######## block 1 ########
==> block_1/met1.png <==
Scale bar: 20 um. Supply wires on this layer in gray. Cells faint in the background.
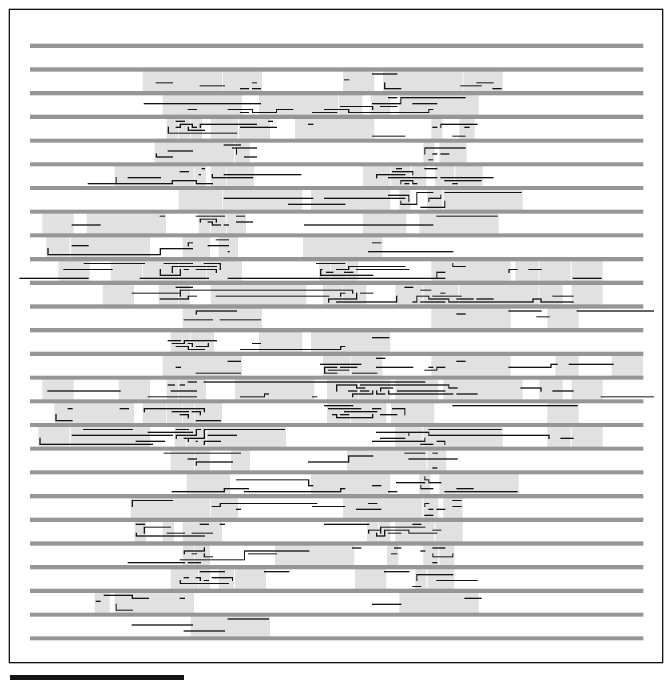

## config.mk

```make
export PLATFORM = sky130hd
export DESIGN_NAME = input_conditioner
export DESIGN_NICKNAME = d
export VERILOG_FILES = /design/src/rtl/input_conditioner_pkg.sv /design/src/rtl/cond_channel.sv /design/src/rtl/input_conditioner.sv
export SDC_FILE = /design/constraint.sdc
export NUM_CORES = 1
export LEC_CHECK = 0
export ABC_CLOCK_PERIOD_IN_PS = 1950
export CAP_MARGIN = 10
export CORE_MARGIN = 2
export CORE_UTILIZATION = 30
export CTS_CLUSTER_SIZE = 10
export DETAILED_ROUTE_END_ITERATION = 8
export GPL_TIMING_DRIVEN = 0
export PLACE_DENSITY_LB_ADDON = 0.15
export SYNTH_ARGS = -nofsm -noshare
export SYNTH_HDL_FRONTEND = slang
export SYNTH_SLANG_ARGS = --single-unit
```

## constraint.sdc

```tcl
create_clock -name clk -period 1.95 [get_ports clk]
set_input_delay 0.195 -clock clk [delete_from_list [all_inputs] [get_ports clk]]
set_output_delay 0.195 -clock clk [all_outputs]
set_load 0.01 [all_outputs]
```

## src/rtl/input_conditioner_pkg.sv

```systemverilog
// Shared types and helpers for the input conditioner: edge-select encoding,
// counter sizing and edge qualification.
package input_conditioner_pkg;

  typedef enum logic [1:0] {
    EDGE_FALL = 2'b00,
    EDGE_RISE = 2'b01,
    EDGE_BOTH = 2'b10,
    EDGE_NONE = 2'b11
  } edge_mode_t;

  // Debounce counter must hold values up to DEBOUNCE_CYCLES-1 at least.
  function automatic int cnt_width(input int cycles);
    return (cycles < 1) ? 1 : $clog2(cycles + 1);
  endfunction

  // An accepted update always toggles the level, so the new value alone
  // tells us which edge it was.
  function automatic logic edge_qualifies(input edge_mode_t mode, input logic new_level);
    logic hit;
    hit = 1'b0;
    case (mode)
      EDGE_FALL: hit = ~new_level;
      EDGE_RISE: hit = new_level;
      EDGE_BOTH: hit = 1'b1;
      default:   hit = 1'b0;
    endcase
    return hit;
  endfunction

endpackage

```

## src/rtl/cond_channel.sv

```systemverilog
// One input channel: metastability chain, counter debouncer, registered
// edge pulse. pulse_next is exported so the top can register the OR in step.
module cond_channel
  import input_conditioner_pkg::*;
#(
  parameter int   SYNC_STAGES     = 2,
  parameter int   DEBOUNCE_CYCLES = 16,
  parameter logic RESET_LEVEL     = 1'b0
) (
  input  logic       clk,
  input  logic       rst_n,
  input  logic       raw,
  input  edge_mode_t edge_mode,
  input  logic       chan_en,
  output logic       level,
  output logic       pulse_next,
  output logic       pulse
);

  localparam int              CW       = cnt_width(DEBOUNCE_CYCLES);
  localparam logic [CW-1:0]   CNT_LAST = CW'(DEBOUNCE_CYCLES - 1);

  logic [SYNC_STAGES-1:0] sync_q;
  logic                   sync;
  logic [CW-1:0]          cnt;
  logic                   flip;

  // Plain flop chain, nothing between stages.
  always_ff @(posedge clk or negedge rst_n) begin
    if (!rst_n) sync_q <= {SYNC_STAGES{RESET_LEVEL}};
    else        sync_q <= {sync_q[SYNC_STAGES-2:0], raw};
  end

  assign sync       = sync_q[SYNC_STAGES-1];
  assign flip       = (sync != level) && (cnt == CNT_LAST);
  assign pulse_next = flip && chan_en && edge_qualifies(edge_mode, sync);

  // Any cycle where sync agrees with level wipes the count: no partial credit.
  always_ff @(posedge clk or negedge rst_n) begin
    if (!rst_n) begin
      cnt   <= '0;
      level <= RESET_LEVEL;
      pulse <= 1'b0;
    end else begin
      pulse <= pulse_next;
      if (sync == level) begin
        cnt <= '0;
      end else if (flip) begin
        level <= sync;
        cnt   <= '0;
      end else begin
        cnt <= cnt + CW'(1);
      end
    end
  end

endmodule

```

## src/rtl/input_conditioner.sv

```systemverilog
// Conditions CHANNELS asynchronous pins into debounced levels and
// single-cycle edge events in the clk domain.
module input_conditioner
  import input_conditioner_pkg::*;
#(
  parameter int   CHANNELS        = 4,
  parameter int   SYNC_STAGES     = 2,
  parameter int   DEBOUNCE_CYCLES = 16,
  parameter logic RESET_LEVEL     = 1'b0
) (
  input  logic                clk,
  input  logic                rst_n,
  input  logic [CHANNELS-1:0] raw_i,
  input  logic [1:0]          edge_mode_i,
  input  logic [CHANNELS-1:0] chan_en_i,
  output logic [CHANNELS-1:0] level_o,
  output logic [CHANNELS-1:0] pulse_o,
  output logic                any_pulse_o
);

  edge_mode_t          mode;
  logic [CHANNELS-1:0] pulse_next;

  assign mode = edge_mode_t'(edge_mode_i);

  for (genvar c = 0; c < CHANNELS; c++) begin : g_chan
    cond_channel #(
      .SYNC_STAGES    (SYNC_STAGES),
      .DEBOUNCE_CYCLES(DEBOUNCE_CYCLES),
      .RESET_LEVEL    (RESET_LEVEL)
    ) u_chan (
      .clk       (clk),
      .rst_n     (rst_n),
      .raw       (raw_i[c]),
      .edge_mode (mode),
      .chan_en   (chan_en_i[c]),
      .level     (level_o[c]),
      .pulse_next(pulse_next[c]),
      .pulse     (pulse_o[c])
    );
  end

  // Registered from the same next-state terms so it lines up with pulse_o.
  always_ff @(posedge clk or negedge rst_n) begin
    if (!rst_n) any_pulse_o <= 1'b0;
    else        any_pulse_o <= |pulse_next;
  end

endmodule

```

######## block 2 ########
### src/rtl/ex_redirect_swc_if.sv
// Signal bundle between the EX stage / flush unit and the execute-stage redirect generator.
interface ex_redirect_swc_if #(
   parameter int PC_W  = 32,
   parameter int CNT_W = 16
);
   logic [3:0]       cycle_cnt;
   logic             ex_valid;
   logic             ex_br_taken;
   logic             ex_jump;
   logic             ex_trap;
   logic [PC_W-1:0]  ex_target_pc;
   logic [PC_W-1:0]  trap_vec;
   logic             flush_stall;
   logic [1:0]       flush;
   logic [1:0]       flush_tid;
   logic [PC_W-1:0]  redirect_pc;
   logic [3:0]       pend_mask;
   logic [CNT_W-1:0] redir_cnt;

   modport master (
      output cycle_cnt, ex_valid, ex_br_taken, ex_jump, ex_trap,
             ex_target_pc, trap_vec, flush_stall,
      input  flush, flush_tid, redirect_pc, pend_mask, redir_cnt
   );

   modport slave (
      input  cycle_cnt, ex_valid, ex_br_taken, ex_jump, ex_trap,
             ex_target_pc, trap_vec, flush_stall,
      output flush, flush_tid, redirect_pc, pend_mask, redir_cnt
   );
endinterface

### src/rtl/ex_redirect_swc.sv
// Execute-stage redirect generator for the 4-thread switch core: issues one-cycle
// branch/trap flush pulses and parks stalled requests in a per-thread pending slot.
module ex_redirect_swc #(
   parameter int PC_W  = 32,
   parameter int CNT_W = 16
) (
   input logic              hclk,
   input logic              hrstn,
   ex_redirect_swc_if.slave bus
);
   localparam logic [1:0] FL_NONE = 2'd0;
   localparam logic [1:0] FL_BR   = 2'd1;
   localparam logic [1:0] FL_TRAP = 2'd2;

   logic [1:0]       flush_q, flush_d;
   logic [1:0]       tid_q, tid_d;
   logic [PC_W-1:0]  pc_q, pc_d;
   logic [3:0]       pend_q, pend_d;
   logic [1:0]       pend_code_q [4];
   logic [1:0]       pend_code_d [4];
   logic [PC_W-1:0]  pend_pc_q [4];
   logic [PC_W-1:0]  pend_pc_d [4];
   logic [CNT_W-1:0] cnt_q, cnt_d;

   logic             slot_vld;
   logic [1:0]       t;
   logic [1:0]       req_code;
   logic [PC_W-1:0]  req_pc;
   logic             issue;

   assign slot_vld = (bus.cycle_cnt >= 4'd1) && (bus.cycle_cnt <= 4'd4);
   assign t        = 2'(bus.cycle_cnt - 4'd1);

   // Trap takes precedence over a branch/jump resolved in the same instruction.
   always_comb begin
      req_code = FL_NONE;
      req_pc   = '0;
      if (bus.ex_valid) begin
         if (bus.ex_trap) begin
            req_code = FL_TRAP;
            req_pc   = bus.trap_vec;
         end else if (bus.ex_br_taken || bus.ex_jump) begin
            req_code = FL_BR;
            req_pc   = {bus.ex_target_pc[PC_W-1:1], 1'b0};
         end
      end
   end

   always_comb begin
      flush_d     = FL_NONE;
      tid_d       = tid_q;
      pc_d        = pc_q;
      pend_d      = pend_q;
      pend_code_d = pend_code_q;
      pend_pc_d   = pend_pc_q;
      issue       = 1'b0;
      if (slot_vld) begin
         if (pend_q[t]) begin
            // A parked request owns the slot; the current EX result is wrong-path.
            if (!bus.flush_stall) begin
               issue     = 1'b1;
               flush_d   = pend_code_q[t];
               tid_d     = t;
               pc_d      = pend_pc_q[t];
               pend_d[t] = 1'b0;
            end
         end else if (req_code != FL_NONE) begin
            if (!bus.flush_stall) begin
               issue   = 1'b1;
               flush_d = req_code;
               tid_d   = t;
               pc_d    = req_pc;
            end else begin
               pend_d[t]      = 1'b1;
               pend_code_d[t] = req_code;
               pend_pc_d[t]   = req_pc;
            end
         end
      end
      cnt_d = cnt_q;
      if (issue && (cnt_q != {CNT_W{1'b1}})) cnt_d = cnt_q + CNT_W'(1);
   end

   always_ff @(posedge hclk or negedge hrstn) begin
      if (!hrstn) begin
         flush_q <= FL_NONE;
         tid_q   <= '0;
         pc_q    <= '0;
         pend_q  <= '0;
         cnt_q   <= '0;
         for (int i = 0; i < 4; i++) begin
            pend_code_q[i] <= FL_NONE;
            pend_pc_q[i]   <= '0;
         end
      end else begin
         flush_q     <= flush_d;
         tid_q       <= tid_d;
         pc_q        <= pc_d;
         pend_q      <= pend_d;
         cnt_q       <= cnt_d;
         pend_code_q <= pend_code_d;
         pend_pc_q   <= pend_pc_d;
      end
   end

   assign bus.flush       = flush_q;
   assign bus.flush_tid   = tid_q;
   assign bus.redirect_pc = pc_q;
   assign bus.pend_mask   = pend_q;
   assign bus.redir_cnt   = cnt_q;
endmodule

### src/flat_wrapper.sv
// flat-port wrapper written by rule: the top's interface ports become plain ports
module ex_redirect_swc_flat 
#(
   parameter int PC_W  = 32,
   parameter int CNT_W = 16
)
  (hclk, hrstn, bus_cycle_cnt, bus_ex_valid, bus_ex_br_taken, bus_ex_jump, bus_ex_trap, bus_ex_target_pc, bus_trap_vec, bus_flush_stall, bus_flush, bus_flush_tid, bus_redirect_pc, bus_pend_mask, bus_redir_cnt);
  ex_redirect_swc_if #(.PC_W(PC_W), .CNT_W(CNT_W)) bus_i ();
  input logic hclk;
  input logic hrstn;
  input wire logic [$bits(bus_i.cycle_cnt)-1:0] bus_cycle_cnt;
  input wire logic [$bits(bus_i.ex_valid)-1:0] bus_ex_valid;
  input wire logic [$bits(bus_i.ex_br_taken)-1:0] bus_ex_br_taken;
  input wire logic [$bits(bus_i.ex_jump)-1:0] bus_ex_jump;
  input wire logic [$bits(bus_i.ex_trap)-1:0] bus_ex_trap;
  input wire logic [$bits(bus_i.ex_target_pc)-1:0] bus_ex_target_pc;
  input wire logic [$bits(bus_i.trap_vec)-1:0] bus_trap_vec;
  input wire logic [$bits(bus_i.flush_stall)-1:0] bus_flush_stall;
  output wire logic [$bits(bus_i.flush)-1:0] bus_flush;
  output wire logic [$bits(bus_i.flush_tid)-1:0] bus_flush_tid;
  output wire logic [$bits(bus_i.redirect_pc)-1:0] bus_redirect_pc;
  output wire logic [$bits(bus_i.pend_mask)-1:0] bus_pend_mask;
  output wire logic [$bits(bus_i.redir_cnt)-1:0] bus_redir_cnt;
  assign bus_i.cycle_cnt = bus_cycle_cnt;
  assign bus_i.ex_valid = bus_ex_valid;
  assign bus_i.ex_br_taken = bus_ex_br_taken;
  assign bus_i.ex_jump = bus_ex_jump;
  assign bus_i.ex_trap = bus_ex_trap;
  assign bus_i.ex_target_pc = bus_ex_target_pc;
  assign bus_i.trap_vec = bus_trap_vec;
  assign bus_i.flush_stall = bus_flush_stall;
  assign bus_flush = bus_i.flush;
  assign bus_flush_tid = bus_i.flush_tid;
  assign bus_redirect_pc = bus_i.redirect_pc;
  assign bus_pend_mask = bus_i.pend_mask;
  assign bus_redir_cnt = bus_i.redir_cnt;
  ex_redirect_swc #(.PC_W(PC_W), .CNT_W(CNT_W)) u_core (.hclk(hclk), .hrstn(hrstn), .bus(bus_i));
endmodule
### config.mk
export PLATFORM = sky130hd
export DESIGN_NAME = ex_redirect_swc_flat
export DESIGN_NICKNAME = d
export VERILOG_FILES = /design/src/rtl/ex_redirect_swc_if.sv /design/src/rtl/ex_redirect_swc.sv /design/src/flat_wrapper.sv
export SDC_FILE = /design/constraint.sdc
export NUM_CORES = 1
export LEC_CHECK = 0
export CAP_MARGIN = 20
export CORE_ASPECT_RATIO = 0.7
export CORE_UTILIZATION = 55
export DETAILED_ROUTE_END_ITERATION = 8
export PLACE_DENSITY_LB_ADDON = 0.3
export SLEW_MARGIN = 5
export SYNTH_ARGS = -nofsm -noshare
export SYNTH_HDL_FRONTEND = slang
export SYNTH_SLANG_ARGS = --single-unit
### constraint.sdc
create_clock -name hclk -period 3.5 [get_ports hclk]
set_input_delay 1.05 -clock hclk [delete_from_list [all_inputs] [get_ports hclk]]
set_output_delay 1.05 -clock hclk [all_outputs]
set_load 0.005 [all_outputs]
######## block 3 ########
**src/rtl/uart_tx_arb_pkg.sv**
```systemverilog
// ----------------------------------------------------------------------------
// uart_tx_arb_pkg
//   Shared definitions for the uart_tx_arb arbiter slice: FSM state
//   encodings and the default byte width of the uart_txd data port.
//   No ports (package).
// ----------------------------------------------------------------------------
package uart_tx_arb_pkg;

    // FSM encodings, kept as plain 2-bit constants so they match the legacy
    // defines that other blocks on this bus still use.
    localparam logic [1:0] S_IDLE   = 2'd0;
    localparam logic [1:0] S_LAUNCH = 2'd1;
    localparam logic [1:0] S_WAIT   = 2'd2;

    localparam int DEF_DATA_W = 8;

endpackage

```
**src/rtl/uart_tx_arb_rr_pick.sv**
```systemverilog
// ----------------------------------------------------------------------------
// uart_tx_arb_rr_pick
//   Combinational round-robin picker. Scans req starting at ptr, wrapping
//   mod NUM_REQ, and selects the first set bit.
//   Ports:
//     req  in  NUM_REQ   request vector
//     ptr  in  IDX_W     highest-priority index for this pick
//     gnt  out NUM_REQ   one-hot winner (all zero when no request)
//     idx  out IDX_W     binary index of the winner
//     any  out 1         at least one request is set
// ----------------------------------------------------------------------------
module uart_tx_arb_rr_pick #(
    parameter int NUM_REQ = 4,
    parameter int IDX_W   = $clog2(NUM_REQ)
) (
    input  logic [NUM_REQ-1:0] req,
    input  logic [IDX_W-1:0]   ptr,
    output logic [NUM_REQ-1:0] gnt,
    output logic [IDX_W-1:0]   idx,
    output logic               any
);

    // One extra bit so ptr + offset cannot overflow before the wrap.
    localparam logic [IDX_W:0] N_L = (IDX_W+1)'(NUM_REQ);

    logic [IDX_W:0]   sum;
    logic [IDX_W-1:0] k;

    // Offsets are visited from farthest to nearest, so the nearest set bit
    // after ptr is the last one written and therefore wins.
    always_comb begin
        gnt = '0;
        idx = '0;
        sum = '0;
        k   = '0;
        for (int i = NUM_REQ - 1; i >= 0; i--) begin
            sum = {1'b0, ptr} + (IDX_W+1)'(i);
            if (sum >= N_L) sum = sum - N_L;
            k = sum[IDX_W-1:0];
            if (req[k]) begin
                gnt    = '0;
                gnt[k] = 1'b1;
                idx    = k;
            end
        end
    end

    assign any = |req;

endmodule

```
**src/rtl/uart_tx_arb.sv**
```systemverilog
// ----------------------------------------------------------------------------
// uart_tx_arb
//   Round-robin sequencer sharing one uart_txd among NUM_REQ byte sources.
//   One byte is framed per grant: IDLE (pick + capture) -> LAUNCH (start
//   pulse) -> WAIT (until done or watchdog) -> IDLE. All outputs registered.
//   Ports:
//     clk, rst_n        clock, synchronous active-low reset
//     i_req             per-source request, held with data until granted
//     i_req_data        source k byte at [k*DATA_W +: DATA_W]
//     o_gnt             one-hot, one-cycle capture pulse
//     o_tx_start        one-cycle start pulse to uart_txd
//     o_tx_data         byte to uart_txd, stable from grant through WAIT
//     i_tx_done         done pulse from uart_txd (honoured in WAIT only)
//     o_busy            high whenever the FSM is not IDLE
//     o_timeout         one-cycle pulse when the watchdog aborts a frame
// ----------------------------------------------------------------------------
module uart_tx_arb
    import uart_tx_arb_pkg::*;
#(
    parameter int NUM_REQ     = 4,
    parameter int DATA_W      = DEF_DATA_W,
    parameter int TIMEOUT_CYC = 200000
) (
    input  logic                      clk,
    input  logic                      rst_n,
    input  logic [NUM_REQ-1:0]        i_req,
    input  logic [NUM_REQ*DATA_W-1:0] i_req_data,
    output logic [NUM_REQ-1:0]        o_gnt,
    output logic                      o_tx_start,
    output logic [DATA_W-1:0]         o_tx_data,
    input  logic                      i_tx_done,
    output logic                      o_busy,
    output logic                      o_timeout
);

    localparam int IDX_W = $clog2(NUM_REQ);
    localparam int WD_W  = (TIMEOUT_CYC > 1) ? $clog2(TIMEOUT_CYC) : 1;
    localparam logic [WD_W-1:0]  WD_LAST  = WD_W'(TIMEOUT_CYC - 1);
    localparam logic [IDX_W-1:0] IDX_LAST = IDX_W'(NUM_REQ - 1);

    logic [1:0]         state_q,   state_d;
    logic [IDX_W-1:0]   rr_ptr_q,  rr_ptr_d;
    logic [IDX_W-1:0]   win_idx_q, win_idx_d;
    logic [WD_W-1:0]    wd_cnt_q,  wd_cnt_d;
    logic [NUM_REQ-1:0] gnt_q,     gnt_d;
    logic               start_q,   start_d;
    logic [DATA_W-1:0]  data_q,    data_d;
    logic               busy_q,    busy_d;
    logic               timeout_q, timeout_d;

    logic [NUM_REQ-1:0]             pick_gnt;
    logic [IDX_W-1:0]               pick_idx;
    logic                           pick_any;
    logic [NUM_REQ-1:0][DATA_W-1:0] req_bytes;
    logic [IDX_W-1:0]               next_ptr;

    // Packed layout puts source k at [k*DATA_W +: DATA_W], same as the port.
    assign req_bytes = i_req_data;

    uart_tx_arb_rr_pick #(
        .NUM_REQ (NUM_REQ),
        .IDX_W   (IDX_W)
    ) u_pick (
        .req (i_req),
        .ptr (rr_ptr_q),
        .gnt (pick_gnt),
        .idx (pick_idx),
        .any (pick_any)
    );

    // Priority moves to the source after the one just served, whether the
    // frame completed or was aborted.
    assign next_ptr = (win_idx_q == IDX_LAST) ? '0 : win_idx_q + IDX_W'(1);

    always_comb begin
        state_d   = state_q;
        rr_ptr_d  = rr_ptr_q;
        win_idx_d = win_idx_q;
        wd_cnt_d  = wd_cnt_q;
        data_d    = data_q;
        gnt_d     = '0;
        start_d   = 1'b0;
        timeout_d = 1'b0;
        case (state_q)
            S_IDLE: begin
                if (pick_any) begin
                    gnt_d     = pick_gnt;
                    data_d    = req_bytes[pick_idx];
                    win_idx_d = pick_idx;
                    state_d   = S_LAUNCH;
                end
            end
            S_LAUNCH: begin
                start_d  = 1'b1;
                wd_cnt_d = '0;
                state_d  = S_WAIT;
            end
            S_WAIT: begin
                // Saturating so a long-stuck transmitter cannot wrap the
                // count back below the abort threshold.
                if (wd_cnt_q != '1) wd_cnt_d = wd_cnt_q + WD_W'(1);
                if (i_tx_done) begin
                    state_d  = S_IDLE;
                    rr_ptr_d = next_ptr;
                end else if (wd_cnt_q == WD_LAST) begin
                    timeout_d = 1'b1;
                    state_d   = S_IDLE;
                    rr_ptr_d  = next_ptr;
                end
            end
            default: state_d = S_IDLE;
        endcase
        busy_d = (state_d != S_IDLE);
    end

    always_ff @(posedge clk) begin
        if (!rst_n) begin
            state_q   <= S_IDLE;
            rr_ptr_q  <= '0;
            win_idx_q <= '0;
            wd_cnt_q  <= '0;
            gnt_q     <= '0;
            start_q   <= 1'b0;
            data_q    <= '0;
            busy_q    <= 1'b0;
            timeout_q <= 1'b0;
        end else begin
            state_q   <= state_d;
            rr_ptr_q  <= rr_ptr_d;
            win_idx_q <= win_idx_d;
            wd_cnt_q  <= wd_cnt_d;
            gnt_q     <= gnt_d;
            start_q   <= start_d;
            data_q    <= data_d;
            busy_q    <= busy_d;
            timeout_q <= timeout_d;
        end
    end

    assign o_gnt      = gnt_q;
    assign o_tx_start = start_q;
    assign o_tx_data  = data_q;
    assign o_busy     = busy_q;
    assign o_timeout  = timeout_q;

endmodule
```
**config.mk**
```make
export PLATFORM = sky130hd
export DESIGN_NAME = uart_tx_arb
export DESIGN_NICKNAME = d
export VERILOG_FILES = /design/src/rtl/uart_tx_arb_pkg.sv /design/src/rtl/uart_tx_arb_rr_pick.sv /design/src/rtl/uart_tx_arb.sv
export SDC_FILE = /design/constraint.sdc
export NUM_CORES = 1
export LEC_CHECK = 0
export CAP_MARGIN = 40
export CORE_MARGIN = 3
export CORE_UTILIZATION = 50
export CTS_CLUSTER_DIAMETER = 50
export CTS_CLUSTER_SIZE = 30
export DETAILED_ROUTE_END_ITERATION = 12
export GPL_ROUTABILITY_DRIVEN = 0
export PLACE_DENSITY = 0.79
export SYNTH_ARGS = -nofsm -noshare
export SYNTH_HDL_FRONTEND = slang
export SYNTH_SLANG_ARGS = --single-unit
```
**constraint.sdc**
```tcl
create_clock -name clk -period 6.85 [get_ports clk]
set_clock_uncertainty 0.05 [all_clocks]
set_input_delay 2.055 -clock clk [delete_from_list [all_inputs] [get_ports clk]]
set_output_delay 2.055 -clock clk [all_outputs]
set_load 0.01 [all_outputs]
```

==> notes/layouts.md <==
Pictures saved along the way, in no particular order.

Register map, names as in the netlist.
Plate I
Scale bar: 20 um. Other sequential cells in the stronger gray, the rest of the logic in the fainter gray.
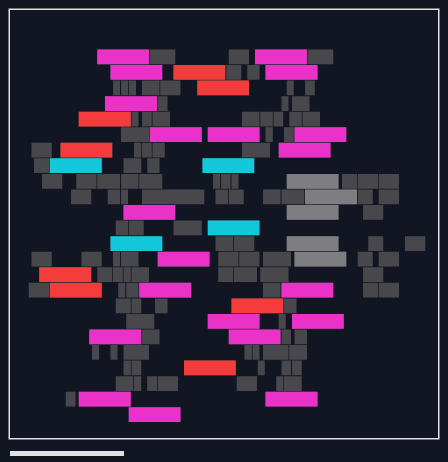
Plate II
Scale bar: 50 um. Other sequential cells in the stronger gray, the rest of the logic in the fainter gray.
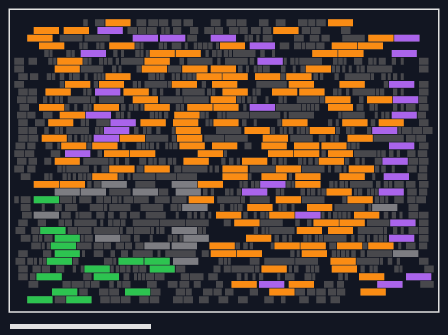
Plate III
Scale bar: 20 um. Other sequential cells in the stronger gray, the rest of the logic in the fainter gray.
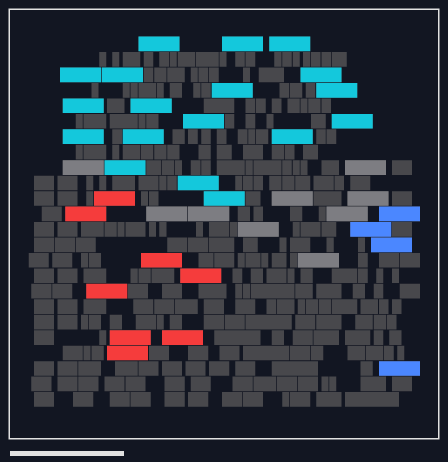
Plate II -> block 2
Plate III -> block 3
Plate I -> block 1

Key to Plate III:
`o_gnt`: in blue, sequential cells 4, where east. `o_tx_data`: in red, sequential cells 8. `wd_cnt_q`: in cyan, sequential cells 18.
Another 9 sequential cells are not colored.

==> block_2/met1.png <==
Scale bar: 50 um. Supply wires on this layer in gray. Cells faint in the background.
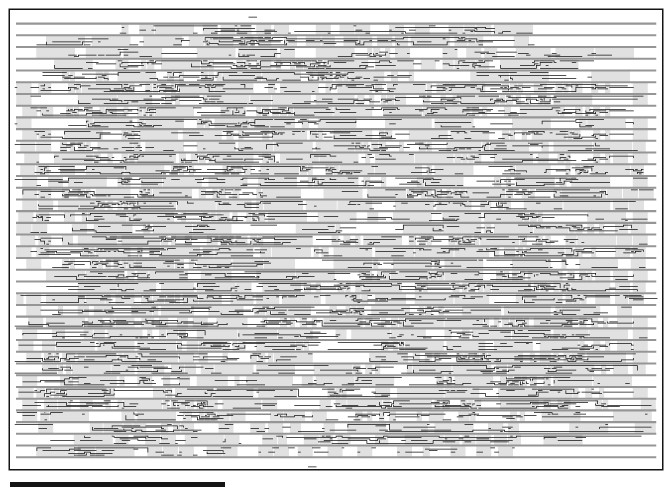
The longest straight run is 50.1 um. 917 nets have wire on it. The layer holds 47% of the routed length. The layer carries 9170 um of wire. The wires run mostly horizontal.

==> block_2/metal_stack.png <==
Two of the layers only.
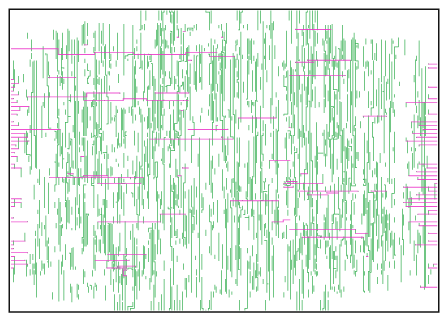
met3: in magenta, wire length 909 um. met2: in green, wire length 9190 um.

==> results.yml, block 2 <==
# yosys + openroad results
outcome:
  outcome: "finished clean"
cells_and_area:
  largest_reg_flops: 128
  seq_share: 0.439
  buf_share: 0.155
  instances_no_fill: 1146
  nets: 1020
critical_path:
  cp_top_family: "buffers and inverters"
  r2r-end: "u_core.pend_pc_q[44]$_DFFE_PN0P_"
  cp_max_fo: 16
  required_ns: 3.79
power:
  leakagePower_nw: 4.70
  power_w: 0.00639
  seq_power_w: 0.00282
  power_switching_w: 0.00166
drt:
  dr_total_vias: 6449
final_timing:
  max-slew-margin-rel: 0.480
  finalHoldViolCount: 0
cts:
  clockBufferDepth: 2
  cts.repair.resized: 0
  cts_root_buffer: "clkbuf_16"
synth:
  synthArstFlopShare: 1.00
  yosys_cells: 812
  fa_ha_area_frac: 0.00875
  synth_area_um2: 8580
  common_cells: "dfrtp_1 (192), nand2_1 (182), o21ai_0 (84)"
global_routing:
  grt_overflow_total: 0
  grt_most_used_layer: "met2"
place:
  hpwl_um: 12600
run:
  drv_cap: 0
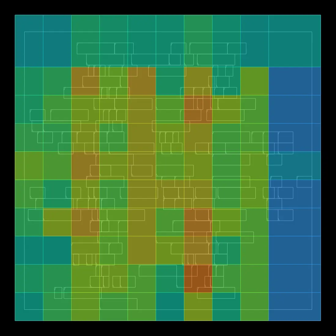
(block_1/final_congestion.png)
drt wl/cell: 10.9 um
Total GRT Usage: 0.104
met1 Track Usage GR: 0.131
GRT Max-Usage Layer: met2
met3 usage: 0.0469

About block_1/met1.png:
149 nets have wire on it. The wires run mostly horizontal. The layer holds 47% of the routed length. The layer carries 1120 um of wire.

==> results.yml, block 1 <==
# yosys + openroad results
place:
  post-place-ws_ns: -0.117
  hpwl_um: 1750
final_timing:
  worst_hold_slack_ns: -0.00118
  finalCritPeriodShare: 0.906
  finalHoldViolCount: 2
  setup_violations: 0
outcome:
  outcome: "finished, violations left"
  violations: "negative hold slack"
floorplanning:
  io-pin-count: 21
  fp.dieH_um: 74.8
cts:
  cts_sinks: 37
  clockBufferDepth: 2
critical_path:
  cp_num_cells: 5
  reg2reg_from: "g_chan[2].u_chan.cnt[0]$_DFF_PN0_"
  r2r-end: "any_pulse_o$_DFF_PN0_"
cells_and_area:
  instances_no_fill: 219
  buffers_excl_clock: 28
  n_antenna_cell: 0
power:
  seq_power_w: 0.000816
  power_w: 0.00159
  p_clk_w: 0.000685
synth:
  synthArstFlopShare: 1.00
  fa_ha_area_frac: 0.0333
  common_cells: "dfrtp_1 (37), nor2_1 (16), xor2_1 (13)"
  yosys_cells: 124
global_routing:
  grt_overflow_total: 0
drt:
  drt-met1-wl_um: 1120
==> block_3/final_congestion.png <==
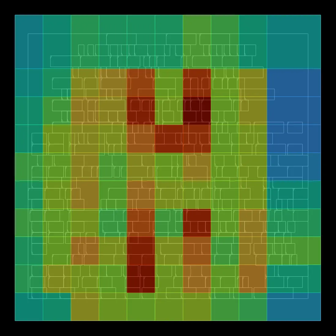
met3 usage: 0.0435
GRT Max-Usage Layer: met2
M2 GR Usage: 0.320
Total GRT Usage: 0.208

==> results.yml, block 3 <==
# yosys + openroad results
power:
  netSwitchingFraction: 0.296
  power.density_nw_per_um2: 183
  leakagePower_nw: 1.06
  power_switching_w: 0.000164
  p_clk_w: 0.000157
  ir_drop_v: 0.000113
critical_path:
  cp_slowest_cell: "mux4_2"
  required_ns: 7.01
  reg2reg_from: "rr_ptr_q[0]$_SDFFE_PN0P_"
  worst-path-buf-inv: 1
cells_and_area:
  seq_share: 0.258
  lay_top_count: "clkdlybuf4s50_1"
  seq_cells: 39
  areaGrowthSynthToFinish_pct: 25.9
outcome:
  outcome: "finished clean"
floorplanning:
  core_um2: 4500
  die_x_um: 75.3
synth:
  yosysWarnings: 0
  top_cell_area_share: 0.325
  ys_seq_frac: 0.325
  synth_nets: 321
min_path:
  hp-class: "reg -> reg"
  holdPathStages: 2
final_timing:
  fin_crit_ns: 4.28
  setup_violations: 0
  maxSlewViolCount: 0
global_routing:
  grt_overflow_total: 0
cts:
  ctsHoldBuffers: 0
drt:
  met2_length_um: 2530

######## block 4 ########
==> block_4/port_nets.png <==
Scale bar: 20 um.
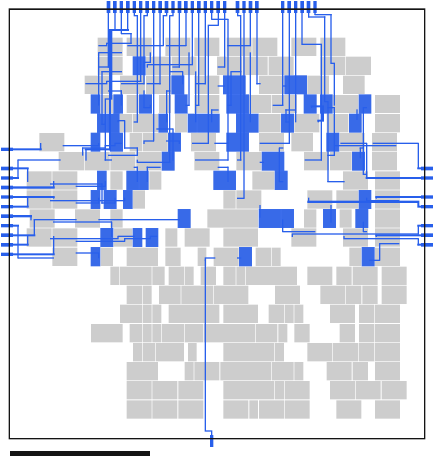

### src/rtl/mem_read_arb_if.sv
// Bundle of requester, BRAM and response signals for mem_read_arb.
// slave = arbiter side, master = requesters plus memory side.
interface mem_read_arb_if #(
  parameter int DATA_WIDTH      = 8,
  parameter int LOG_MAX_ADDRESS = 12,
  parameter int NUM_REQ         = 4
);
  logic [NUM_REQ-1:0]                 req;
  logic [NUM_REQ*LOG_MAX_ADDRESS-1:0] req_addr;
  logic [NUM_REQ-1:0]                 grant;
  logic                               mem_read;
  logic [LOG_MAX_ADDRESS-1:0]         mem_addr;
  logic                               mem_valid;
  logic [DATA_WIDTH-1:0]              mem_data;
  logic [NUM_REQ-1:0]                 resp_valid;
  logic [DATA_WIDTH-1:0]              resp_data;
  logic                               err;

  modport slave (
    input  req, req_addr, mem_valid, mem_data,
    output grant, mem_read, mem_addr, resp_valid, resp_data, err
  );

  modport master (
    output req, req_addr, mem_valid, mem_data,
    input  grant, mem_read, mem_addr, resp_valid, resp_data, err
  );
endinterface

### src/rtl/mem_read_arb.sv
// Shared BRAM read-port arbiter: zero-latency grant, tag pipeline routes responses back.
// Define MEM_ARB_FIXED_PRIO_EN for fixed priority (lowest index wins); default is round-robin.
module mem_read_arb #(
  parameter int DATA_WIDTH      = 8,
  parameter int LOG_MAX_ADDRESS = 12,
  parameter int NUM_REQ         = 4,
  parameter int MEM_LATENCY     = 1
) (
  input  logic           clk,
  input  logic           rst,
  mem_read_arb_if.slave  bus
);
  localparam int ID_W  = $clog2(NUM_REQ);
  localparam int CNT_W = $clog2(MEM_LATENCY + 1);

  logic [ID_W-1:0]            ptr;
  logic                       gnt_any;
  logic [ID_W-1:0]            gnt_id;
  logic [NUM_REQ-1:0]         grant;
  logic [LOG_MAX_ADDRESS-1:0] mem_addr;

  logic [MEM_LATENCY-1:0]     vld_p;
  logic [ID_W-1:0]            id_p [MEM_LATENCY];
  logic                       last_vld;
  logic [ID_W-1:0]            last_id;

  logic [CNT_W-1:0]           settle;
  logic                       err_q;
  logic [NUM_REQ-1:0]         resp_valid;
  logic [DATA_WIDTH-1:0]      resp_data;

  // Requester index visited k places after the pointer, wrapping at NUM_REQ.
  function automatic logic [ID_W-1:0] rr_index(input logic [ID_W-1:0] base, input int k);
    int s;
    s = int'(base) + k;
    if (s >= NUM_REQ) s = s - NUM_REQ;
    return ID_W'(s);
  endfunction

  function automatic logic [ID_W-1:0] next_ptr(input logic [ID_W-1:0] id);
    return (int'(id) == NUM_REQ - 1) ? '0 : id + 1'b1;
  endfunction

  // Arbitration: combinational search starting at ptr; descending scan so the
  // nearest requester after the pointer is the last (winning) assignment.
  always_comb begin
    gnt_any  = 1'b0;
    gnt_id   = '0;
    grant    = '0;
    mem_addr = '0;
    for (int k = NUM_REQ - 1; k >= 0; k--) begin
      if (bus.req[rr_index(ptr, k)]) begin
        gnt_any = 1'b1;
        gnt_id  = rr_index(ptr, k);
      end
    end
    if (rst) gnt_any = 1'b0;
    for (int i = 0; i < NUM_REQ; i++) begin
      grant[i] = gnt_any && (gnt_id == ID_W'(i));
      if (grant[i]) mem_addr = bus.req_addr[i*LOG_MAX_ADDRESS +: LOG_MAX_ADDRESS];
    end
  end

  // Fixed priority is the same search with the pointer pinned at zero.
  always_ff @(posedge clk) begin
    if (rst) begin
      ptr <= '0;
`ifdef MEM_ARB_FIXED_PRIO_EN
    end else begin
      ptr <= '0;
    end
`else
    end else if (gnt_any) begin
      ptr <= next_ptr(gnt_id);
    end
`endif
  end

  // Tag pipeline stage 0..MEM_LATENCY-1: valid is reset, ids are data only.
  always_ff @(posedge clk) begin
    if (rst) begin
      vld_p <= '0;
    end else begin
      vld_p[0] <= gnt_any;
      for (int i = 1; i < MEM_LATENCY; i++) vld_p[i] <= vld_p[i-1];
    end
  end

  always_ff @(posedge clk) begin
    id_p[0] <= gnt_id;
    for (int i = 1; i < MEM_LATENCY; i++) id_p[i] <= id_p[i-1];
  end

  assign last_vld = vld_p[MEM_LATENCY-1];
  assign last_id  = id_p[MEM_LATENCY-1];

  // Response stage: memory data routed to the tag at the end of the pipeline.
  always_comb begin
    resp_valid = '0;
    resp_data  = '0;
    if (!rst && bus.mem_valid && last_vld) begin
      resp_valid[last_id] = 1'b1;
      resp_data           = bus.mem_data;
    end
  end

  // Reads issued before reset may still return during the settle window.
  always_ff @(posedge clk) begin
    if (rst) begin
      err_q  <= 1'b0;
      settle <= CNT_W'(MEM_LATENCY);
    end else if (settle != '0) begin
      settle <= settle - 1'b1;
    end else if (bus.mem_valid != last_vld) begin
      err_q <= 1'b1;
    end
  end

  assign bus.grant      = grant;
  assign bus.mem_read   = gnt_any;
  assign bus.mem_addr   = mem_addr;
  assign bus.resp_valid = resp_valid;
  assign bus.resp_data  = resp_data;
  assign bus.err        = err_q;
endmodule

### src/flat_wrapper.sv
// flat-port wrapper written by rule: the top's interface ports become plain ports
module mem_read_arb_flat 
#(
  parameter int DATA_WIDTH      = 8,
  parameter int LOG_MAX_ADDRESS = 12,
  parameter int NUM_REQ         = 4,
  parameter int MEM_LATENCY     = 1
)
  (clk, rst, bus_req, bus_req_addr, bus_mem_valid, bus_mem_data, bus_grant, bus_mem_read, bus_mem_addr, bus_resp_valid, bus_resp_data, bus_err);
  mem_read_arb_if #(.DATA_WIDTH(DATA_WIDTH), .LOG_MAX_ADDRESS(LOG_MAX_ADDRESS), .NUM_REQ(NUM_REQ)) bus_i ();
  input  logic clk;
  input  logic rst;
  input wire logic [$bits(bus_i.req)-1:0] bus_req;
  input wire logic [$bits(bus_i.req_addr)-1:0] bus_req_addr;
  input wire logic [$bits(bus_i.mem_valid)-1:0] bus_mem_valid;
  input wire logic [$bits(bus_i.mem_data)-1:0] bus_mem_data;
  output wire logic [$bits(bus_i.grant)-1:0] bus_grant;
  output wire logic [$bits(bus_i.mem_read)-1:0] bus_mem_read;
  output wire logic [$bits(bus_i.mem_addr)-1:0] bus_mem_addr;
  output wire logic [$bits(bus_i.resp_valid)-1:0] bus_resp_valid;
  output wire logic [$bits(bus_i.resp_data)-1:0] bus_resp_data;
  output wire logic [$bits(bus_i.err)-1:0] bus_err;
  assign bus_i.req = bus_req;
  assign bus_i.req_addr = bus_req_addr;
  assign bus_i.mem_valid = bus_mem_valid;
  assign bus_i.mem_data = bus_mem_data;
  assign bus_grant = bus_i.grant;
  assign bus_mem_read = bus_i.mem_read;
  assign bus_mem_addr = bus_i.mem_addr;
  assign bus_resp_valid = bus_i.resp_valid;
  assign bus_resp_data = bus_i.resp_data;
  assign bus_err = bus_i.err;
  mem_read_arb #(.DATA_WIDTH(DATA_WIDTH), .LOG_MAX_ADDRESS(LOG_MAX_ADDRESS), .NUM_REQ(NUM_REQ), .MEM_LATENCY(MEM_LATENCY)) u_core (.clk(clk), .rst(rst), .bus(bus_i));
endmodule
### config.mk
export PLATFORM = sky130hd
export DESIGN_NAME = mem_read_arb_flat
export DESIGN_NICKNAME = d
export VERILOG_FILES = /design/src/rtl/mem_read_arb_if.sv /design/src/rtl/mem_read_arb.sv /design/src/flat_wrapper.sv
export SDC_FILE = /design/constraint.sdc
export NUM_CORES = 1
export LEC_CHECK = 0
export CORE_AREA = 2 2 57 59
export CTS_BUF_LIST = sky130_fd_sc_hd__clkbuf_8
export DETAILED_ROUTE_END_ITERATION = 10
export DIE_AREA = 0 0 59 61
export PLACE_DENSITY = 0.92
export SYNTH_ARGS = -nofsm -noshare
export SYNTH_HDL_FRONTEND = slang
export SYNTH_SLANG_ARGS = --single-unit
### constraint.sdc
create_clock -name clk -period 6.6 [get_ports clk]
set_clock_uncertainty 0.15 [all_clocks]
set_input_delay 1.32 -clock clk [delete_from_list [all_inputs] [get_ports clk]]
set_output_delay 1.32 -clock clk [all_outputs]
set_load 0.05 [all_outputs]
######## block 5 ########
<file path="src/rtl/jk_pkg.sv">
// rtl/jk_pkg.sv - shared JK excitation encoding and counter defaults
package jk_pkg;

   // {J,K} pairs as seen by a jk_cell on each edge
   typedef enum logic [1:0] {
      HOLD = 2'b00,
      RST  = 2'b01,
      SET  = 2'b10,
      TGL  = 2'b11
   } jk_op_e;

   localparam int DEF_WIDTH   = 4;
   localparam int DEF_MODULUS = 10;

endpackage

</file>
<file path="src/rtl/jk_cell.sv">
// rtl/jk_cell.sv - single JK flip-flop with synchronous active-high clear
module jk_cell
   import jk_pkg::*;
(
   input  logic J,
   input  logic K,
   input  logic clk,
   input  logic clear,
   output logic Q,
   output logic Qbar
);

   always_ff @(posedge clk) begin
      if (clear) begin
         Q <= 1'b0;
      end else begin
         case ({J, K})
            HOLD:    Q <= Q;
            RST:     Q <= 1'b0;
            SET:     Q <= 1'b1;
            TGL:     Q <= ~Q;
            default: Q <= Q;
         endcase
      end
   end

   assign Qbar = ~Q;

endmodule

</file>
<file path="src/rtl/jk_mod_counter.sv">
// rtl/jk_mod_counter.sv - up/down modulo counter with parallel load built from JK cells
module jk_mod_counter
   import jk_pkg::*;
#(
   parameter int WIDTH   = DEF_WIDTH,
   parameter int MODULUS = DEF_MODULUS
) (
   input  logic             clk,
   input  logic             clear,
   input  logic             en,
   input  logic             up,
   input  logic             load,
   input  logic [WIDTH-1:0] din,
   output logic [WIDTH-1:0] Q,
   output logic [WIDTH-1:0] Qbar,
   output logic             tc,
   output logic             wrap
);

   localparam logic [WIDTH-1:0] MAX_VAL = WIDTH'(MODULUS - 1);

   logic [WIDTH-1:0] d_clamped;
   logic [WIDTH-1:0] next_up;
   logic [WIDTH-1:0] next_dn;
   logic [WIDTH-1:0] toggle;
   logic [WIDTH-1:0] j;
   logic [WIDTH-1:0] k;
   logic             at_max;
   logic             at_zero;

   assign at_max  = (Q == MAX_VAL);
   assign at_zero = (Q == '0);

   // Toggle mask is the set of bits that differ between Q and its successor
   always_comb begin
      next_up   = at_max  ? '0      : Q + 1'b1;
      next_dn   = at_zero ? MAX_VAL : Q - 1'b1;
      toggle    = Q ^ (up ? next_up : next_dn);
      d_clamped = (32'(din) >= MODULUS) ? MAX_VAL : din;
   end

   assign tc = en & ~load & ((up & at_max) | (~up & at_zero));

   genvar i;
   generate
      for (i = 0; i < WIDTH; i++) begin : g_bit
         assign j[i] = load ? d_clamped[i]  : (en & toggle[i]);
         assign k[i] = load ? ~d_clamped[i] : (en & toggle[i]);

         jk_cell u_cell (
            .J     (j[i]),
            .K     (k[i]),
            .clk   (clk),
            .clear (clear),
            .Q     (Q[i]),
            .Qbar  (Qbar[i])
         );
      end
   endgenerate

   always_ff @(posedge clk) begin
      if (clear) begin
         wrap <= 1'b0;
      end else begin
         wrap <= tc;
      end
   end

endmodule

</file>
<file path="config.mk">
export PLATFORM = sky130hd
export DESIGN_NAME = jk_mod_counter
export DESIGN_NICKNAME = d
export VERILOG_FILES = /design/src/rtl/jk_pkg.sv /design/src/rtl/jk_cell.sv /design/src/rtl/jk_mod_counter.sv
export SDC_FILE = /design/constraint.sdc
export NUM_CORES = 1
export LEC_CHECK = 0
export CAP_MARGIN = 0
export CORE_AREA = 2 2 39 41
export DETAILED_ROUTE_END_ITERATION = 12
export DIE_AREA = 0 0 41 43
export GPL_ROUTABILITY_DRIVEN = 0
export PLACE_DENSITY = 0.71
export SLEW_MARGIN = 20
export SYNTH_ARGS = -nofsm -noshare
export SYNTH_HDL_FRONTEND = slang
export SYNTH_HIERARCHICAL = 1
export SYNTH_SLANG_ARGS = --single-unit
</file>
<file path="constraint.sdc">
create_clock -name clk -period 1.3 [get_ports clk]
set_clock_uncertainty 0.05 [all_clocks]
set_input_delay 0.26 -clock clk [delete_from_list [all_inputs] [get_ports clk]]
set_output_delay 0.26 -clock clk [all_outputs]
set_load 0.01 [all_outputs]
</file>
==> block_4/metal_stack.png <==
Two of the layers only.
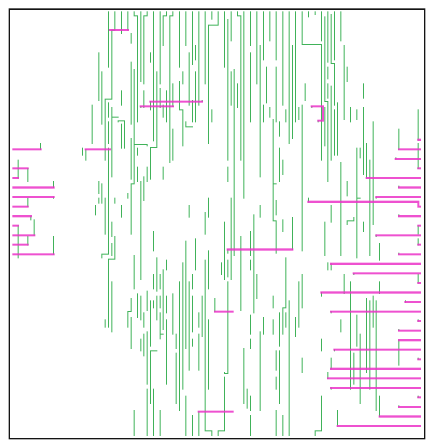
met3: in magenta, wire length 255 um. met2: in green, wire length 1600 um.

==> block_4/pdn.png <==
Pins as bars on the die edge. Tap cells in gray.
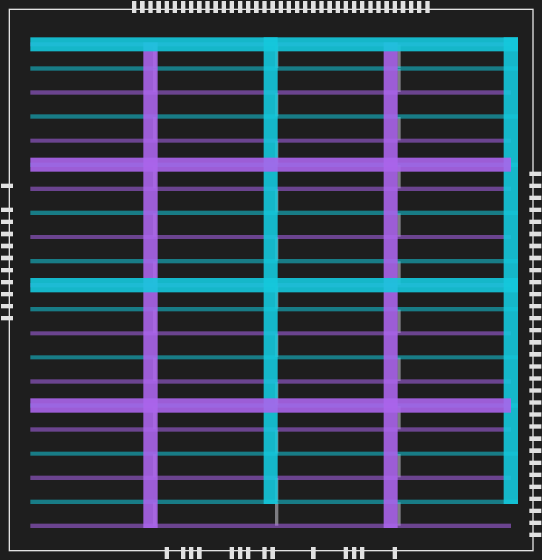
VDD: in cyan. VSS: in purple.
21 met1 rails follow the rows. 4 straps on met5. The core has 20 rows.

Notes on block_4/port_nets.png above:
`bus_req_addr`: in blue, bits 48, direction input, end cells 48, buffers 48, wire 956 um.

==> results.yml, block 4 <==
# yosys + openroad results
cells_and_area:
  n_antenna_cell: 0
  clkbuf_count: 3
  nNonClkInverters: 7
  reg_top3: "u_core.id_p: 2 flops, u_core.ptr: 2 flops"
  lay_top_count: "clkdlybuf4s50_1"
critical_path:
  cp_max_fo: 25
  slowest_delay_ns: 0.84
  path_cells: "clkdlybuf4s50_1 -> o221ai_1 -> a21oi_1 -> ha_1 -> a21oi_1 -> o21ai_0 -> o21ai_0 -> o21ai_0 -> clkdlybuf4s50_1"
drt:
  routed_wl_um: 3320
  drcViolationCount: 0
  ant_nets: 0
global_routing:
  grt_util_all_layers: 0.171
power:
  top_power_group: "combinational cells"
  ir_drop_v: 0.0000869
  power_w: 0.000395
  power_switching_w: 0.000194
outcome:
  outcome: "finished clean"
floorplanning:
  core_um2: 2950
cts:
  cts_root_buffer: "clkbuf_8"
  cts_setup_buffers: 0
  htree_num_levels: 1
synth:
  synth-edff-count: 0
final_timing:
  max-slew-margin-rel: 0.480
  fin_crit_ns: 5.99
  setup-tns-final_ns: 0
min_path:
  hp-start: "u_core.bus.err$_SDFFE_PP0P_"
==> block_5/port_nets.png <==
Scale bar: 10 um.
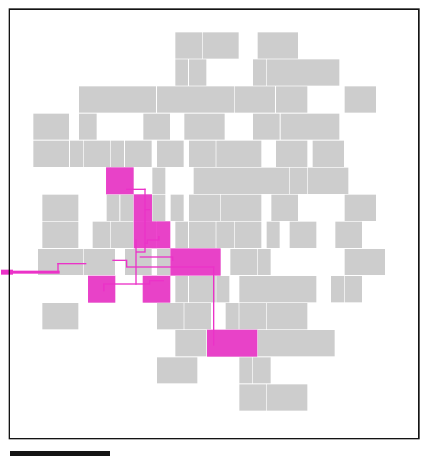
`load`: in magenta, bits 1, direction input, end cells 8, buffers 2, wire 53.2 um.

==> block_5/pdn.png <==
Pins as bars on the die edge. Tap cells in gray.
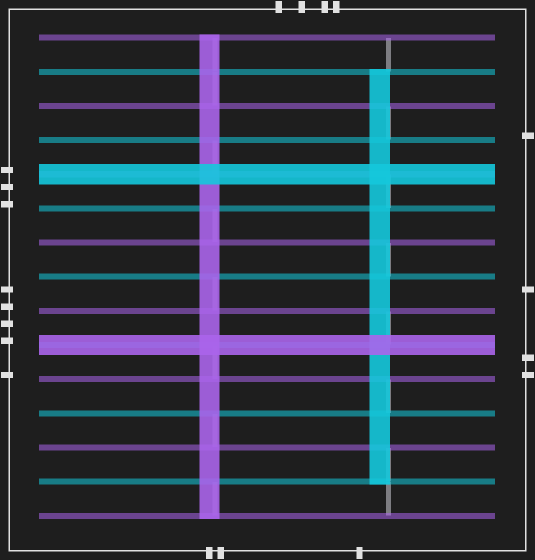
VDD: in cyan. VSS: in purple.
The core has 14 rows. 2 straps on met5. 2 straps on met4.

==> results.yml, block 5 <==
# yosys + openroad results
outcome:
  outcome: "finished, violations left"
  violations: "negative setup slack"
cells_and_area:
  n_antenna_cell: 0
  buf_share: 0.370
  register_area_um2: 105
drt:
  drt-met1-wl_um: 468
  vias_per_cell: 4.72
  drtPass1Iterations: 4
  routed_wl_um: 1130
power:
  power_switching_w: 0.000196
  seq_power_w: 0.000178
  top_power_group: "combinational cells"
synth:
  synthFlopType: "dfxtp_1"
  topCombFamilyByArea: "simple AND/OR/NAND/NOR gates"
  yosys-stat-area_um2: 359
  fa_ha_area_frac: 0
  synth_flops: 5
final_timing:
  finalHoldViolCount: 0
  timing.final.ws_setup_ns: -0.230
  worst_hold_slack_ns: 0.365
  setup_violations: 5
cts:
  cts_made_buffers: 3
critical_path:
  reg2reg_depth: 6

==> notes/layouts.md <==
Pictures saved along the way, in no particular order.

Routing congestion map.
(a)
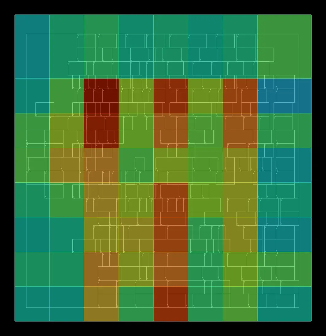
(b)
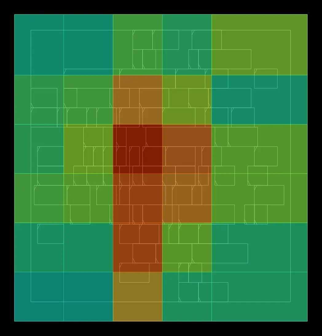
- highest utilization: (a)
(b) is block 5.
(a) is block 4.


######## block 6 ########
==> block_6/port_nets.png <==
Scale bar: 20 um.
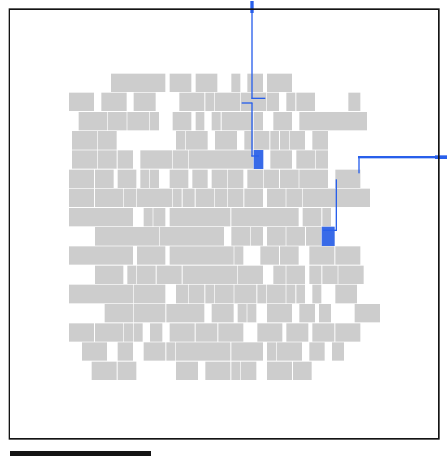

### src/rtl/mc_control_pkg.sv
// Shared types and encodings for the multi-cycle MIPS main control unit.
// Imported by mc_control and mc_imm_decode.
package mc_control_pkg;

  typedef enum logic [3:0] {
    S_FETCH,
    S_DECODE,
    S_MEMADR,
    S_MEMRD,
    S_MEMWB,
    S_MEMWR,
    S_EXEC_R,
    S_RWB,
    S_BRANCH,
    S_JUMP,
    S_EXEC_I,
    S_IWB
  } state_t;

  localparam logic [5:0] OP_RTYPE = 6'b000000;
  localparam logic [5:0] OP_J     = 6'b000010;
  localparam logic [5:0] OP_JAL   = 6'b000011;
  localparam logic [5:0] OP_BEQ   = 6'b000100;
  localparam logic [5:0] OP_BNE   = 6'b000101;
  localparam logic [5:0] OP_ADDI  = 6'b001000;
  localparam logic [5:0] OP_ADDIU = 6'b001001;
  localparam logic [5:0] OP_SLTI  = 6'b001010;
  localparam logic [5:0] OP_SLTIU = 6'b001011;
  localparam logic [5:0] OP_ANDI  = 6'b001100;
  localparam logic [5:0] OP_ORI   = 6'b001101;
  localparam logic [5:0] OP_XORI  = 6'b001110;
  localparam logic [5:0] OP_LUI   = 6'b001111;
  localparam logic [5:0] OP_LW    = 6'b100011;
  localparam logic [5:0] OP_SW    = 6'b101011;

  localparam logic [3:0] ALU_ADD   = 4'b0000;
  localparam logic [3:0] ALU_FUNCT = 4'b0010;
  localparam logic [3:0] ALU_BEQ   = 4'b0100;
  localparam logic [3:0] ALU_BNE   = 4'b0101;
  localparam logic [3:0] ALU_ADDI  = 4'b1000;
  localparam logic [3:0] ALU_SLTI  = 4'b1010;
  localparam logic [3:0] ALU_SLTIU = 4'b1011;
  localparam logic [3:0] ALU_ANDI  = 4'b1100;
  localparam logic [3:0] ALU_ORI   = 4'b1101;
  localparam logic [3:0] ALU_XORI  = 4'b1110;
  localparam logic [3:0] ALU_LUI   = 4'b1111;

  localparam logic [1:0] SRCB_RT      = 2'd0;
  localparam logic [1:0] SRCB_FOUR    = 2'd1;
  localparam logic [1:0] SRCB_IMM     = 2'd2;
  localparam logic [1:0] SRCB_IMM_SH2 = 2'd3;

  localparam logic [1:0] PCSRC_ALU    = 2'd0;
  localparam logic [1:0] PCSRC_ALUOUT = 2'd1;
  localparam logic [1:0] PCSRC_JUMP   = 2'd2;

  // Both 0010xx and 0011xx immediate-ALU opcodes share this prefix.
  function automatic logic is_itype(input logic [5:0] op);
    return op[5:3] == 3'b001;
  endfunction

endpackage

### src/rtl/mc_imm_decode.sv
// Maps the latched opcode to the ALU operation and immediate extension
// mode used by the EXEC_I and BRANCH states.
module mc_imm_decode #(
  parameter int ALUOP_W = 4
) (
  input  logic [5:0]         op,
  output logic [ALUOP_W-1:0] alu_op,
  output logic               zero_ext
);
  import mc_control_pkg::*;

  logic [3:0] code;

  always_comb begin
    code     = ALU_ADD;
    zero_ext = 1'b0;
    case (op)
      OP_BEQ:            code = ALU_BEQ;
      OP_BNE:            code = ALU_BNE;
      OP_ADDI, OP_ADDIU: code = ALU_ADDI;
      OP_SLTI:           code = ALU_SLTI;
      OP_SLTIU:          code = ALU_SLTIU;
      OP_ANDI: begin
        code     = ALU_ANDI;
        zero_ext = 1'b1;
      end
      OP_ORI: begin
        code     = ALU_ORI;
        zero_ext = 1'b1;
      end
      OP_XORI: begin
        code     = ALU_XORI;
        zero_ext = 1'b1;
      end
      OP_LUI:            code = ALU_LUI;
      default:           code = ALU_ADD;
    endcase
  end

  assign alu_op = ALUOP_W'(code);

endmodule

### src/rtl/mc_control.sv
// Multi-cycle MIPS main control FSM: sequences fetch/decode/execute/memory/
// write-back and stalls on the mem_ready handshake.
module mc_control #(
  parameter int ALUOP_W = 4
) (
  input  logic               clk,
  input  logic               rst,
  input  logic [5:0]         opcode,
  input  logic               mem_ready,
  output logic               PCWrite,
  output logic               PCWriteCond,
  output logic               IorD,
  output logic               MemRead,
  output logic               MemWrite,
  output logic               IRWrite,
  output logic               MemToReg,
  output logic               RegDst,
  output logic               RegWrite,
  output logic               Link,
  output logic               ZeroExt,
  output logic               BranchNe,
  output logic               ALUSrcA,
  output logic [1:0]         ALUSrcB,
  output logic [1:0]         PCSource,
  output logic [ALUOP_W-1:0] ALUOp,
  output logic               instr_done,
  output logic               illegal
);
  import mc_control_pkg::*;

  state_t             state;
  state_t             decode_next;
  logic               decode_legal;
  logic [5:0]         op_q;
  logic [ALUOP_W-1:0] imm_alu_op;
  logic               imm_zero_ext;

  mc_imm_decode #(.ALUOP_W(ALUOP_W)) u_imm_decode (
    .op       (op_q),
    .alu_op   (imm_alu_op),
    .zero_ext (imm_zero_ext)
  );

  // DECODE dispatches on the live opcode; op_q is only valid afterwards.
  always_comb begin
    decode_next  = S_FETCH;
    decode_legal = 1'b1;
    if (opcode == OP_LW || opcode == OP_SW)
      decode_next = S_MEMADR;
    else if (opcode == OP_RTYPE)
      decode_next = S_EXEC_R;
    else if (opcode == OP_BEQ || opcode == OP_BNE)
      decode_next = S_BRANCH;
    else if (opcode == OP_J || opcode == OP_JAL)
      decode_next = S_JUMP;
    else if (is_itype(opcode))
      decode_next = S_EXEC_I;
    else
      decode_legal = 1'b0;
  end

  always_ff @(posedge clk or posedge rst) begin
    if (rst) begin
      state <= S_FETCH;
      op_q  <= '0;
    end else begin
      case (state)
        S_FETCH:  if (mem_ready) state <= S_DECODE;
        S_DECODE: begin
          op_q  <= opcode;
          state <= decode_next;
        end
        S_MEMADR: state <= (op_q == OP_LW) ? S_MEMRD : S_MEMWR;
        S_MEMRD:  if (mem_ready) state <= S_MEMWB;
        S_MEMWB:  state <= S_FETCH;
        S_MEMWR:  if (mem_ready) state <= S_FETCH;
        S_EXEC_R: state <= S_RWB;
        S_RWB:    state <= S_FETCH;
        S_BRANCH: state <= S_FETCH;
        S_JUMP:   state <= S_FETCH;
        S_EXEC_I: state <= S_IWB;
        S_IWB:    state <= S_FETCH;
        default:  state <= S_FETCH;
      endcase
    end
  end

  always_comb begin
    PCWrite     = 1'b0;
    PCWriteCond = 1'b0;
    IorD        = 1'b0;
    MemRead     = 1'b0;
    MemWrite    = 1'b0;
    IRWrite     = 1'b0;
    MemToReg    = 1'b0;
    RegDst      = 1'b0;
    RegWrite    = 1'b0;
    Link        = 1'b0;
    ZeroExt     = 1'b0;
    BranchNe    = 1'b0;
    ALUSrcA     = 1'b0;
    ALUSrcB     = SRCB_RT;
    PCSource    = PCSRC_ALU;
    ALUOp       = ALUOP_W'(ALU_ADD);
    instr_done  = 1'b0;
    illegal     = 1'b0;
    case (state)
      S_FETCH: begin
        MemRead = 1'b1;
        ALUSrcB = SRCB_FOUR;
        IRWrite = mem_ready;
        PCWrite = mem_ready;
      end
      S_DECODE: begin
        ALUSrcB = SRCB_IMM_SH2;
        if (!decode_legal) begin
          illegal    = 1'b1;
          instr_done = 1'b1;
        end
      end
      S_MEMADR: begin
        ALUSrcA = 1'b1;
        ALUSrcB = SRCB_IMM;
      end
      S_MEMRD: begin
        MemRead = 1'b1;
        IorD    = 1'b1;
      end
      S_MEMWB: begin
        RegWrite   = 1'b1;
        MemToReg   = 1'b1;
        instr_done = 1'b1;
      end
      S_MEMWR: begin
        MemWrite   = 1'b1;
        IorD       = 1'b1;
        instr_done = mem_ready;
      end
      S_EXEC_R: begin
        ALUSrcA = 1'b1;
        ALUOp   = ALUOP_W'(ALU_FUNCT);
      end
      S_RWB: begin
        RegWrite   = 1'b1;
        RegDst     = 1'b1;
        instr_done = 1'b1;
      end
      S_BRANCH: begin
        ALUSrcA     = 1'b1;
        PCWriteCond = 1'b1;
        PCSource    = PCSRC_ALUOUT;
        ALUOp       = imm_alu_op;
        BranchNe    = (op_q == OP_BNE);
        instr_done  = 1'b1;
      end
      S_JUMP: begin
        PCWrite    = 1'b1;
        PCSource   = PCSRC_JUMP;
        RegWrite   = (op_q == OP_JAL);
        Link       = (op_q == OP_JAL);
        instr_done = 1'b1;
      end
      S_EXEC_I: begin
        ALUSrcA = 1'b1;
        ALUSrcB = SRCB_IMM;
        ALUOp   = imm_alu_op;
        ZeroExt = imm_zero_ext;
      end
      S_IWB: begin
        RegWrite   = 1'b1;
        instr_done = 1'b1;
      end
      default: ;
    endcase
    // Kill every state-changing strobe while reset is held, even mid-access.
    if (rst) begin
      PCWrite     = 1'b0;
      PCWriteCond = 1'b0;
      IRWrite     = 1'b0;
      RegWrite    = 1'b0;
      MemRead     = 1'b0;
      MemWrite    = 1'b0;
    end
  end

endmodule

### config.mk
export PLATFORM = sky130hd
export DESIGN_NAME = mc_control
export DESIGN_NICKNAME = d
export VERILOG_FILES = /design/src/rtl/mc_control_pkg.sv /design/src/rtl/mc_imm_decode.sv /design/src/rtl/mc_control.sv
export SDC_FILE = /design/constraint.sdc
export NUM_CORES = 1
export LEC_CHECK = 0
export CORE_MARGIN = 8
export CORE_UTILIZATION = 46
export CTS_BUF_LIST = sky130_fd_sc_hd__clkbuf_2
export CTS_CLUSTER_DIAMETER = 60
export DETAILED_ROUTE_END_ITERATION = 16
export GPL_TIMING_DRIVEN = 1
export PLACE_DENSITY = 0.81
export RECOVER_POWER = 50
export SLEW_MARGIN = 5
export SYNTH_ARGS = -nofsm -noshare
export SYNTH_HDL_FRONTEND = slang
export SYNTH_SLANG_ARGS = --single-unit
### constraint.sdc
create_clock -name clk -period 2.6 [get_ports clk]
set_clock_uncertainty 0.15 [all_clocks]
set_input_delay 0.39 -clock clk [delete_from_list [all_inputs] [get_ports clk]]
set_output_delay 0.39 -clock clk [all_outputs]
set_load 0.01 [all_outputs]
######## block 7 ########
## src/rtl/cmd_issue_queue.sv

```systemverilog
// cmd_issue_queue: validating command FIFO that issues one registered command per permitted cycle
// Ports:
//   clk, reset                  - clock, synchronous active-high reset
//   in_valid/in_ready           - upstream handshake; in_op_code/in_address/in_data form the command
//   out_en                      - downstream permits an issue this cycle
//   op_code/address/data        - registered issued command, zero when nothing issues
//   issue_valid                 - outputs hold a freshly issued command
//   err_op/err_addr             - one-cycle pulses for commands dropped on bad opcode/address
//   level, issued_cnt           - FIFO occupancy, wrapping count of issued commands
module cmd_issue_queue #(
  parameter int DEPTH    = 4,
  parameter int ADDR_MAX = 7
) (
  input  logic                     clk,
  input  logic                     reset,
  input  logic                     in_valid,
  output logic                     in_ready,
  input  logic [7:0]               in_op_code,
  input  logic [7:0]               in_address,
  input  logic [15:0]              in_data,
  input  logic                     out_en,
  output logic [7:0]               op_code,
  output logic [7:0]               address,
  output logic [15:0]              data,
  output logic                     issue_valid,
  output logic                     err_addr,
  output logic                     err_op,
  output logic [$clog2(DEPTH):0]   level,
  output logic [15:0]              issued_cnt
);
  localparam int AW = $clog2(DEPTH);
  logic [31:0]   mem [DEPTH];
  logic [AW-1:0] wp, rp;
  logic          acc, bad_op, bad_addr, push, pop;
  // level never exceeds DEPTH = 2**AW, so its top bit alone means full
  assign in_ready = !reset && !level[AW];
  always_comb begin
    acc      = in_valid && in_ready;
    bad_op   = in_op_code == 8'd0 || in_op_code > 8'd4;
    bad_addr = in_address > 8'(ADDR_MAX);
    push     = acc && !bad_op && !bad_addr;
    pop      = out_en && level != '0;
  end
  // in_ready is low during reset, so no write can slip in then
  always_ff @(posedge clk)
    if (push) mem[wp] <= {in_op_code, in_address, in_data};
  always_ff @(posedge clk) begin
    if (reset) begin
      wp                       <= '0;
      rp                       <= '0;
      level                    <= '0;
      issued_cnt               <= '0;
      {op_code, address, data} <= '0;
      issue_valid              <= 1'b0;
      err_op                   <= 1'b0;
      err_addr                 <= 1'b0;
    end else begin
      if (push) wp <= wp + 1'b1;
      if (pop) rp <= rp + 1'b1;
      level                    <= level + {{AW{1'b0}}, push} - {{AW{1'b0}}, pop};
      issued_cnt               <= issued_cnt + {15'd0, pop};
      {op_code, address, data} <= pop ? mem[rp] : 32'd0;
      issue_valid              <= pop;
      err_op                   <= acc && bad_op;
      err_addr                 <= acc && bad_addr;
    end
  end
endmodule

```

## config.mk

```make
export PLATFORM = sky130hd
export DESIGN_NAME = cmd_issue_queue
export DESIGN_NICKNAME = d
export VERILOG_FILES = /design/src/rtl/cmd_issue_queue.sv
export SDC_FILE = /design/constraint.sdc
export NUM_CORES = 1
export LEC_CHECK = 0
export CAP_MARGIN = 40
export CORE_MARGIN = 4
export CORE_UTILIZATION = 45
export DETAILED_ROUTE_END_ITERATION = 8
export PLACE_DENSITY_LB_ADDON = 0.3
export SLEW_MARGIN = 20
export SYNTH_ARGS = -nofsm -noshare
export SYNTH_HDL_FRONTEND = slang
export SYNTH_SLANG_ARGS = --single-unit
```

## constraint.sdc

```tcl
create_clock -name clk -period 6.6 [get_ports clk]
set_clock_uncertainty 0.15 [all_clocks]
set_input_delay 1.32 -clock clk [delete_from_list [all_inputs] [get_ports clk]]
set_output_delay 1.32 -clock clk [all_outputs]
set_load 0.01 [all_outputs]
```


==> layout pictures side by side <==
Metal layers overlaid.
Two of the layers only.
image #1
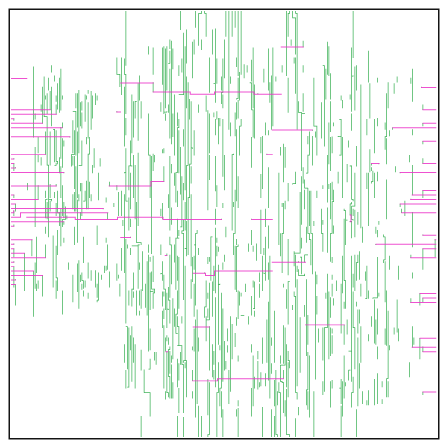
image #2
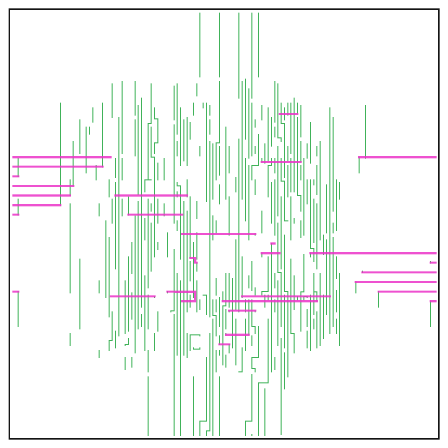
| picture | from |
|---|---|
| image #2 | block 6 |
| image #1 | block 7 |

Key to image #2:
met3: in magenta, wire length 199 um. met2: in green, wire length 1630 um.

==> block_6/final_congestion.png <==
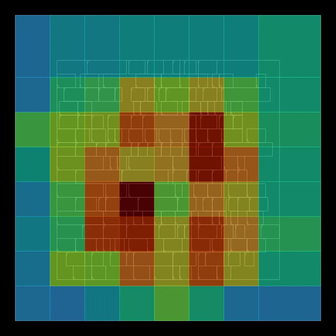
Total GRT Usage: 0.166
M2 GR Usage: 0.299
GRT Max-Usage Layer: met2
met3 usage: 0.0487
final core utilization: 0.764

## Picture notes: block_6/port_nets.png
`ALUSrcB`: in blue, bits 2, direction output, end cells 2, buffers 2, wire 45.7 um.

==> results.yml, block 6 <==
# yosys + openroad results
critical_path:
  cp_slowest_cell: "clkdlybuf4s50_1"
  worstSetupStartpoint: "state[3]$_DFFE_PP0P_"
drt:
  met2_length_um: 1630
  routedWlPerCell_um: 16.5
final_timing:
  maxSlewViolCount: 0
  setup-tns-final_ns: 0
  fin_crit_ns: 2.55
cts:
  ctsHoldBuffers: 0
  cts_tree: "built"
  cts_sinks: 10
  cts_made_buffers: 3
  clockBufferDepth: 2
synth:
  ys_seq_frac: 0.273
  top_cell_area_share: 0.273
  synthAoiAreaFrac: 0.195
  top_area_cell: "dfrtp_1"
  synth-edff-count: 0
cells_and_area:
  logic_gate_count: 89
  largest_class: "combinational gates"
  seq_share: 0.173
  fillCellCount: 134
  instances_no_fill: 190
  largest_reg_flops: 6
power:
  pwr-share-comb: 0.619
  seqPwrFrac: 0.295
outcome:
  outcome: "finished clean"
global_routing:
  use_met1: 0.183
place:
  post-place-ws_ns: -0.221
floorplanning:
  io-pin-count: 32
==> block_7/registers.png <==
Scale bar: 50 um. Other sequential cells in the stronger gray, the rest of the logic in the fainter gray.
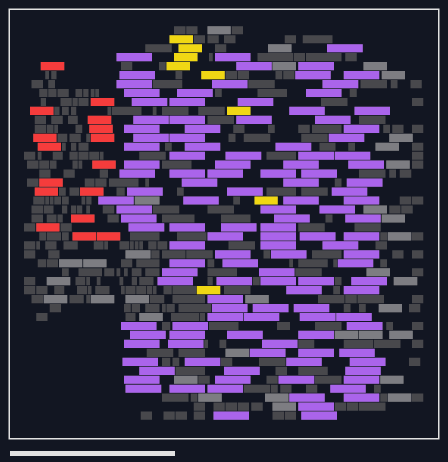
`address`: in yellow, sequential cells 8. `mem`: in purple, sequential cells 128. `issued_cnt`: in red, sequential cells 16.
Another 34 sequential cells are not colored.

==> results.yml, block 7 <==
# yosys + openroad results
outcome:
  outcome: "finished clean"
final_timing:
  fin_crit_ns: 4.20
floorplanning:
  fp-row-count: 44
  fp.dieH_um: 130
synth:
  synthArstFlopShare: 0
  topCombFamilyByArea: "multiplexers"
  ys_types: 37
global_routing:
  grt_most_used_layer: "met2"
  grt_overflow_total: 0
  grt_util_all_layers: 0.156
  use_met2: 0.262
cts:
  cts.repair.resized: 0
  cts_sinks: 186
cells_and_area:
  nNonClkInverters: 7
  instances_no_fill: 666
  clkbuf_count: 27
  top_register: "mem"
  logic_gate_count: 159
  final_layout_top_logic_cells: "edfxtp_1 (128), clkdlybuf4s50_1 (90), dfxtp_1 (56), nor2b_1 (35), mux4_2 (32)"
power:
  top_power_group: "registers"
  power.density_nw_per_um2: 327
drt:
  drcViolationCount: 0
  dr_wl_met3_um: 643
critical_path:
  required_ns: 6.76
  reg2reg_from: "level[2]$_SDFF_PP0_"
  cp_num_cells: 13

######## block 8 ########
==> block_8/final_congestion.png <==
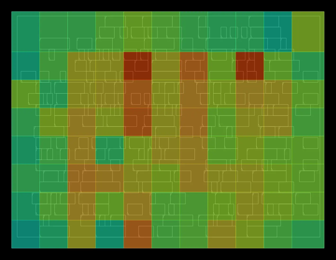

--- src/rtl/lock_code_tx.sv ---
// Serial unlock-code transmitter: sends a latched 2-bit symbol sequence,
// waits for the lock to answer, and resends a bounded number of times.
module lock_code_tx #(
    parameter int MAX_LEN = 8,
    parameter int GAP     = 0,
    parameter int TIMEOUT = 4,
    parameter int RETRIES = 1
) (
    input  logic                   clk,
    input  logic                   rst,
    input  logic                   start,
    input  logic [2*MAX_LEN-1:0]   code,
    input  logic [3:0]             len,
    input  logic                   unlock_in,
    output logic [1:0]             sym_out,
    output logic                   sym_valid,
    output logic                   busy,
    output logic                   done,
    output logic                   fail
);
    localparam int IDX_W  = (MAX_LEN > 1) ? $clog2(MAX_LEN) : 1;
    localparam int GAP_W  = (GAP > 1)     ? $clog2(GAP)     : 1;
    localparam int WAIT_W = (TIMEOUT > 1) ? $clog2(TIMEOUT) : 1;
    localparam int RTRY_W = (RETRIES > 0) ? $clog2(RETRIES + 1) : 1;

    typedef enum logic [2:0] {S_IDLE, S_SEND, S_GAP, S_WAIT, S_DONE} state_t;

    state_t               state_q, state_d;
    logic [2*MAX_LEN-1:0] code_q, code_d;
    logic [3:0]           len_q, len_d;
    logic [IDX_W-1:0]     idx_q, idx_d;
    logic [GAP_W-1:0]     gap_q, gap_d;
    logic [WAIT_W-1:0]    wait_q, wait_d;
    logic [RTRY_W-1:0]    rtry_q, rtry_d;
    logic [1:0]           sym_q, sym_d;
    logic                 vld_q, vld_d;
    logic                 fail_q, fail_d;

    logic                 len_ok, last;
    logic [IDX_W-1:0]     idx_inc;

    // The unused symbol code 11 goes out as 00 but still counts as a symbol.
    function automatic logic [1:0] enc(input logic [1:0] s);
        return (s == 2'b11) ? 2'b00 : s;
    endfunction

    assign len_ok  = (len != 4'd0) && (32'(len) <= 32'(MAX_LEN));
    assign last    = (idx_q == IDX_W'(len_q - 4'd1));
    assign idx_inc = idx_q + IDX_W'(1);

    always_comb begin
        state_d = state_q;
        code_d  = code_q;
        len_d   = len_q;
        idx_d   = idx_q;
        gap_d   = gap_q;
        wait_d  = wait_q;
        rtry_d  = rtry_q;
        sym_d   = 2'b00;
        vld_d   = 1'b0;
        fail_d  = 1'b0;
        case (state_q)
            S_IDLE: begin
                // A start coinciding with a fail pulse is dropped.
                if (start && !fail_q) begin
                    if (len_ok) begin
                        state_d = S_SEND;
                        code_d  = code;
                        len_d   = len;
                        idx_d   = '0;
                        rtry_d  = '0;
                        sym_d   = enc(code[1:0]);
                        vld_d   = 1'b1;
                    end else begin
                        fail_d  = 1'b1;
                    end
                end
            end
            S_SEND: begin
                if (GAP > 0) begin
                    state_d = S_GAP;
                    gap_d   = '0;
                end else if (last) begin
                    state_d = S_WAIT;
                    wait_d  = '0;
                end else begin
                    idx_d   = idx_inc;
                    sym_d   = enc(code_q[2*idx_inc +: 2]);
                    vld_d   = 1'b1;
                end
            end
            S_GAP: begin
                if (gap_q == GAP_W'(GAP - 1)) begin
                    if (last) begin
                        state_d = S_WAIT;
                        wait_d  = '0;
                    end else begin
                        state_d = S_SEND;
                        idx_d   = idx_inc;
                        sym_d   = enc(code_q[2*idx_inc +: 2]);
                        vld_d   = 1'b1;
                    end
                end else begin
                    gap_d = gap_q + GAP_W'(1);
                end
            end
            S_WAIT: begin
                if (unlock_in) begin
                    state_d = S_DONE;
                end else if (wait_q == WAIT_W'(TIMEOUT - 1)) begin
                    if (rtry_q < RTRY_W'(RETRIES)) begin
                        state_d = S_SEND;
                        rtry_d  = rtry_q + RTRY_W'(1);
                        idx_d   = '0;
                        sym_d   = enc(code_q[1:0]);
                        vld_d   = 1'b1;
                    end else begin
                        state_d = S_IDLE;
                        fail_d  = 1'b1;
                    end
                end else begin
                    wait_d = wait_q + WAIT_W'(1);
                end
            end
            S_DONE:  state_d = S_IDLE;
            default: state_d = S_IDLE;
        endcase
    end

    always_ff @(posedge clk) begin
        if (rst) begin
            state_q <= S_IDLE;
            code_q  <= '0;
            len_q   <= '0;
            idx_q   <= '0;
            gap_q   <= '0;
            wait_q  <= '0;
            rtry_q  <= '0;
            sym_q   <= 2'b00;
            vld_q   <= 1'b0;
            fail_q  <= 1'b0;
        end else begin
            state_q <= state_d;
            code_q  <= code_d;
            len_q   <= len_d;
            idx_q   <= idx_d;
            gap_q   <= gap_d;
            wait_q  <= wait_d;
            rtry_q  <= rtry_d;
            sym_q   <= sym_d;
            vld_q   <= vld_d;
            fail_q  <= fail_d;
        end
    end

    assign sym_out   = sym_q;
    assign sym_valid = vld_q;
    assign fail      = fail_q;
    assign busy      = (state_q != S_IDLE);
    assign done      = (state_q == S_DONE);
endmodule

--- config.mk ---
export PLATFORM = sky130hd
export DESIGN_NAME = lock_code_tx
export DESIGN_NICKNAME = d
export VERILOG_FILES = /design/src/rtl/lock_code_tx.sv
export SDC_FILE = /design/constraint.sdc
export NUM_CORES = 1
export LEC_CHECK = 0
export ABC_CLOCK_PERIOD_IN_PS = 2800
export CELL_PAD_IN_SITES_DETAIL_PLACEMENT = 1
export CELL_PAD_IN_SITES_GLOBAL_PLACEMENT = 1
export CORE_ASPECT_RATIO = 0.75
export CORE_UTILIZATION = 39
export CTS_CLUSTER_SIZE = 24
export DETAILED_ROUTE_END_ITERATION = 8
export GPL_ROUTABILITY_DRIVEN = 0
export PLACE_DENSITY_LB_ADDON = 0.1
export SETUP_SLACK_MARGIN = 0.2
export SYNTH_ARGS = -nofsm -noshare
export SYNTH_HDL_FRONTEND = slang
export SYNTH_SLANG_ARGS = --single-unit
export TNS_END_PERCENT = 20
--- constraint.sdc ---
create_clock -name clk -period 2.8 [get_ports clk]
set_input_delay 0.56 -clock clk [delete_from_list [all_inputs] [get_ports clk]]
set_output_delay 0.56 -clock clk [all_outputs]
set_load 0.05 [all_outputs]
######## block 9 ########
### src/rtl/rx_pkg.sv
// -----------------------------------------------------------------------------
// rx_pkg
// Shared types and helpers for the bit-to-byte receive path.
//   RxState        : deserialiser FSM states
//   RxBitCount     : bit position within the current byte (0..8)
//   PARITY_BIT_IDX : position of the ISO/IEC 14443A odd-parity bit
//   odd_parity_ok  : true when data byte plus parity bit hold an odd number of 1s
// -----------------------------------------------------------------------------
package rx_pkg;

  typedef enum logic [1:0] {
    IDLE = 2'd0,
    RX   = 2'd1,
    ERR  = 2'd2
  } RxState;

  typedef logic [3:0] RxBitCount;

  localparam RxBitCount PARITY_BIT_IDX = 4'd8;

  // The XOR of all nine bits is 1 exactly when the number of ones is odd.
  function automatic logic odd_parity_ok(input logic [7:0] data_byte,
                                         input logic       parity_bit);
    return (^{data_byte, parity_bit}) == 1'b1;
  endfunction

endpackage

### src/rtl/rx_deserialiser.sv
// -----------------------------------------------------------------------------
// rx_deserialiser
// Turns the bit-level receive event stream from the frame decoder into the
// byte-level event stream used by the byte-wide rx consumers. Data bits arrive
// LSB first; after every 8 data bits an odd-parity bit is checked and stripped.
// A frame ending part way through a byte reports the partial byte together
// with its bit count.
//
// Ports:
//   clk, rst_n        clock, asynchronous active-low reset
//   in_soc / in_eoc   start / end of frame pulses
//   in_error          decode error pulse from upstream
//   in_data_valid     in_data carries a bit this cycle
//   in_data           received bit
//   out_soc/out_eoc   registered start / end of frame pulses
//   out_error         registered error pulse
//   out_data_valid    out_data / out_data_bits are valid this cycle
//   out_data          received byte (partial bytes zero-filled above the count)
//   out_data_bits     valid bits in out_data, 0 means a full byte
//   out_byte_count    full bytes emitted in the current frame (optional)
//
// Optional feature macro: RX_DESERIALISER_BYTE_COUNT_EN adds out_byte_count.
// All outputs appear one cycle after the input cycle that caused them.
// -----------------------------------------------------------------------------
module rx_deserialiser
  import rx_pkg::*;
#(
  parameter int DATA_WIDTH = 8
) (
  input  logic                  clk,
  input  logic                  rst_n,
  input  logic                  in_soc,
  input  logic                  in_eoc,
  input  logic                  in_error,
  input  logic                  in_data_valid,
  input  logic                  in_data,
  output logic                  out_soc,
  output logic                  out_eoc,
  output logic                  out_error,
  output logic                  out_data_valid,
  output logic [DATA_WIDTH-1:0] out_data,
  output logic [2:0]            out_data_bits
`ifdef RX_DESERIALISER_BYTE_COUNT_EN
  ,
  output logic [7:0]            out_byte_count
`endif
);

  // The parity helper and the 3-bit bit count assume byte-wide data.
  if (DATA_WIDTH != 8) begin : g_bad_width
    $error("rx_deserialiser: DATA_WIDTH must be 8");
  end

  RxState                state_r, state_s;
  RxBitCount             count_r, count_s;
  logic [DATA_WIDTH-1:0] shift_r, shift_s;

  logic                  soc_s, eoc_s, err_s, dv_s;
  logic [DATA_WIDTH-1:0] data_s;
  logic [2:0]            bits_s;

  // State, datapath and output registers.
  always_ff @(posedge clk or negedge rst_n) begin
    if (!rst_n) begin
      state_r        <= IDLE;
      count_r        <= 4'd0;
      shift_r        <= {DATA_WIDTH{1'b0}};
      out_soc        <= 1'b0;
      out_eoc        <= 1'b0;
      out_error      <= 1'b0;
      out_data_valid <= 1'b0;
      out_data       <= {DATA_WIDTH{1'b0}};
      out_data_bits  <= 3'd0;
    end else begin
      state_r        <= state_s;
      count_r        <= count_s;
      shift_r        <= shift_s;
      out_soc        <= soc_s;
      out_eoc        <= eoc_s;
      out_error      <= err_s;
      out_data_valid <= dv_s;
      out_data       <= data_s;
      out_data_bits  <= bits_s;
    end
  end

  // Next state, bit count and shift register.
  always_comb begin
    state_s = state_r;
    count_s = count_r;
    shift_s = shift_r;
    if (in_soc) begin
      // soc abandons whatever frame is in progress, from any state.
      state_s = RX;
      count_s = 4'd0;
      shift_s = {DATA_WIDTH{1'b0}};
    end else begin
      case (state_r)
        IDLE: begin
          state_s = IDLE;
        end
        RX: begin
          if (in_eoc) begin
            // eoc wins over a simultaneous data bit; the bit is dropped.
            state_s = IDLE;
            count_s = 4'd0;
            shift_s = {DATA_WIDTH{1'b0}};
          end else if (in_error) begin
            state_s = ERR;
          end else if (in_data_valid) begin
            if (count_r < PARITY_BIT_IDX) begin
              shift_s[count_r[2:0]] = in_data;
              count_s               = count_r + 4'd1;
            end else if (odd_parity_ok(shift_r, in_data)) begin
              // Cleared so a following partial byte starts from zero.
              count_s = 4'd0;
              shift_s = {DATA_WIDTH{1'b0}};
            end else begin
              state_s = ERR;
            end
          end else begin
            state_s = RX;
          end
        end
        ERR: begin
          if (in_eoc) begin
            state_s = IDLE;
          end else begin
            state_s = ERR;
          end
        end
        default: begin
          state_s = IDLE;
        end
      endcase
    end
  end

  // Output event decode; registered by the block above.
  always_comb begin
    soc_s  = 1'b0;
    eoc_s  = 1'b0;
    err_s  = 1'b0;
    dv_s   = 1'b0;
    data_s = {DATA_WIDTH{1'b0}};
    bits_s = 3'd0;
    if (in_soc) begin
      soc_s = 1'b1;
    end else begin
      case (state_r)
        IDLE: begin
          soc_s = 1'b0;
        end
        RX: begin
          if (in_eoc) begin
            eoc_s = 1'b1;
            if (in_error) begin
              err_s = 1'b1;
            end else if (count_r == PARITY_BIT_IDX) begin
              // Frame ended where the parity bit was due.
              err_s = 1'b1;
            end else if (count_r != 4'd0) begin
              dv_s   = 1'b1;
              bits_s = count_r[2:0];
              for (int i = 0; i < DATA_WIDTH; i++) begin
                data_s[i] = (i < int'(count_r)) ? shift_r[i] : 1'b0;
              end
            end else begin
              dv_s = 1'b0;
            end
          end else if (in_error) begin
            err_s = 1'b1;
          end else if (in_data_valid && (count_r == PARITY_BIT_IDX)) begin
            if (odd_parity_ok(shift_r, in_data)) begin
              dv_s   = 1'b1;
              data_s = shift_r;
            end else begin
              err_s = 1'b1;
            end
          end else begin
            dv_s = 1'b0;
          end
        end
        ERR: begin
          if (in_eoc) begin
            eoc_s = 1'b1;
          end else begin
            eoc_s = 1'b0;
          end
        end
        default: begin
          soc_s = 1'b0;
        end
      endcase
    end
  end

`ifdef RX_DESERIALISER_BYTE_COUNT_EN
  // Full bytes in the current frame; partial bytes (emitted with eoc) excluded.
  always_ff @(posedge clk or negedge rst_n) begin
    if (!rst_n) begin
      out_byte_count <= 8'd0;
    end else if (soc_s) begin
      out_byte_count <= 8'd0;
    end else if (dv_s && !eoc_s && (out_byte_count != 8'hFF)) begin
      out_byte_count <= out_byte_count + 8'd1;
    end else begin
      out_byte_count <= out_byte_count;
    end
  end
`endif

endmodule

### config.mk
export PLATFORM = sky130hd
export DESIGN_NAME = rx_deserialiser
export DESIGN_NICKNAME = d
export VERILOG_FILES = /design/src/rtl/rx_pkg.sv /design/src/rtl/rx_deserialiser.sv
export SDC_FILE = /design/constraint.sdc
export NUM_CORES = 1
export LEC_CHECK = 0
export CORE_MARGIN = 2
export CORE_UTILIZATION = 40
export CTS_CLUSTER_SIZE = 10
export DETAILED_ROUTE_END_ITERATION = 8
export PLACE_DENSITY = 0.71
export SLEW_MARGIN = 20
export SYNTH_ARGS = -nofsm -noshare
export SYNTH_HDL_FRONTEND = slang
export SYNTH_SLANG_ARGS = --single-unit
export TNS_END_PERCENT = 100
### constraint.sdc
create_clock -name clk -period 2.6 [get_ports clk]
set_input_delay 0.26 -clock clk [delete_from_list [all_inputs] [get_ports clk]]
set_output_delay 0.26 -clock clk [all_outputs]
set_load 0.005 [all_outputs]
######## block 10 ########
===== src/rtl/byte_packer.sv =====
// Packs a valid-only byte stream into words behind a valid/ready output.
// Holds up to two words: the output register plus one full accumulator.
module byte_packer #(
  parameter int BYTES_PER_WORD = 4,
  parameter bit LSB_FIRST      = 1'b1
) (
  input  logic                                    clk,
  input  logic                                    rst_n,
  input  logic [7:0]                              din,
  input  logic                                    enable_in,
  input  logic                                    flush,
  output logic [8*BYTES_PER_WORD-1:0]             word_out,
  output logic [$clog2(BYTES_PER_WORD+1)-1:0]     word_bytes,
  output logic                                    word_valid,
  input  logic                                    word_ready,
  output logic                                    overflow,
  input  logic                                    clr_ovf
);

  localparam int W  = 8 * BYTES_PER_WORD;
  localparam int CW = $clog2(BYTES_PER_WORD + 1);

  typedef enum logic {FILLING, FULL} state_e;

  state_e          state_q, state_d;
  logic [W-1:0]    acc_q, acc_d;
  logic [CW-1:0]   cnt_q, cnt_d;
  logic [W-1:0]    out_q, out_d;
  logic [CW-1:0]   bytes_q, bytes_d;
  logic            valid_q, valid_d;
  logic            ovf_q, ovf_d;

  logic            slot_free;
  logic [CW-1:0]   pos;
  logic [CW-1:0]   lane;
  logic [CW-1:0]   n;
  logic [W-1:0]    merged;
  logic            last;

  always_comb begin
    slot_free = !valid_q || word_ready;
    // In FULL an incoming byte can only start a fresh word.
    pos    = (state_q == FULL) ? '0 : cnt_q;
    lane   = LSB_FIRST ? pos : CW'(BYTES_PER_WORD - 1) - pos;
    merged = (state_q == FULL) ? '0 : acc_q;
    for (int i = 0; i < BYTES_PER_WORD; i++) begin
      if (enable_in && lane == CW'(i)) merged[8*i +: 8] = din;
    end
    n    = pos + CW'(enable_in);
    last = enable_in && (pos == CW'(BYTES_PER_WORD - 1));

    state_d = state_q;
    acc_d   = acc_q;
    cnt_d   = cnt_q;
    out_d   = out_q;
    bytes_d = bytes_q;
    valid_d = valid_q && !word_ready;
    ovf_d   = ovf_q && !clr_ovf;

    unique case (state_q)
      FILLING: begin
        if (last || (flush && n != '0)) begin
          if (slot_free) begin
            out_d   = merged;
            bytes_d = n;
            valid_d = 1'b1;
            acc_d   = '0;
            cnt_d   = '0;
          end else begin
            state_d = FULL;
            acc_d   = merged;
            cnt_d   = n;
          end
        end else begin
          acc_d = merged;
          cnt_d = n;
        end
      end
      FULL: begin
        if (slot_free) begin
          out_d   = acc_q;
          bytes_d = cnt_q;
          valid_d = 1'b1;
          state_d = FILLING;
          acc_d   = merged;
          cnt_d   = n;
        end else if (enable_in) begin
          ovf_d = 1'b1;
        end
      end
    endcase
  end

  always_ff @(posedge clk or negedge rst_n) begin
    if (!rst_n) begin
      state_q <= FILLING;
      acc_q   <= '0;
      cnt_q   <= '0;
      out_q   <= '0;
      bytes_q <= '0;
      valid_q <= 1'b0;
      ovf_q   <= 1'b0;
    end else begin
      state_q <= state_d;
      acc_q   <= acc_d;
      cnt_q   <= cnt_d;
      out_q   <= out_d;
      bytes_q <= bytes_d;
      valid_q <= valid_d;
      ovf_q   <= ovf_d;
    end
  end

  assign word_out   = out_q;
  assign word_bytes = bytes_q;
  assign word_valid = valid_q;
  assign overflow   = ovf_q;

endmodule


===== config.mk =====
export PLATFORM = sky130hd
export DESIGN_NAME = byte_packer
export DESIGN_NICKNAME = d
export VERILOG_FILES = /design/src/rtl/byte_packer.sv
export SDC_FILE = /design/constraint.sdc
export NUM_CORES = 1
export LEC_CHECK = 0
export CAP_MARGIN = 20
export CORE_MARGIN = 5
export CORE_UTILIZATION = 55
export CTS_CLUSTER_DIAMETER = 150
export DETAILED_ROUTE_END_ITERATION = 16
export PLACE_DENSITY = 0.78
export SETUP_SLACK_MARGIN = 0.5
export SLEW_MARGIN = 20
export SYNTH_ARGS = -nofsm -noshare
export SYNTH_HDL_FRONTEND = slang
export SYNTH_SLANG_ARGS = --single-unit

===== constraint.sdc =====
create_clock -name clk -period 3.14 [get_ports clk]
set_clock_uncertainty 0.15 [all_clocks]
set_input_delay 0.471 -clock clk [delete_from_list [all_inputs] [get_ports clk]]
set_output_delay 0.471 -clock clk [all_outputs]
set_load 0.01 [all_outputs]

######## block 11 ########
==> src/rtl/gecko_writeback_tracker.sv <==
// Retirement end of the Gecko register-status protocol: arbitrates completed results onto
// the single register-file write port and retires the per-register pending counters.
module gecko_writeback_tracker #(
    parameter int NUM_SOURCES   = 3,
    parameter int COUNTER_WIDTH = 2
) (
    input  logic                          clk,
    input  logic                          rst,
    input  logic                          issue_valid,
    input  logic [4:0]                    issue_rd,
    input  logic [NUM_SOURCES-1:0]        src_valid,
    output logic [NUM_SOURCES-1:0]        src_ready,
    input  logic [NUM_SOURCES*5-1:0]      src_reg_addr,
    input  logic [NUM_SOURCES*32-1:0]     src_value,
    output logic                          rf_write_enable,
    output logic [4:0]                    rf_write_addr,
    output logic [31:0]                   rf_write_value,
    output logic [32*COUNTER_WIDTH-1:0]   reg_counters,
    output logic                          retire_valid,
    output logic [4:0]                    retire_addr,
    output logic                          error
);

    localparam int PTR_W = (NUM_SOURCES > 1) ? $clog2(NUM_SOURCES) : 1;
    localparam logic [COUNTER_WIDTH-1:0] CNT_MAX = '1;

    logic [PTR_W-1:0]         ptr;
    logic [PTR_W-1:0]         cand_idx;
    logic [PTR_W-1:0]         grant_idx;
    logic [NUM_SOURCES-1:0]   grant;
    logic                     grant_any;
    logic [4:0]               g_addr;
    logic [31:0]              g_value;
    logic                     inc_hit;
    logic                     dec_hit;
    logic                     same_reg;
    logic [COUNTER_WIDTH-1:0] cnt [32];

    // Round-robin search beginning at ptr; nothing is granted while reset is held.
    always_comb begin
        grant     = '0;
        grant_any = 1'b0;
        grant_idx = '0;
        cand_idx  = '0;
        for (int k = 0; k < NUM_SOURCES; k++) begin
            cand_idx = PTR_W'((int'(ptr) + k) % NUM_SOURCES);
            if (!grant_any && !rst && src_valid[cand_idx]) begin
                grant_any       = 1'b1;
                grant_idx       = cand_idx;
                grant[cand_idx] = 1'b1;
            end
        end
    end

    always_comb begin
        g_addr  = '0;
        g_value = '0;
        for (int i = 0; i < NUM_SOURCES; i++) begin
            if (grant[i]) begin
                g_addr  = src_reg_addr[i*5 +: 5];
                g_value = src_value[i*32 +: 32];
            end
        end
    end

    assign src_ready = grant;
    assign inc_hit   = issue_valid && (issue_rd != 5'd0);
    assign dec_hit   = grant_any && (g_addr != 5'd0);
    assign same_reg  = inc_hit && dec_hit && (issue_rd == g_addr);

    always_ff @(posedge clk) begin
        if (rst) begin
            ptr <= '0;
        end else if (grant_any) begin
            ptr <= (int'(grant_idx) == NUM_SOURCES - 1) ? '0 : grant_idx + 1'b1;
        end
    end

    // Write port and retire pulse share the same one-cycle-late timing.
    always_ff @(posedge clk) begin
        if (rst) begin
            rf_write_enable <= 1'b0;
            rf_write_addr   <= '0;
            rf_write_value  <= '0;
            retire_valid    <= 1'b0;
            retire_addr     <= '0;
        end else begin
            rf_write_enable <= dec_hit;
            retire_valid    <= dec_hit;
            if (grant_any) begin
                rf_write_addr  <= g_addr;
                rf_write_value <= g_value;
                retire_addr    <= g_addr;
            end
        end
    end

    // x0 is never touched here, so its counter stays at its reset value of zero.
    always_ff @(posedge clk) begin
        if (rst) begin
            for (int r = 0; r < 32; r++) begin
                cnt[r] <= '0;
            end
            error <= 1'b0;
        end else if (!same_reg) begin
            if (inc_hit) begin
                if (cnt[issue_rd] == CNT_MAX) begin
                    error <= 1'b1;
                end else begin
                    cnt[issue_rd] <= cnt[issue_rd] + 1'b1;
                end
            end
            if (dec_hit) begin
                if (cnt[g_addr] == '0) begin
                    error <= 1'b1;
                end else begin
                    cnt[g_addr] <= cnt[g_addr] - 1'b1;
                end
            end
        end
    end

    always_comb begin
        reg_counters = '0;
        for (int r = 0; r < 32; r++) begin
            reg_counters[r*COUNTER_WIDTH +: COUNTER_WIDTH] = cnt[r];
        end
    end

endmodule
==> config.mk <==
export PLATFORM = sky130hd
export DESIGN_NAME = gecko_writeback_tracker
export DESIGN_NICKNAME = d
export VERILOG_FILES = /design/src/rtl/gecko_writeback_tracker.sv
export SDC_FILE = /design/constraint.sdc
export NUM_CORES = 1
export LEC_CHECK = 0
export CAP_MARGIN = 30
export CELL_PAD_IN_SITES_DETAIL_PLACEMENT = 1
export CELL_PAD_IN_SITES_GLOBAL_PLACEMENT = 1
export CORE_MARGIN = 2
export CORE_UTILIZATION = 32
export CTS_CLUSTER_DIAMETER = 50
export DETAILED_ROUTE_END_ITERATION = 16
export GPL_TIMING_DRIVEN = 0
export PLACE_DENSITY_LB_ADDON = 0.1
export SKIP_CTS_REPAIR_TIMING = 1
export SLEW_MARGIN = 20
export SYNTH_ARGS = -nofsm -noshare
export SYNTH_HDL_FRONTEND = slang
export SYNTH_SLANG_ARGS = --single-unit
==> constraint.sdc <==
create_clock -name clk -period 5.2 [get_ports clk]
set_clock_uncertainty 0.2 [all_clocks]
set_input_delay 0.78 -clock clk [delete_from_list [all_inputs] [get_ports clk]]
set_output_delay 0.78 -clock clk [all_outputs]
set_load 0.05 [all_outputs]
######## block 12 ########
[src/rtl/gate_sweep_ctrl.sv]
// Self-test sequencer for the six-gate logic array: steps {a,b} through all four
// combinations, checks y against the AND/NAND/OR/NOR/XOR/XNOR table, accumulates failures.
module gate_sweep_ctrl #(
   parameter int SETTLE_CYCLES = 1,
   parameter int CNT_W         = 8
) (
   input  logic             clk,
   input  logic             rst_n,
   input  logic             start,
   input  logic [7:0]       sweeps,
   input  logic [5:0]       y,
   output logic             a,
   output logic             b,
   output logic             busy,
   output logic             done,
   output logic [5:0]       fail_mask,
   output logic [CNT_W-1:0] err_cnt
);

   localparam int                SET_W    = (SETTLE_CYCLES > 1) ? $clog2(SETTLE_CYCLES) : 1;
   localparam logic [SET_W-1:0]  SET_LAST = SET_W'(SETTLE_CYCLES - 1);
   localparam logic [CNT_W-1:0]  CNT_MAX  = {CNT_W{1'b1}};

   typedef enum logic [1:0] {
      ST_IDLE   = 2'd0,
      ST_DRIVE  = 2'd1,
      ST_SAMPLE = 2'd2,
      ST_DONE   = 2'd3
   } state_t;

   state_t             r_state;
   state_t             w_state_nxt;
   logic [1:0]         r_idx;
   logic [7:0]         r_sweep;
   logic [7:0]         r_sweeps;
   logic [SET_W-1:0]   r_settle;
   logic [5:0]         r_fail_mask;
   logic [CNT_W-1:0]   r_err_cnt;
   logic               r_busy;
   logic               r_done;

   logic [5:0]         w_exp;
   logic [5:0]         w_mism;
   logic               w_any_mism;
   logic               w_settle_done;
   logic               w_last_vec;
   logic               w_last_sweep;

   function automatic logic [5:0] expected_y(input logic i_a, input logic i_b);
      return {~(i_a ^ i_b), (i_a ^ i_b), ~(i_a | i_b), (i_a | i_b), ~(i_a & i_b), (i_a & i_b)};
   endfunction

   // The vector index is the operand register, so a/b hold their last value outside a run.
   assign a          = r_idx[1];
   assign b          = r_idx[0];
   assign busy       = r_busy;
   assign done       = r_done;
   assign fail_mask  = r_fail_mask;
   assign err_cnt    = r_err_cnt;

   assign w_exp         = expected_y(r_idx[1], r_idx[0]);
   assign w_mism        = y ^ w_exp;
   assign w_any_mism    = |w_mism;
   assign w_settle_done = (r_settle == SET_LAST);
   assign w_last_vec    = (r_idx == 2'd3);
   assign w_last_sweep  = (r_sweep == (r_sweeps - 8'd1));

   // Next-state decode for the sweep sequencer.
   always_comb begin
      w_state_nxt = r_state;
      case (r_state)
         ST_IDLE: begin
            if (start) begin
               w_state_nxt = ST_DRIVE;
            end else begin
               w_state_nxt = ST_IDLE;
            end
         end
         ST_DRIVE: begin
            if (w_settle_done) begin
               w_state_nxt = ST_SAMPLE;
            end else begin
               w_state_nxt = ST_DRIVE;
            end
         end
         ST_SAMPLE: begin
            if (w_last_vec && w_last_sweep) begin
               w_state_nxt = ST_DONE;
            end else begin
               w_state_nxt = ST_DRIVE;
            end
         end
         ST_DONE: w_state_nxt = ST_IDLE;
         default: w_state_nxt = ST_IDLE;
      endcase
   end

   // State register.
   always_ff @(posedge clk or negedge rst_n) begin
      if (!rst_n) begin
         r_state <= ST_IDLE;
      end else begin
         r_state <= w_state_nxt;
      end
   end

   // Status flags registered from the next state so they align with the state they describe.
   always_ff @(posedge clk or negedge rst_n) begin
      if (!rst_n) begin
         r_busy <= 1'b0;
         r_done <= 1'b0;
      end else begin
         r_busy <= (w_state_nxt == ST_DRIVE) || (w_state_nxt == ST_SAMPLE);
         r_done <= (w_state_nxt == ST_DONE);
      end
   end

   // Vector/sweep/settle counters and the result accumulators.
   always_ff @(posedge clk or negedge rst_n) begin
      if (!rst_n) begin
         r_idx       <= 2'd0;
         r_sweep     <= 8'd0;
         r_sweeps    <= 8'd1;
         r_settle    <= '0;
         r_fail_mask <= 6'd0;
         r_err_cnt   <= '0;
      end else begin
         case (r_state)
            ST_IDLE: begin
               if (start) begin
                  r_sweeps    <= (sweeps == 8'd0) ? 8'd1 : sweeps;
                  r_sweep     <= 8'd0;
                  r_idx       <= 2'd0;
                  r_settle    <= '0;
                  r_fail_mask <= 6'd0;
                  r_err_cnt   <= '0;
               end
            end
            ST_DRIVE: begin
               if (w_settle_done) begin
                  r_settle <= '0;
               end else begin
                  r_settle <= r_settle + SET_W'(1);
               end
            end
            ST_SAMPLE: begin
               r_fail_mask <= r_fail_mask | w_mism;
               // One count per failing vector, pinned at all-ones rather than wrapping.
               if (w_any_mism && (r_err_cnt != CNT_MAX)) begin
                  r_err_cnt <= r_err_cnt + CNT_W'(1);
               end
               if (!w_last_vec) begin
                  r_idx <= r_idx + 2'd1;
               end else if (!w_last_sweep) begin
                  r_idx   <= 2'd0;
                  r_sweep <= r_sweep + 8'd1;
               end
            end
            default: begin
               r_idx <= r_idx;
            end
         endcase
      end
   end

endmodule

[config.mk]
export PLATFORM = sky130hd
export DESIGN_NAME = gate_sweep_ctrl
export DESIGN_NICKNAME = d
export VERILOG_FILES = /design/src/rtl/gate_sweep_ctrl.sv
export SDC_FILE = /design/constraint.sdc
export NUM_CORES = 1
export LEC_CHECK = 0
export ABC_CLOCK_PERIOD_IN_PS = 3000
export CAP_MARGIN = 15
export CELL_PAD_IN_SITES_DETAIL_PLACEMENT = 1
export CELL_PAD_IN_SITES_GLOBAL_PLACEMENT = 2
export CORE_UTILIZATION = 28
export DETAILED_ROUTE_END_ITERATION = 10
export DONT_BUFFER_PORTS = 1
export PLACE_DENSITY_LB_ADDON = 0.1
export SLEW_MARGIN = 25
export SYNTH_ARGS = -nofsm -noshare
export SYNTH_HDL_FRONTEND = slang
export SYNTH_SLANG_ARGS = --single-unit
[constraint.sdc]
create_clock -name clk -period 3 [get_ports clk]
set_clock_uncertainty 0.2 [all_clocks]
set_input_delay 0.9 -clock clk [delete_from_list [all_inputs] [get_ports clk]]
set_output_delay 0.9 -clock clk [all_outputs]
set_load 0.01 [all_outputs]
==> block_12/final_congestion.png <==
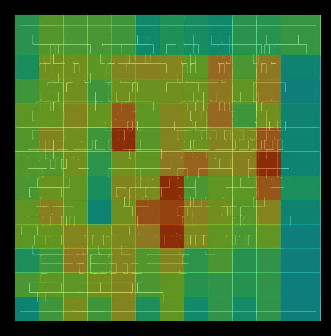
Total GRT Usage: 0.156
GRT Max-Usage Layer: met2

==> results.yml, block 12 <==
# yosys + openroad results
outcome:
  outcome: "finished clean"
synth:
  yosys-stat-area_um2: 2040
  synth.avg_cell_area_um2: 9.09
  synth_nets: 247
  syn_inst: 224
  simple_gate_area_frac: 0.244
cells_and_area:
  register_area_um2: 902
  final_core_util: 0.325
  buf_share: 0.0217
  seq_cells: 36
  stdcell_area_um2: 2250
global_routing:
  grt_max_degree: 37
cts:
  clk_latency_ns: 0.29
  cts_root_buffer: "clkbuf_8"
critical_path:
  worst-path-buf-inv: 2
  slowest_delay_ns: 0.59
min_path:
  hp-class: "in -> async"
floorplanning:
  initCoreUtil: 0.295
drt:
  ant_nets: 0
  drtPass1Iterations: 4
  first_iter_violations: 41
power:
  top_power_group: "registers"
final_timing:
  max_freq_mhz: 359
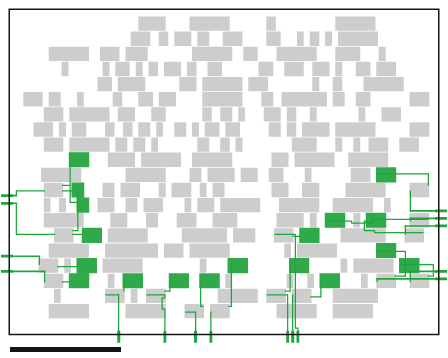
(block_8/port_nets.png)
Scale bar: 20 um.
`code`: in green, bits 16, direction input, end cells 18, buffers 16, wire 261 um.

Notes on block_8/final_congestion.png above:
Total GRT Usage: 0.193
final core utilization: 0.516

==> results.yml, block 8 <==
# yosys + openroad results
critical_path:
  cp_max_fo: 14
  critPathCapture: "done"
  cp_top_family: "buffers and inverters"
power:
  netSwitchingFraction: 0.261
  p_clk_w: 0.000364
place:
  post-place-cells: 249
min_path:
  holdPathStages: 2
final_timing:
  finalCritPeriodShare: 0.894
  timing.final.ws_setup_ns: 0.296
  setup_violations: 0
  fin_crit_ns: 2.50
  rsz0062_at_grt: "no"
  worst_hold_slack_ns: 0.490
cts:
  cts_sinks: 33
  cts_tree: "built"
synth:
  synth_dominant_cell_count: "dfxtp_1"
  top_area_cell: "dfxtp_1"
  fa_ha_area_frac: 0.0228
  synth.avg_cell_area_um2: 9.66
cells_and_area:
  combGateArea_um2: 931
global_routing:
  antenna_found_initial: 0
  use_met2: 0.300
  use_met1: 0.260
floorplanning:
  core_um2: 4050
drt:
  drtPass1Iterations: 4
outcome:
  outcome: "finished clean"
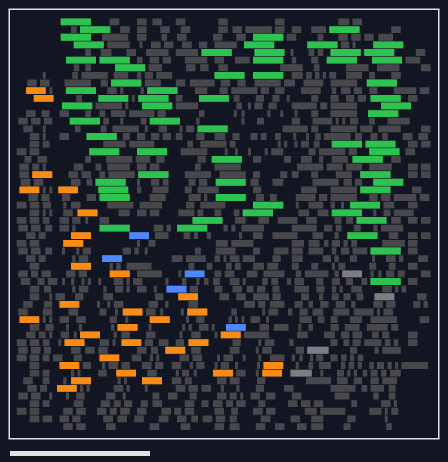
(block_11/registers.png)
Scale bar: 50 um. Other sequential cells in the stronger gray, the rest of the logic in the fainter gray.
`retire_addr`: in blue, sequential cells 5. `cnt`: in green, sequential cells 64. `rf_write_value`: in orange, sequential cells 32.

==> block_11/final_congestion.png <==
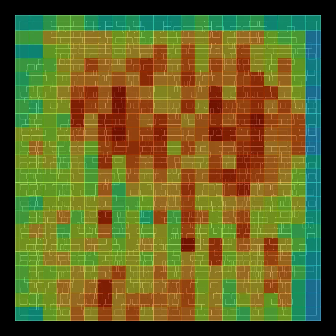
met3 usage: 0.0398
M2 GR Usage: 0.468
final core utilization: 0.521
met1 Track Usage GR: 0.363

==> results.yml, block 11 <==
# yosys + openroad results
outcome:
  outcome: "finished clean"
power:
  comb-power_w: 0.00505
  leakagePower_nw: 3.80
cells_and_area:
  nNonClkInverters: 8
  instances_no_fill: 1252
  stdcell_area_um2: 11300
  reg_top3: "cnt: 64 flops, rf_write_value: 32 flops, retire_addr: 5 flops"
  seq_cells: 105
final_timing:
  setup_violations: 0
  maxSlewViolCount: 0
  max-slew-margin-rel: 0.0572
  max_freq_mhz: 193
  finalHoldViolCount: 0
synth:
  synth-edff-count: 64
  ys_seq_frac: 0.389
  synth.avg_cell_area_um2: 10.3
critical_path:
  cp_max_fo: 10
  cp_top_family: "AND-OR/OR-AND gates"
  crit_path_end_kind: "flip-flop"
cts:
  clockBufferDepth: 2
  cts_sinks: 105
drt:
  dr_wl_met3_um: 2230
  drcViolationCount: 0
floorplanning:
  initCoreUtil: 0.324
place:
  port_buffers: 231
  hpwl_um: 25200
min_path:
  hp-start: "error$_SDFFE_PP0N_"
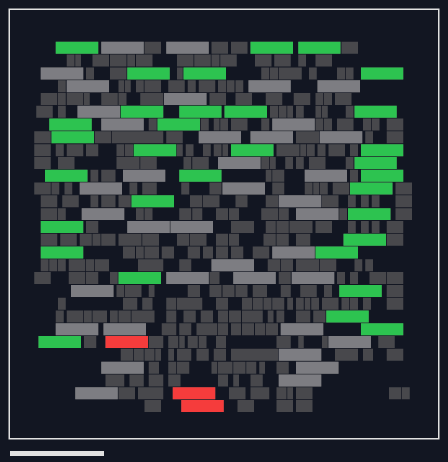
(block_10/registers.png)
Scale bar: 20 um. Other sequential cells in the stronger gray, the rest of the logic in the fainter gray.
`cnt_q`: in red, sequential cells 3. `word_out`: in green, sequential cells 32.
Another 38 sequential cells are not colored.

==> results.yml, block 10 <==
# yosys + openroad results
floorplanning:
  fp-row-count: 29
  fp.dieH_um: 91
  dieArea_um2: 8280
  die_x_um: 91
outcome:
  outcome: "finished clean"
synth:
  synthFlopType: "dfrtp_1"
  top_cell_area_share: 0.506
  synth_flops: 73
drt:
  dr_total_vias: 2834
  drcViolationCount: 0
critical_path:
  reg2reg_from: "cnt_q[1]$_DFFE_PN0P_"
  cp_slowest_cell: "or4_4"
  crit_path_end_kind: "flip-flop"
cells_and_area:
  final_core_util: 0.680
cts:
  clk_latency_ns: 0.35
  cts_root_buffer: "clkbuf_8"
min_path:
  hp-class: "in -> async"
global_routing:
  grt_max_degree: 74
==> block_9/registers.png <==
Scale bar: 20 um. Other sequential cells in the stronger gray, the rest of the logic in the fainter gray.
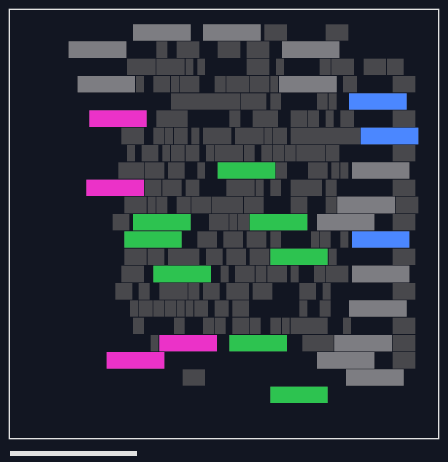
`count_r`: in magenta, sequential cells 4. `out_data_bits`: in blue, sequential cells 3. `shift_r`: in green, sequential cells 8, where center.
Another 14 sequential cells are not colored.

==> results.yml, block 9 <==
# yosys + openroad results
outcome:
  outcome: "finished clean"
power:
  power.density_nw_per_um2: 567
cts:
  cts_tree: "built"
  cts_setup_buffers: 0
cells_and_area:
  register_area_um2: 726
  buf_share: 0.115
  nNonClkInverters: 13
global_routing:
  use_met3: 0.0300
floorplanning:
  tapCellCount: 50
critical_path:
  worstSetupStartpoint: "in_data"
  arrival_ns: 2.30
  cp_slowest_cell: "clkdlybuf4s50_1"
  reg2reg_depth: 8
place:
  port_buffers: 21
synth:
  synth.avg_cell_area_um2: 10.0
  yosys-stat-area_um2: 1610
  fa_ha_area_frac: 0.0389
  synth_area_um2: 1610
drt:
  routed_wl_um: 3360
final_timing:
  timing.final.ws_setup_ns: 0.466

######## block 13 ########
==> config.mk <==
export PLATFORM = sky130hd
export DESIGN_NAME = decode_stage
export DESIGN_NICKNAME = d
export VERILOG_FILES = /design/src/rtl/decode_stage.sv
export SDC_FILE = /design/constraint.sdc
export NUM_CORES = 2
export LEC_CHECK = 0
export ABC_AREA = 0
export CORE_ASPECT_RATIO = 1.4
export CORE_MARGIN = 2
export CORE_UTILIZATION = 46
export CTS_BUF_LIST = sky130_fd_sc_hd__clkbuf_4 sky130_fd_sc_hd__clkbuf_8
export CTS_CLUSTER_DIAMETER = 50
export DETAILED_ROUTE_END_ITERATION = 16
export PLACE_DENSITY = 0.66
export SLEW_MARGIN = 25
export SYNTH_ARGS = -nofsm -noshare
export SYNTH_HDL_FRONTEND = slang
export SYNTH_SLANG_ARGS = --single-unit
==> constraint.sdc <==
create_clock -name clk -period 2.05 [get_ports clk]
set_input_delay 0.205 -clock clk [delete_from_list [all_inputs] [get_ports clk]]
set_output_delay 0.205 -clock clk [all_outputs]
set_load 0.01 [all_outputs]
==> src/rtl/decode_stage.sv <==
// RV32I decode stage: IF/ID register, 32x32 register file, instruction decode and ID/EX register.
// Optional macro RF_WRITE_BYPASS_EN: same-cycle write-through from the W-stage port to the read ports.
module decode_stage #(
    parameter int               DPW   = 32,
    parameter int               ADW   = 5,
    parameter logic [DPW-1:0]   NOP_I = 32'h13
) (
    input  logic             clk,
    input  logic             rst,
    input  logic [DPW-1:0]   instrF,
    input  logic [DPW-1:0]   PCF,
    input  logic [DPW-1:0]   PCPlus4F,
    input  logic             stallD,
    input  logic             flushD,
    input  logic             flushE,
    input  logic             regwriteW,
    input  logic [ADW-1:0]   RdW,
    input  logic [DPW-1:0]   resultW,
    output logic [ADW-1:0]   Rs1D,
    output logic [ADW-1:0]   Rs2D,
    output logic [ADW-1:0]   Rs1E,
    output logic [ADW-1:0]   Rs2E,
    output logic [ADW-1:0]   RdE,
    output logic [DPW-1:0]   RD1E,
    output logic [DPW-1:0]   RD2E,
    output logic [DPW-1:0]   ImmExtE,
    output logic [DPW-1:0]   PCE,
    output logic [DPW-1:0]   PCPlus4E,
    output logic             regwriteE,
    output logic             resultsrcE,
    output logic             memwriteE,
    output logic             branchE,
    output logic             jumpE,
    output logic             linkE,
    output logic             alusrcE,
    output logic [3:0]       alucontrolE,
    output logic [2:0]       funct3E,
    output logic             illegalE
);

    typedef enum logic [3:0] {
        ADD_OP  = 4'd0,
        SUB_OP  = 4'd1,
        SLL_OP  = 4'd2,
        SLT_OP  = 4'd3,
        SLTU_OP = 4'd4,
        XOR_OP  = 4'd5,
        SRL_OP  = 4'd6,
        SRA_OP  = 4'd7,
        OR_OP   = 4'd8,
        AND_OP  = 4'd9
    } alu_op_t;

    localparam logic [6:0] OPC_LUI    = 7'b0110111;
    localparam logic [6:0] OPC_AUIPC  = 7'b0010111;
    localparam logic [6:0] OPC_JAL    = 7'b1101111;
    localparam logic [6:0] OPC_JALR   = 7'b1100111;
    localparam logic [6:0] OPC_BRANCH = 7'b1100011;
    localparam logic [6:0] OPC_LOAD   = 7'b0000011;
    localparam logic [6:0] OPC_STORE  = 7'b0100011;
    localparam logic [6:0] OPC_OPIMM  = 7'b0010011;
    localparam logic [6:0] OPC_OP     = 7'b0110011;

    logic [DPW-1:0] instrD_q, PCD_q, PCPlus4D_q;
    logic [DPW-1:0] rf_q [0:(1<<ADW)-1];

    // NOTE: state updates use non-blocking assignments so every register samples pre-edge values.
    always_ff @(posedge clk) begin
        if (rst || flushD) begin
            instrD_q   <= NOP_I;
            PCD_q      <= '0;
            PCPlus4D_q <= '0;
        end else if (!stallD) begin
            instrD_q   <= instrF;
            PCD_q      <= PCF;
            PCPlus4D_q <= PCPlus4F;
        end
    end

    // NOTE: the register file is cleared on rst so x1..x31 start at 0; that keeps it in flops rather than RAM.
    always_ff @(posedge clk) begin
        if (rst) begin
            for (int i = 0; i < (1 << ADW); i++) rf_q[i] <= '0;
        end else if (regwriteW && RdW != '0) begin
            rf_q[RdW] <= resultW;
        end
    end

    logic [6:0]     opcode;
    logic [2:0]     funct3;
    logic [ADW-1:0] rd;
    logic [DPW-1:0] rd1_d, rd2_d;

    assign opcode = instrD_q[6:0];
    assign funct3 = instrD_q[14:12];
    assign rd     = instrD_q[11:7];
    assign Rs1D   = instrD_q[19:15];
    assign Rs2D   = instrD_q[24:20];

    always_comb begin
        rd1_d = (Rs1D == '0) ? '0 : rf_q[Rs1D];
        rd2_d = (Rs2D == '0) ? '0 : rf_q[Rs2D];
`ifdef RF_WRITE_BYPASS_EN
        if (regwriteW && RdW != '0 && RdW == Rs1D) rd1_d = resultW;
        if (regwriteW && RdW != '0 && RdW == Rs2D) rd2_d = resultW;
`endif
    end

    logic [DPW-1:0] imm_i, imm_s, imm_b, imm_u, imm_j;
    assign imm_i = {{(DPW-12){instrD_q[31]}}, instrD_q[31:20]};
    assign imm_s = {{(DPW-12){instrD_q[31]}}, instrD_q[31:25], instrD_q[11:7]};
    assign imm_b = {{(DPW-13){instrD_q[31]}}, instrD_q[31], instrD_q[7], instrD_q[30:25], instrD_q[11:8], 1'b0};
    assign imm_u = {instrD_q[31:12], 12'b0};
    assign imm_j = {{(DPW-21){instrD_q[31]}}, instrD_q[31], instrD_q[19:12], instrD_q[20], instrD_q[30:21], 1'b0};

    function automatic alu_op_t alu_sel(input logic [2:0] f3, input logic alt);
        case (f3)
            3'b000:  alu_sel = alt ? SUB_OP : ADD_OP;
            3'b001:  alu_sel = SLL_OP;
            3'b010:  alu_sel = SLT_OP;
            3'b011:  alu_sel = SLTU_OP;
            3'b100:  alu_sel = XOR_OP;
            3'b101:  alu_sel = alt ? SRA_OP : SRL_OP;
            3'b110:  alu_sel = OR_OP;
            default: alu_sel = AND_OP;
        endcase
    endfunction

    logic           regwrite_d, resultsrc_d, memwrite_d, branch_d, jump_d, link_d, alusrc_d, illegal_d;
    alu_op_t        alu_d;
    logic [DPW-1:0] imm_d, opa_d;

    always_comb begin
        // NOTE: every decode output is defaulted first so no path through the case infers a latch.
        regwrite_d  = 1'b0;
        resultsrc_d = 1'b0;
        memwrite_d  = 1'b0;
        branch_d    = 1'b0;
        jump_d      = 1'b0;
        link_d      = 1'b0;
        alusrc_d    = 1'b0;
        illegal_d   = 1'b0;
        alu_d       = ADD_OP;
        imm_d       = '0;
        opa_d       = rd1_d;
        case (opcode)
            OPC_LUI:    begin regwrite_d = 1'b1; alusrc_d = 1'b1; imm_d = imm_u; opa_d = '0; end
            OPC_AUIPC:  begin regwrite_d = 1'b1; alusrc_d = 1'b1; imm_d = imm_u; opa_d = PCD_q; end
            // JAL feeds PC as operand A so the ALU produces the jump target.
            OPC_JAL:    begin regwrite_d = 1'b1; jump_d = 1'b1; link_d = 1'b1; alusrc_d = 1'b1;
                              imm_d = imm_j; opa_d = PCD_q; end
            OPC_JALR:   begin regwrite_d = 1'b1; jump_d = 1'b1; link_d = 1'b1; alusrc_d = 1'b1;
                              imm_d = imm_i; end
            OPC_BRANCH: begin branch_d = 1'b1; alu_d = SUB_OP; imm_d = imm_b; end
            OPC_LOAD:   begin regwrite_d = 1'b1; resultsrc_d = 1'b1; alusrc_d = 1'b1; imm_d = imm_i; end
            OPC_STORE:  begin memwrite_d = 1'b1; alusrc_d = 1'b1; imm_d = imm_s; end
            OPC_OPIMM:  begin regwrite_d = 1'b1; alusrc_d = 1'b1; imm_d = imm_i;
                              alu_d = alu_sel(funct3, instrD_q[30] && funct3 == 3'b101); end
            OPC_OP:     begin regwrite_d = 1'b1; alu_d = alu_sel(funct3, instrD_q[30]); end
            default:    illegal_d = 1'b1;
        endcase
        if (rd == '0) regwrite_d = 1'b0;
    end

    always_ff @(posedge clk) begin
        if (rst || flushE) begin
            Rs1E        <= '0;
            Rs2E        <= '0;
            RdE         <= '0;
            RD1E        <= '0;
            RD2E        <= '0;
            ImmExtE     <= '0;
            PCE         <= '0;
            PCPlus4E    <= '0;
            regwriteE   <= 1'b0;
            resultsrcE  <= 1'b0;
            memwriteE   <= 1'b0;
            branchE     <= 1'b0;
            jumpE       <= 1'b0;
            linkE       <= 1'b0;
            alusrcE     <= 1'b0;
            alucontrolE <= '0;
            funct3E     <= '0;
            illegalE    <= 1'b0;
        end else begin
            Rs1E        <= Rs1D;
            Rs2E        <= Rs2D;
            RdE         <= rd;
            RD1E        <= opa_d;
            RD2E        <= rd2_d;
            ImmExtE     <= imm_d;
            PCE         <= PCD_q;
            PCPlus4E    <= PCPlus4D_q;
            regwriteE   <= regwrite_d;
            resultsrcE  <= resultsrc_d;
            memwriteE   <= memwrite_d;
            branchE     <= branch_d;
            jumpE       <= jump_d;
            linkE       <= link_d;
            alusrcE     <= alusrc_d;
            alucontrolE <= alu_d;
            funct3E     <= funct3;
            illegalE    <= illegal_d;
        end
    end

endmodule

==> block_13/port_nets.png <==
Scale bar: 100 um.
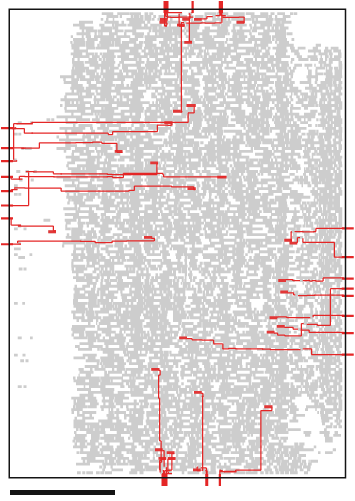
`RD2E`: in red, bits 32, direction output, end cells 32, buffers 32, wire 2740 um.

==> block_13/metal_stack.png <==
Two of the layers only.
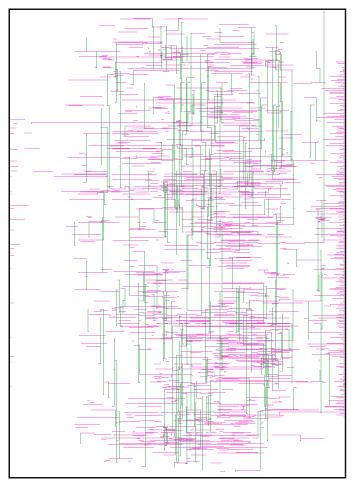
met3: in magenta, wire length 20.7 mm. met4: in green, wire length 10300 um.

==> results.yml <==
# yosys + openroad results
cells_and_area:
  nNonClkInverters: 3
  buf_share: 0.155
  fillCellCount: 10300
min_path:
  holdPathStages: 4
run:
  warning_count: 30
  drv_cap: 0
outcome:
  outcome: "finished, violations left"
  violations: "negative setup slack"
place:
  hpwl_um: 140000
drt:
  top_layer: "met5"
critical_path:
  worst-path-buf-inv: 3
  required_ns: 2.84
  cp_max_fo: 5
global_routing:
  grt_util_all_layers: 0.299
  grt_overflow_total: 0
  use_met1: 0.364
final_timing:
  setup_violations: 65
  timing.final.ws_setup_ns: -0.261
cts:
  cts_tree: "built"


==> notes/layouts.md <==
Pictures saved along the way, in no particular order.

Register map, names as in the netlist.
panel A
Scale bar: 20 um. Other sequential cells in the stronger gray, the rest of the logic in the fainter gray.
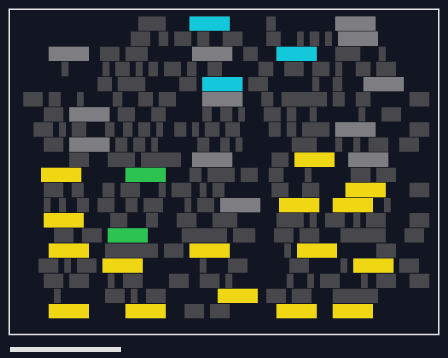
panel B
Scale bar: 100 um. Other sequential cells in the stronger gray, the rest of the logic in the fainter gray.
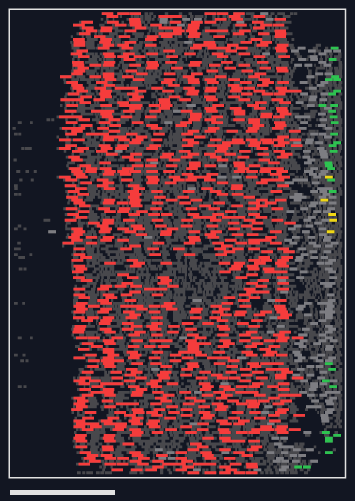
panel C
Scale bar: 20 um. Other cells in gray.
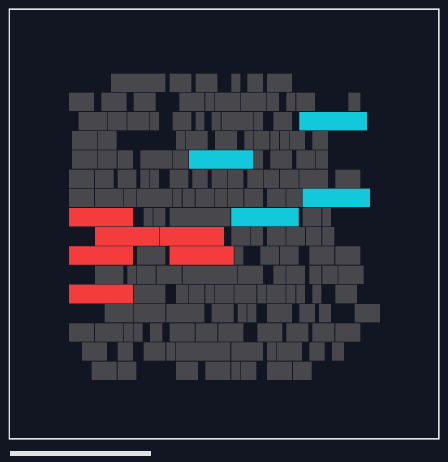
panel D
Scale bar: 20 um. Other sequential cells in the stronger gray, the rest of the logic in the fainter gray.
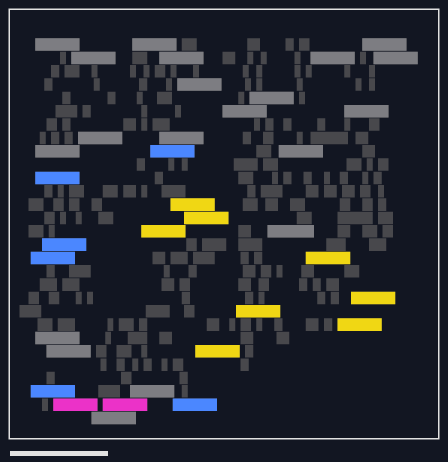
Panel C comes from block 6.
Panel B comes from block 13.
Panel A comes from block 8.
Panel D comes from block 12.


==> screenshots <==
Nets reached from selected ports.
shot_01.png
Scale bar: 20 um.
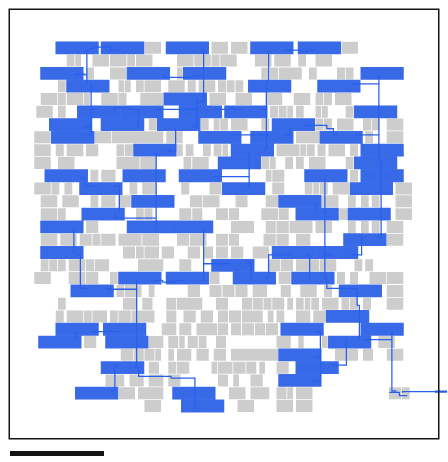
shot_02.png
Scale bar: 50 um.
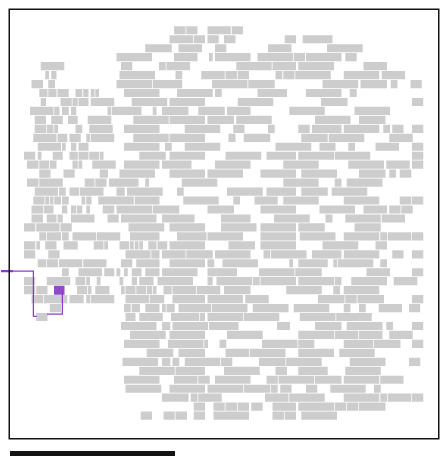
shot_03.png
Scale bar: 50 um.
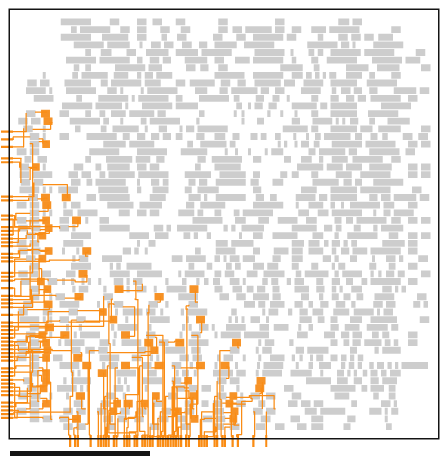
shot_04.png
Scale bar: 20 um.
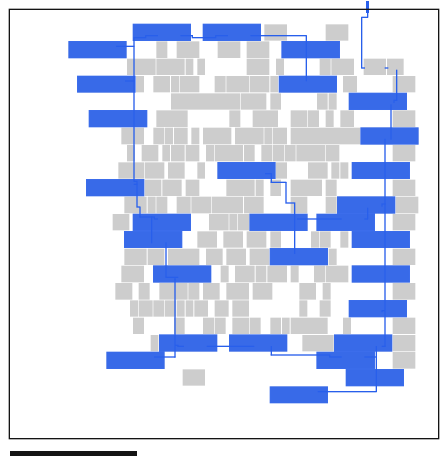
shot_05.png
Scale bar: 20 um.
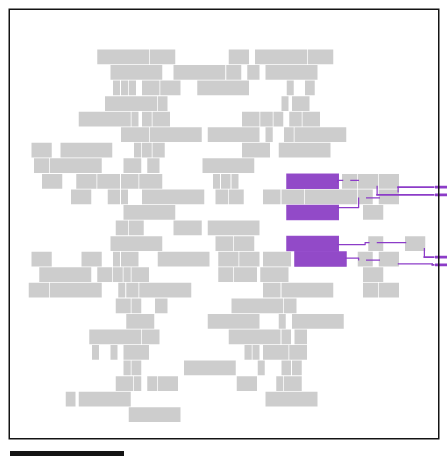
shot_06.png
Scale bar: 50 um.
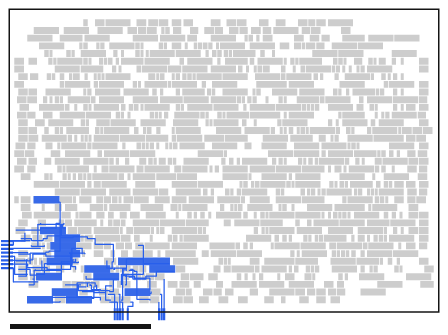
For block 10, see shot_01.png.
For block 9, see shot_04.png.
For block 1, see shot_05.png.
For block 11, see shot_03.png.
For block 2, see shot_06.png.
For block 7, see shot_02.png.

Key to shot_02.png:
`out_en`: in purple, bits 1, direction input, end cells 1, buffers 1, wire 33.1 um.

No activity file was given, so power comes from the tool's default toggle rates.
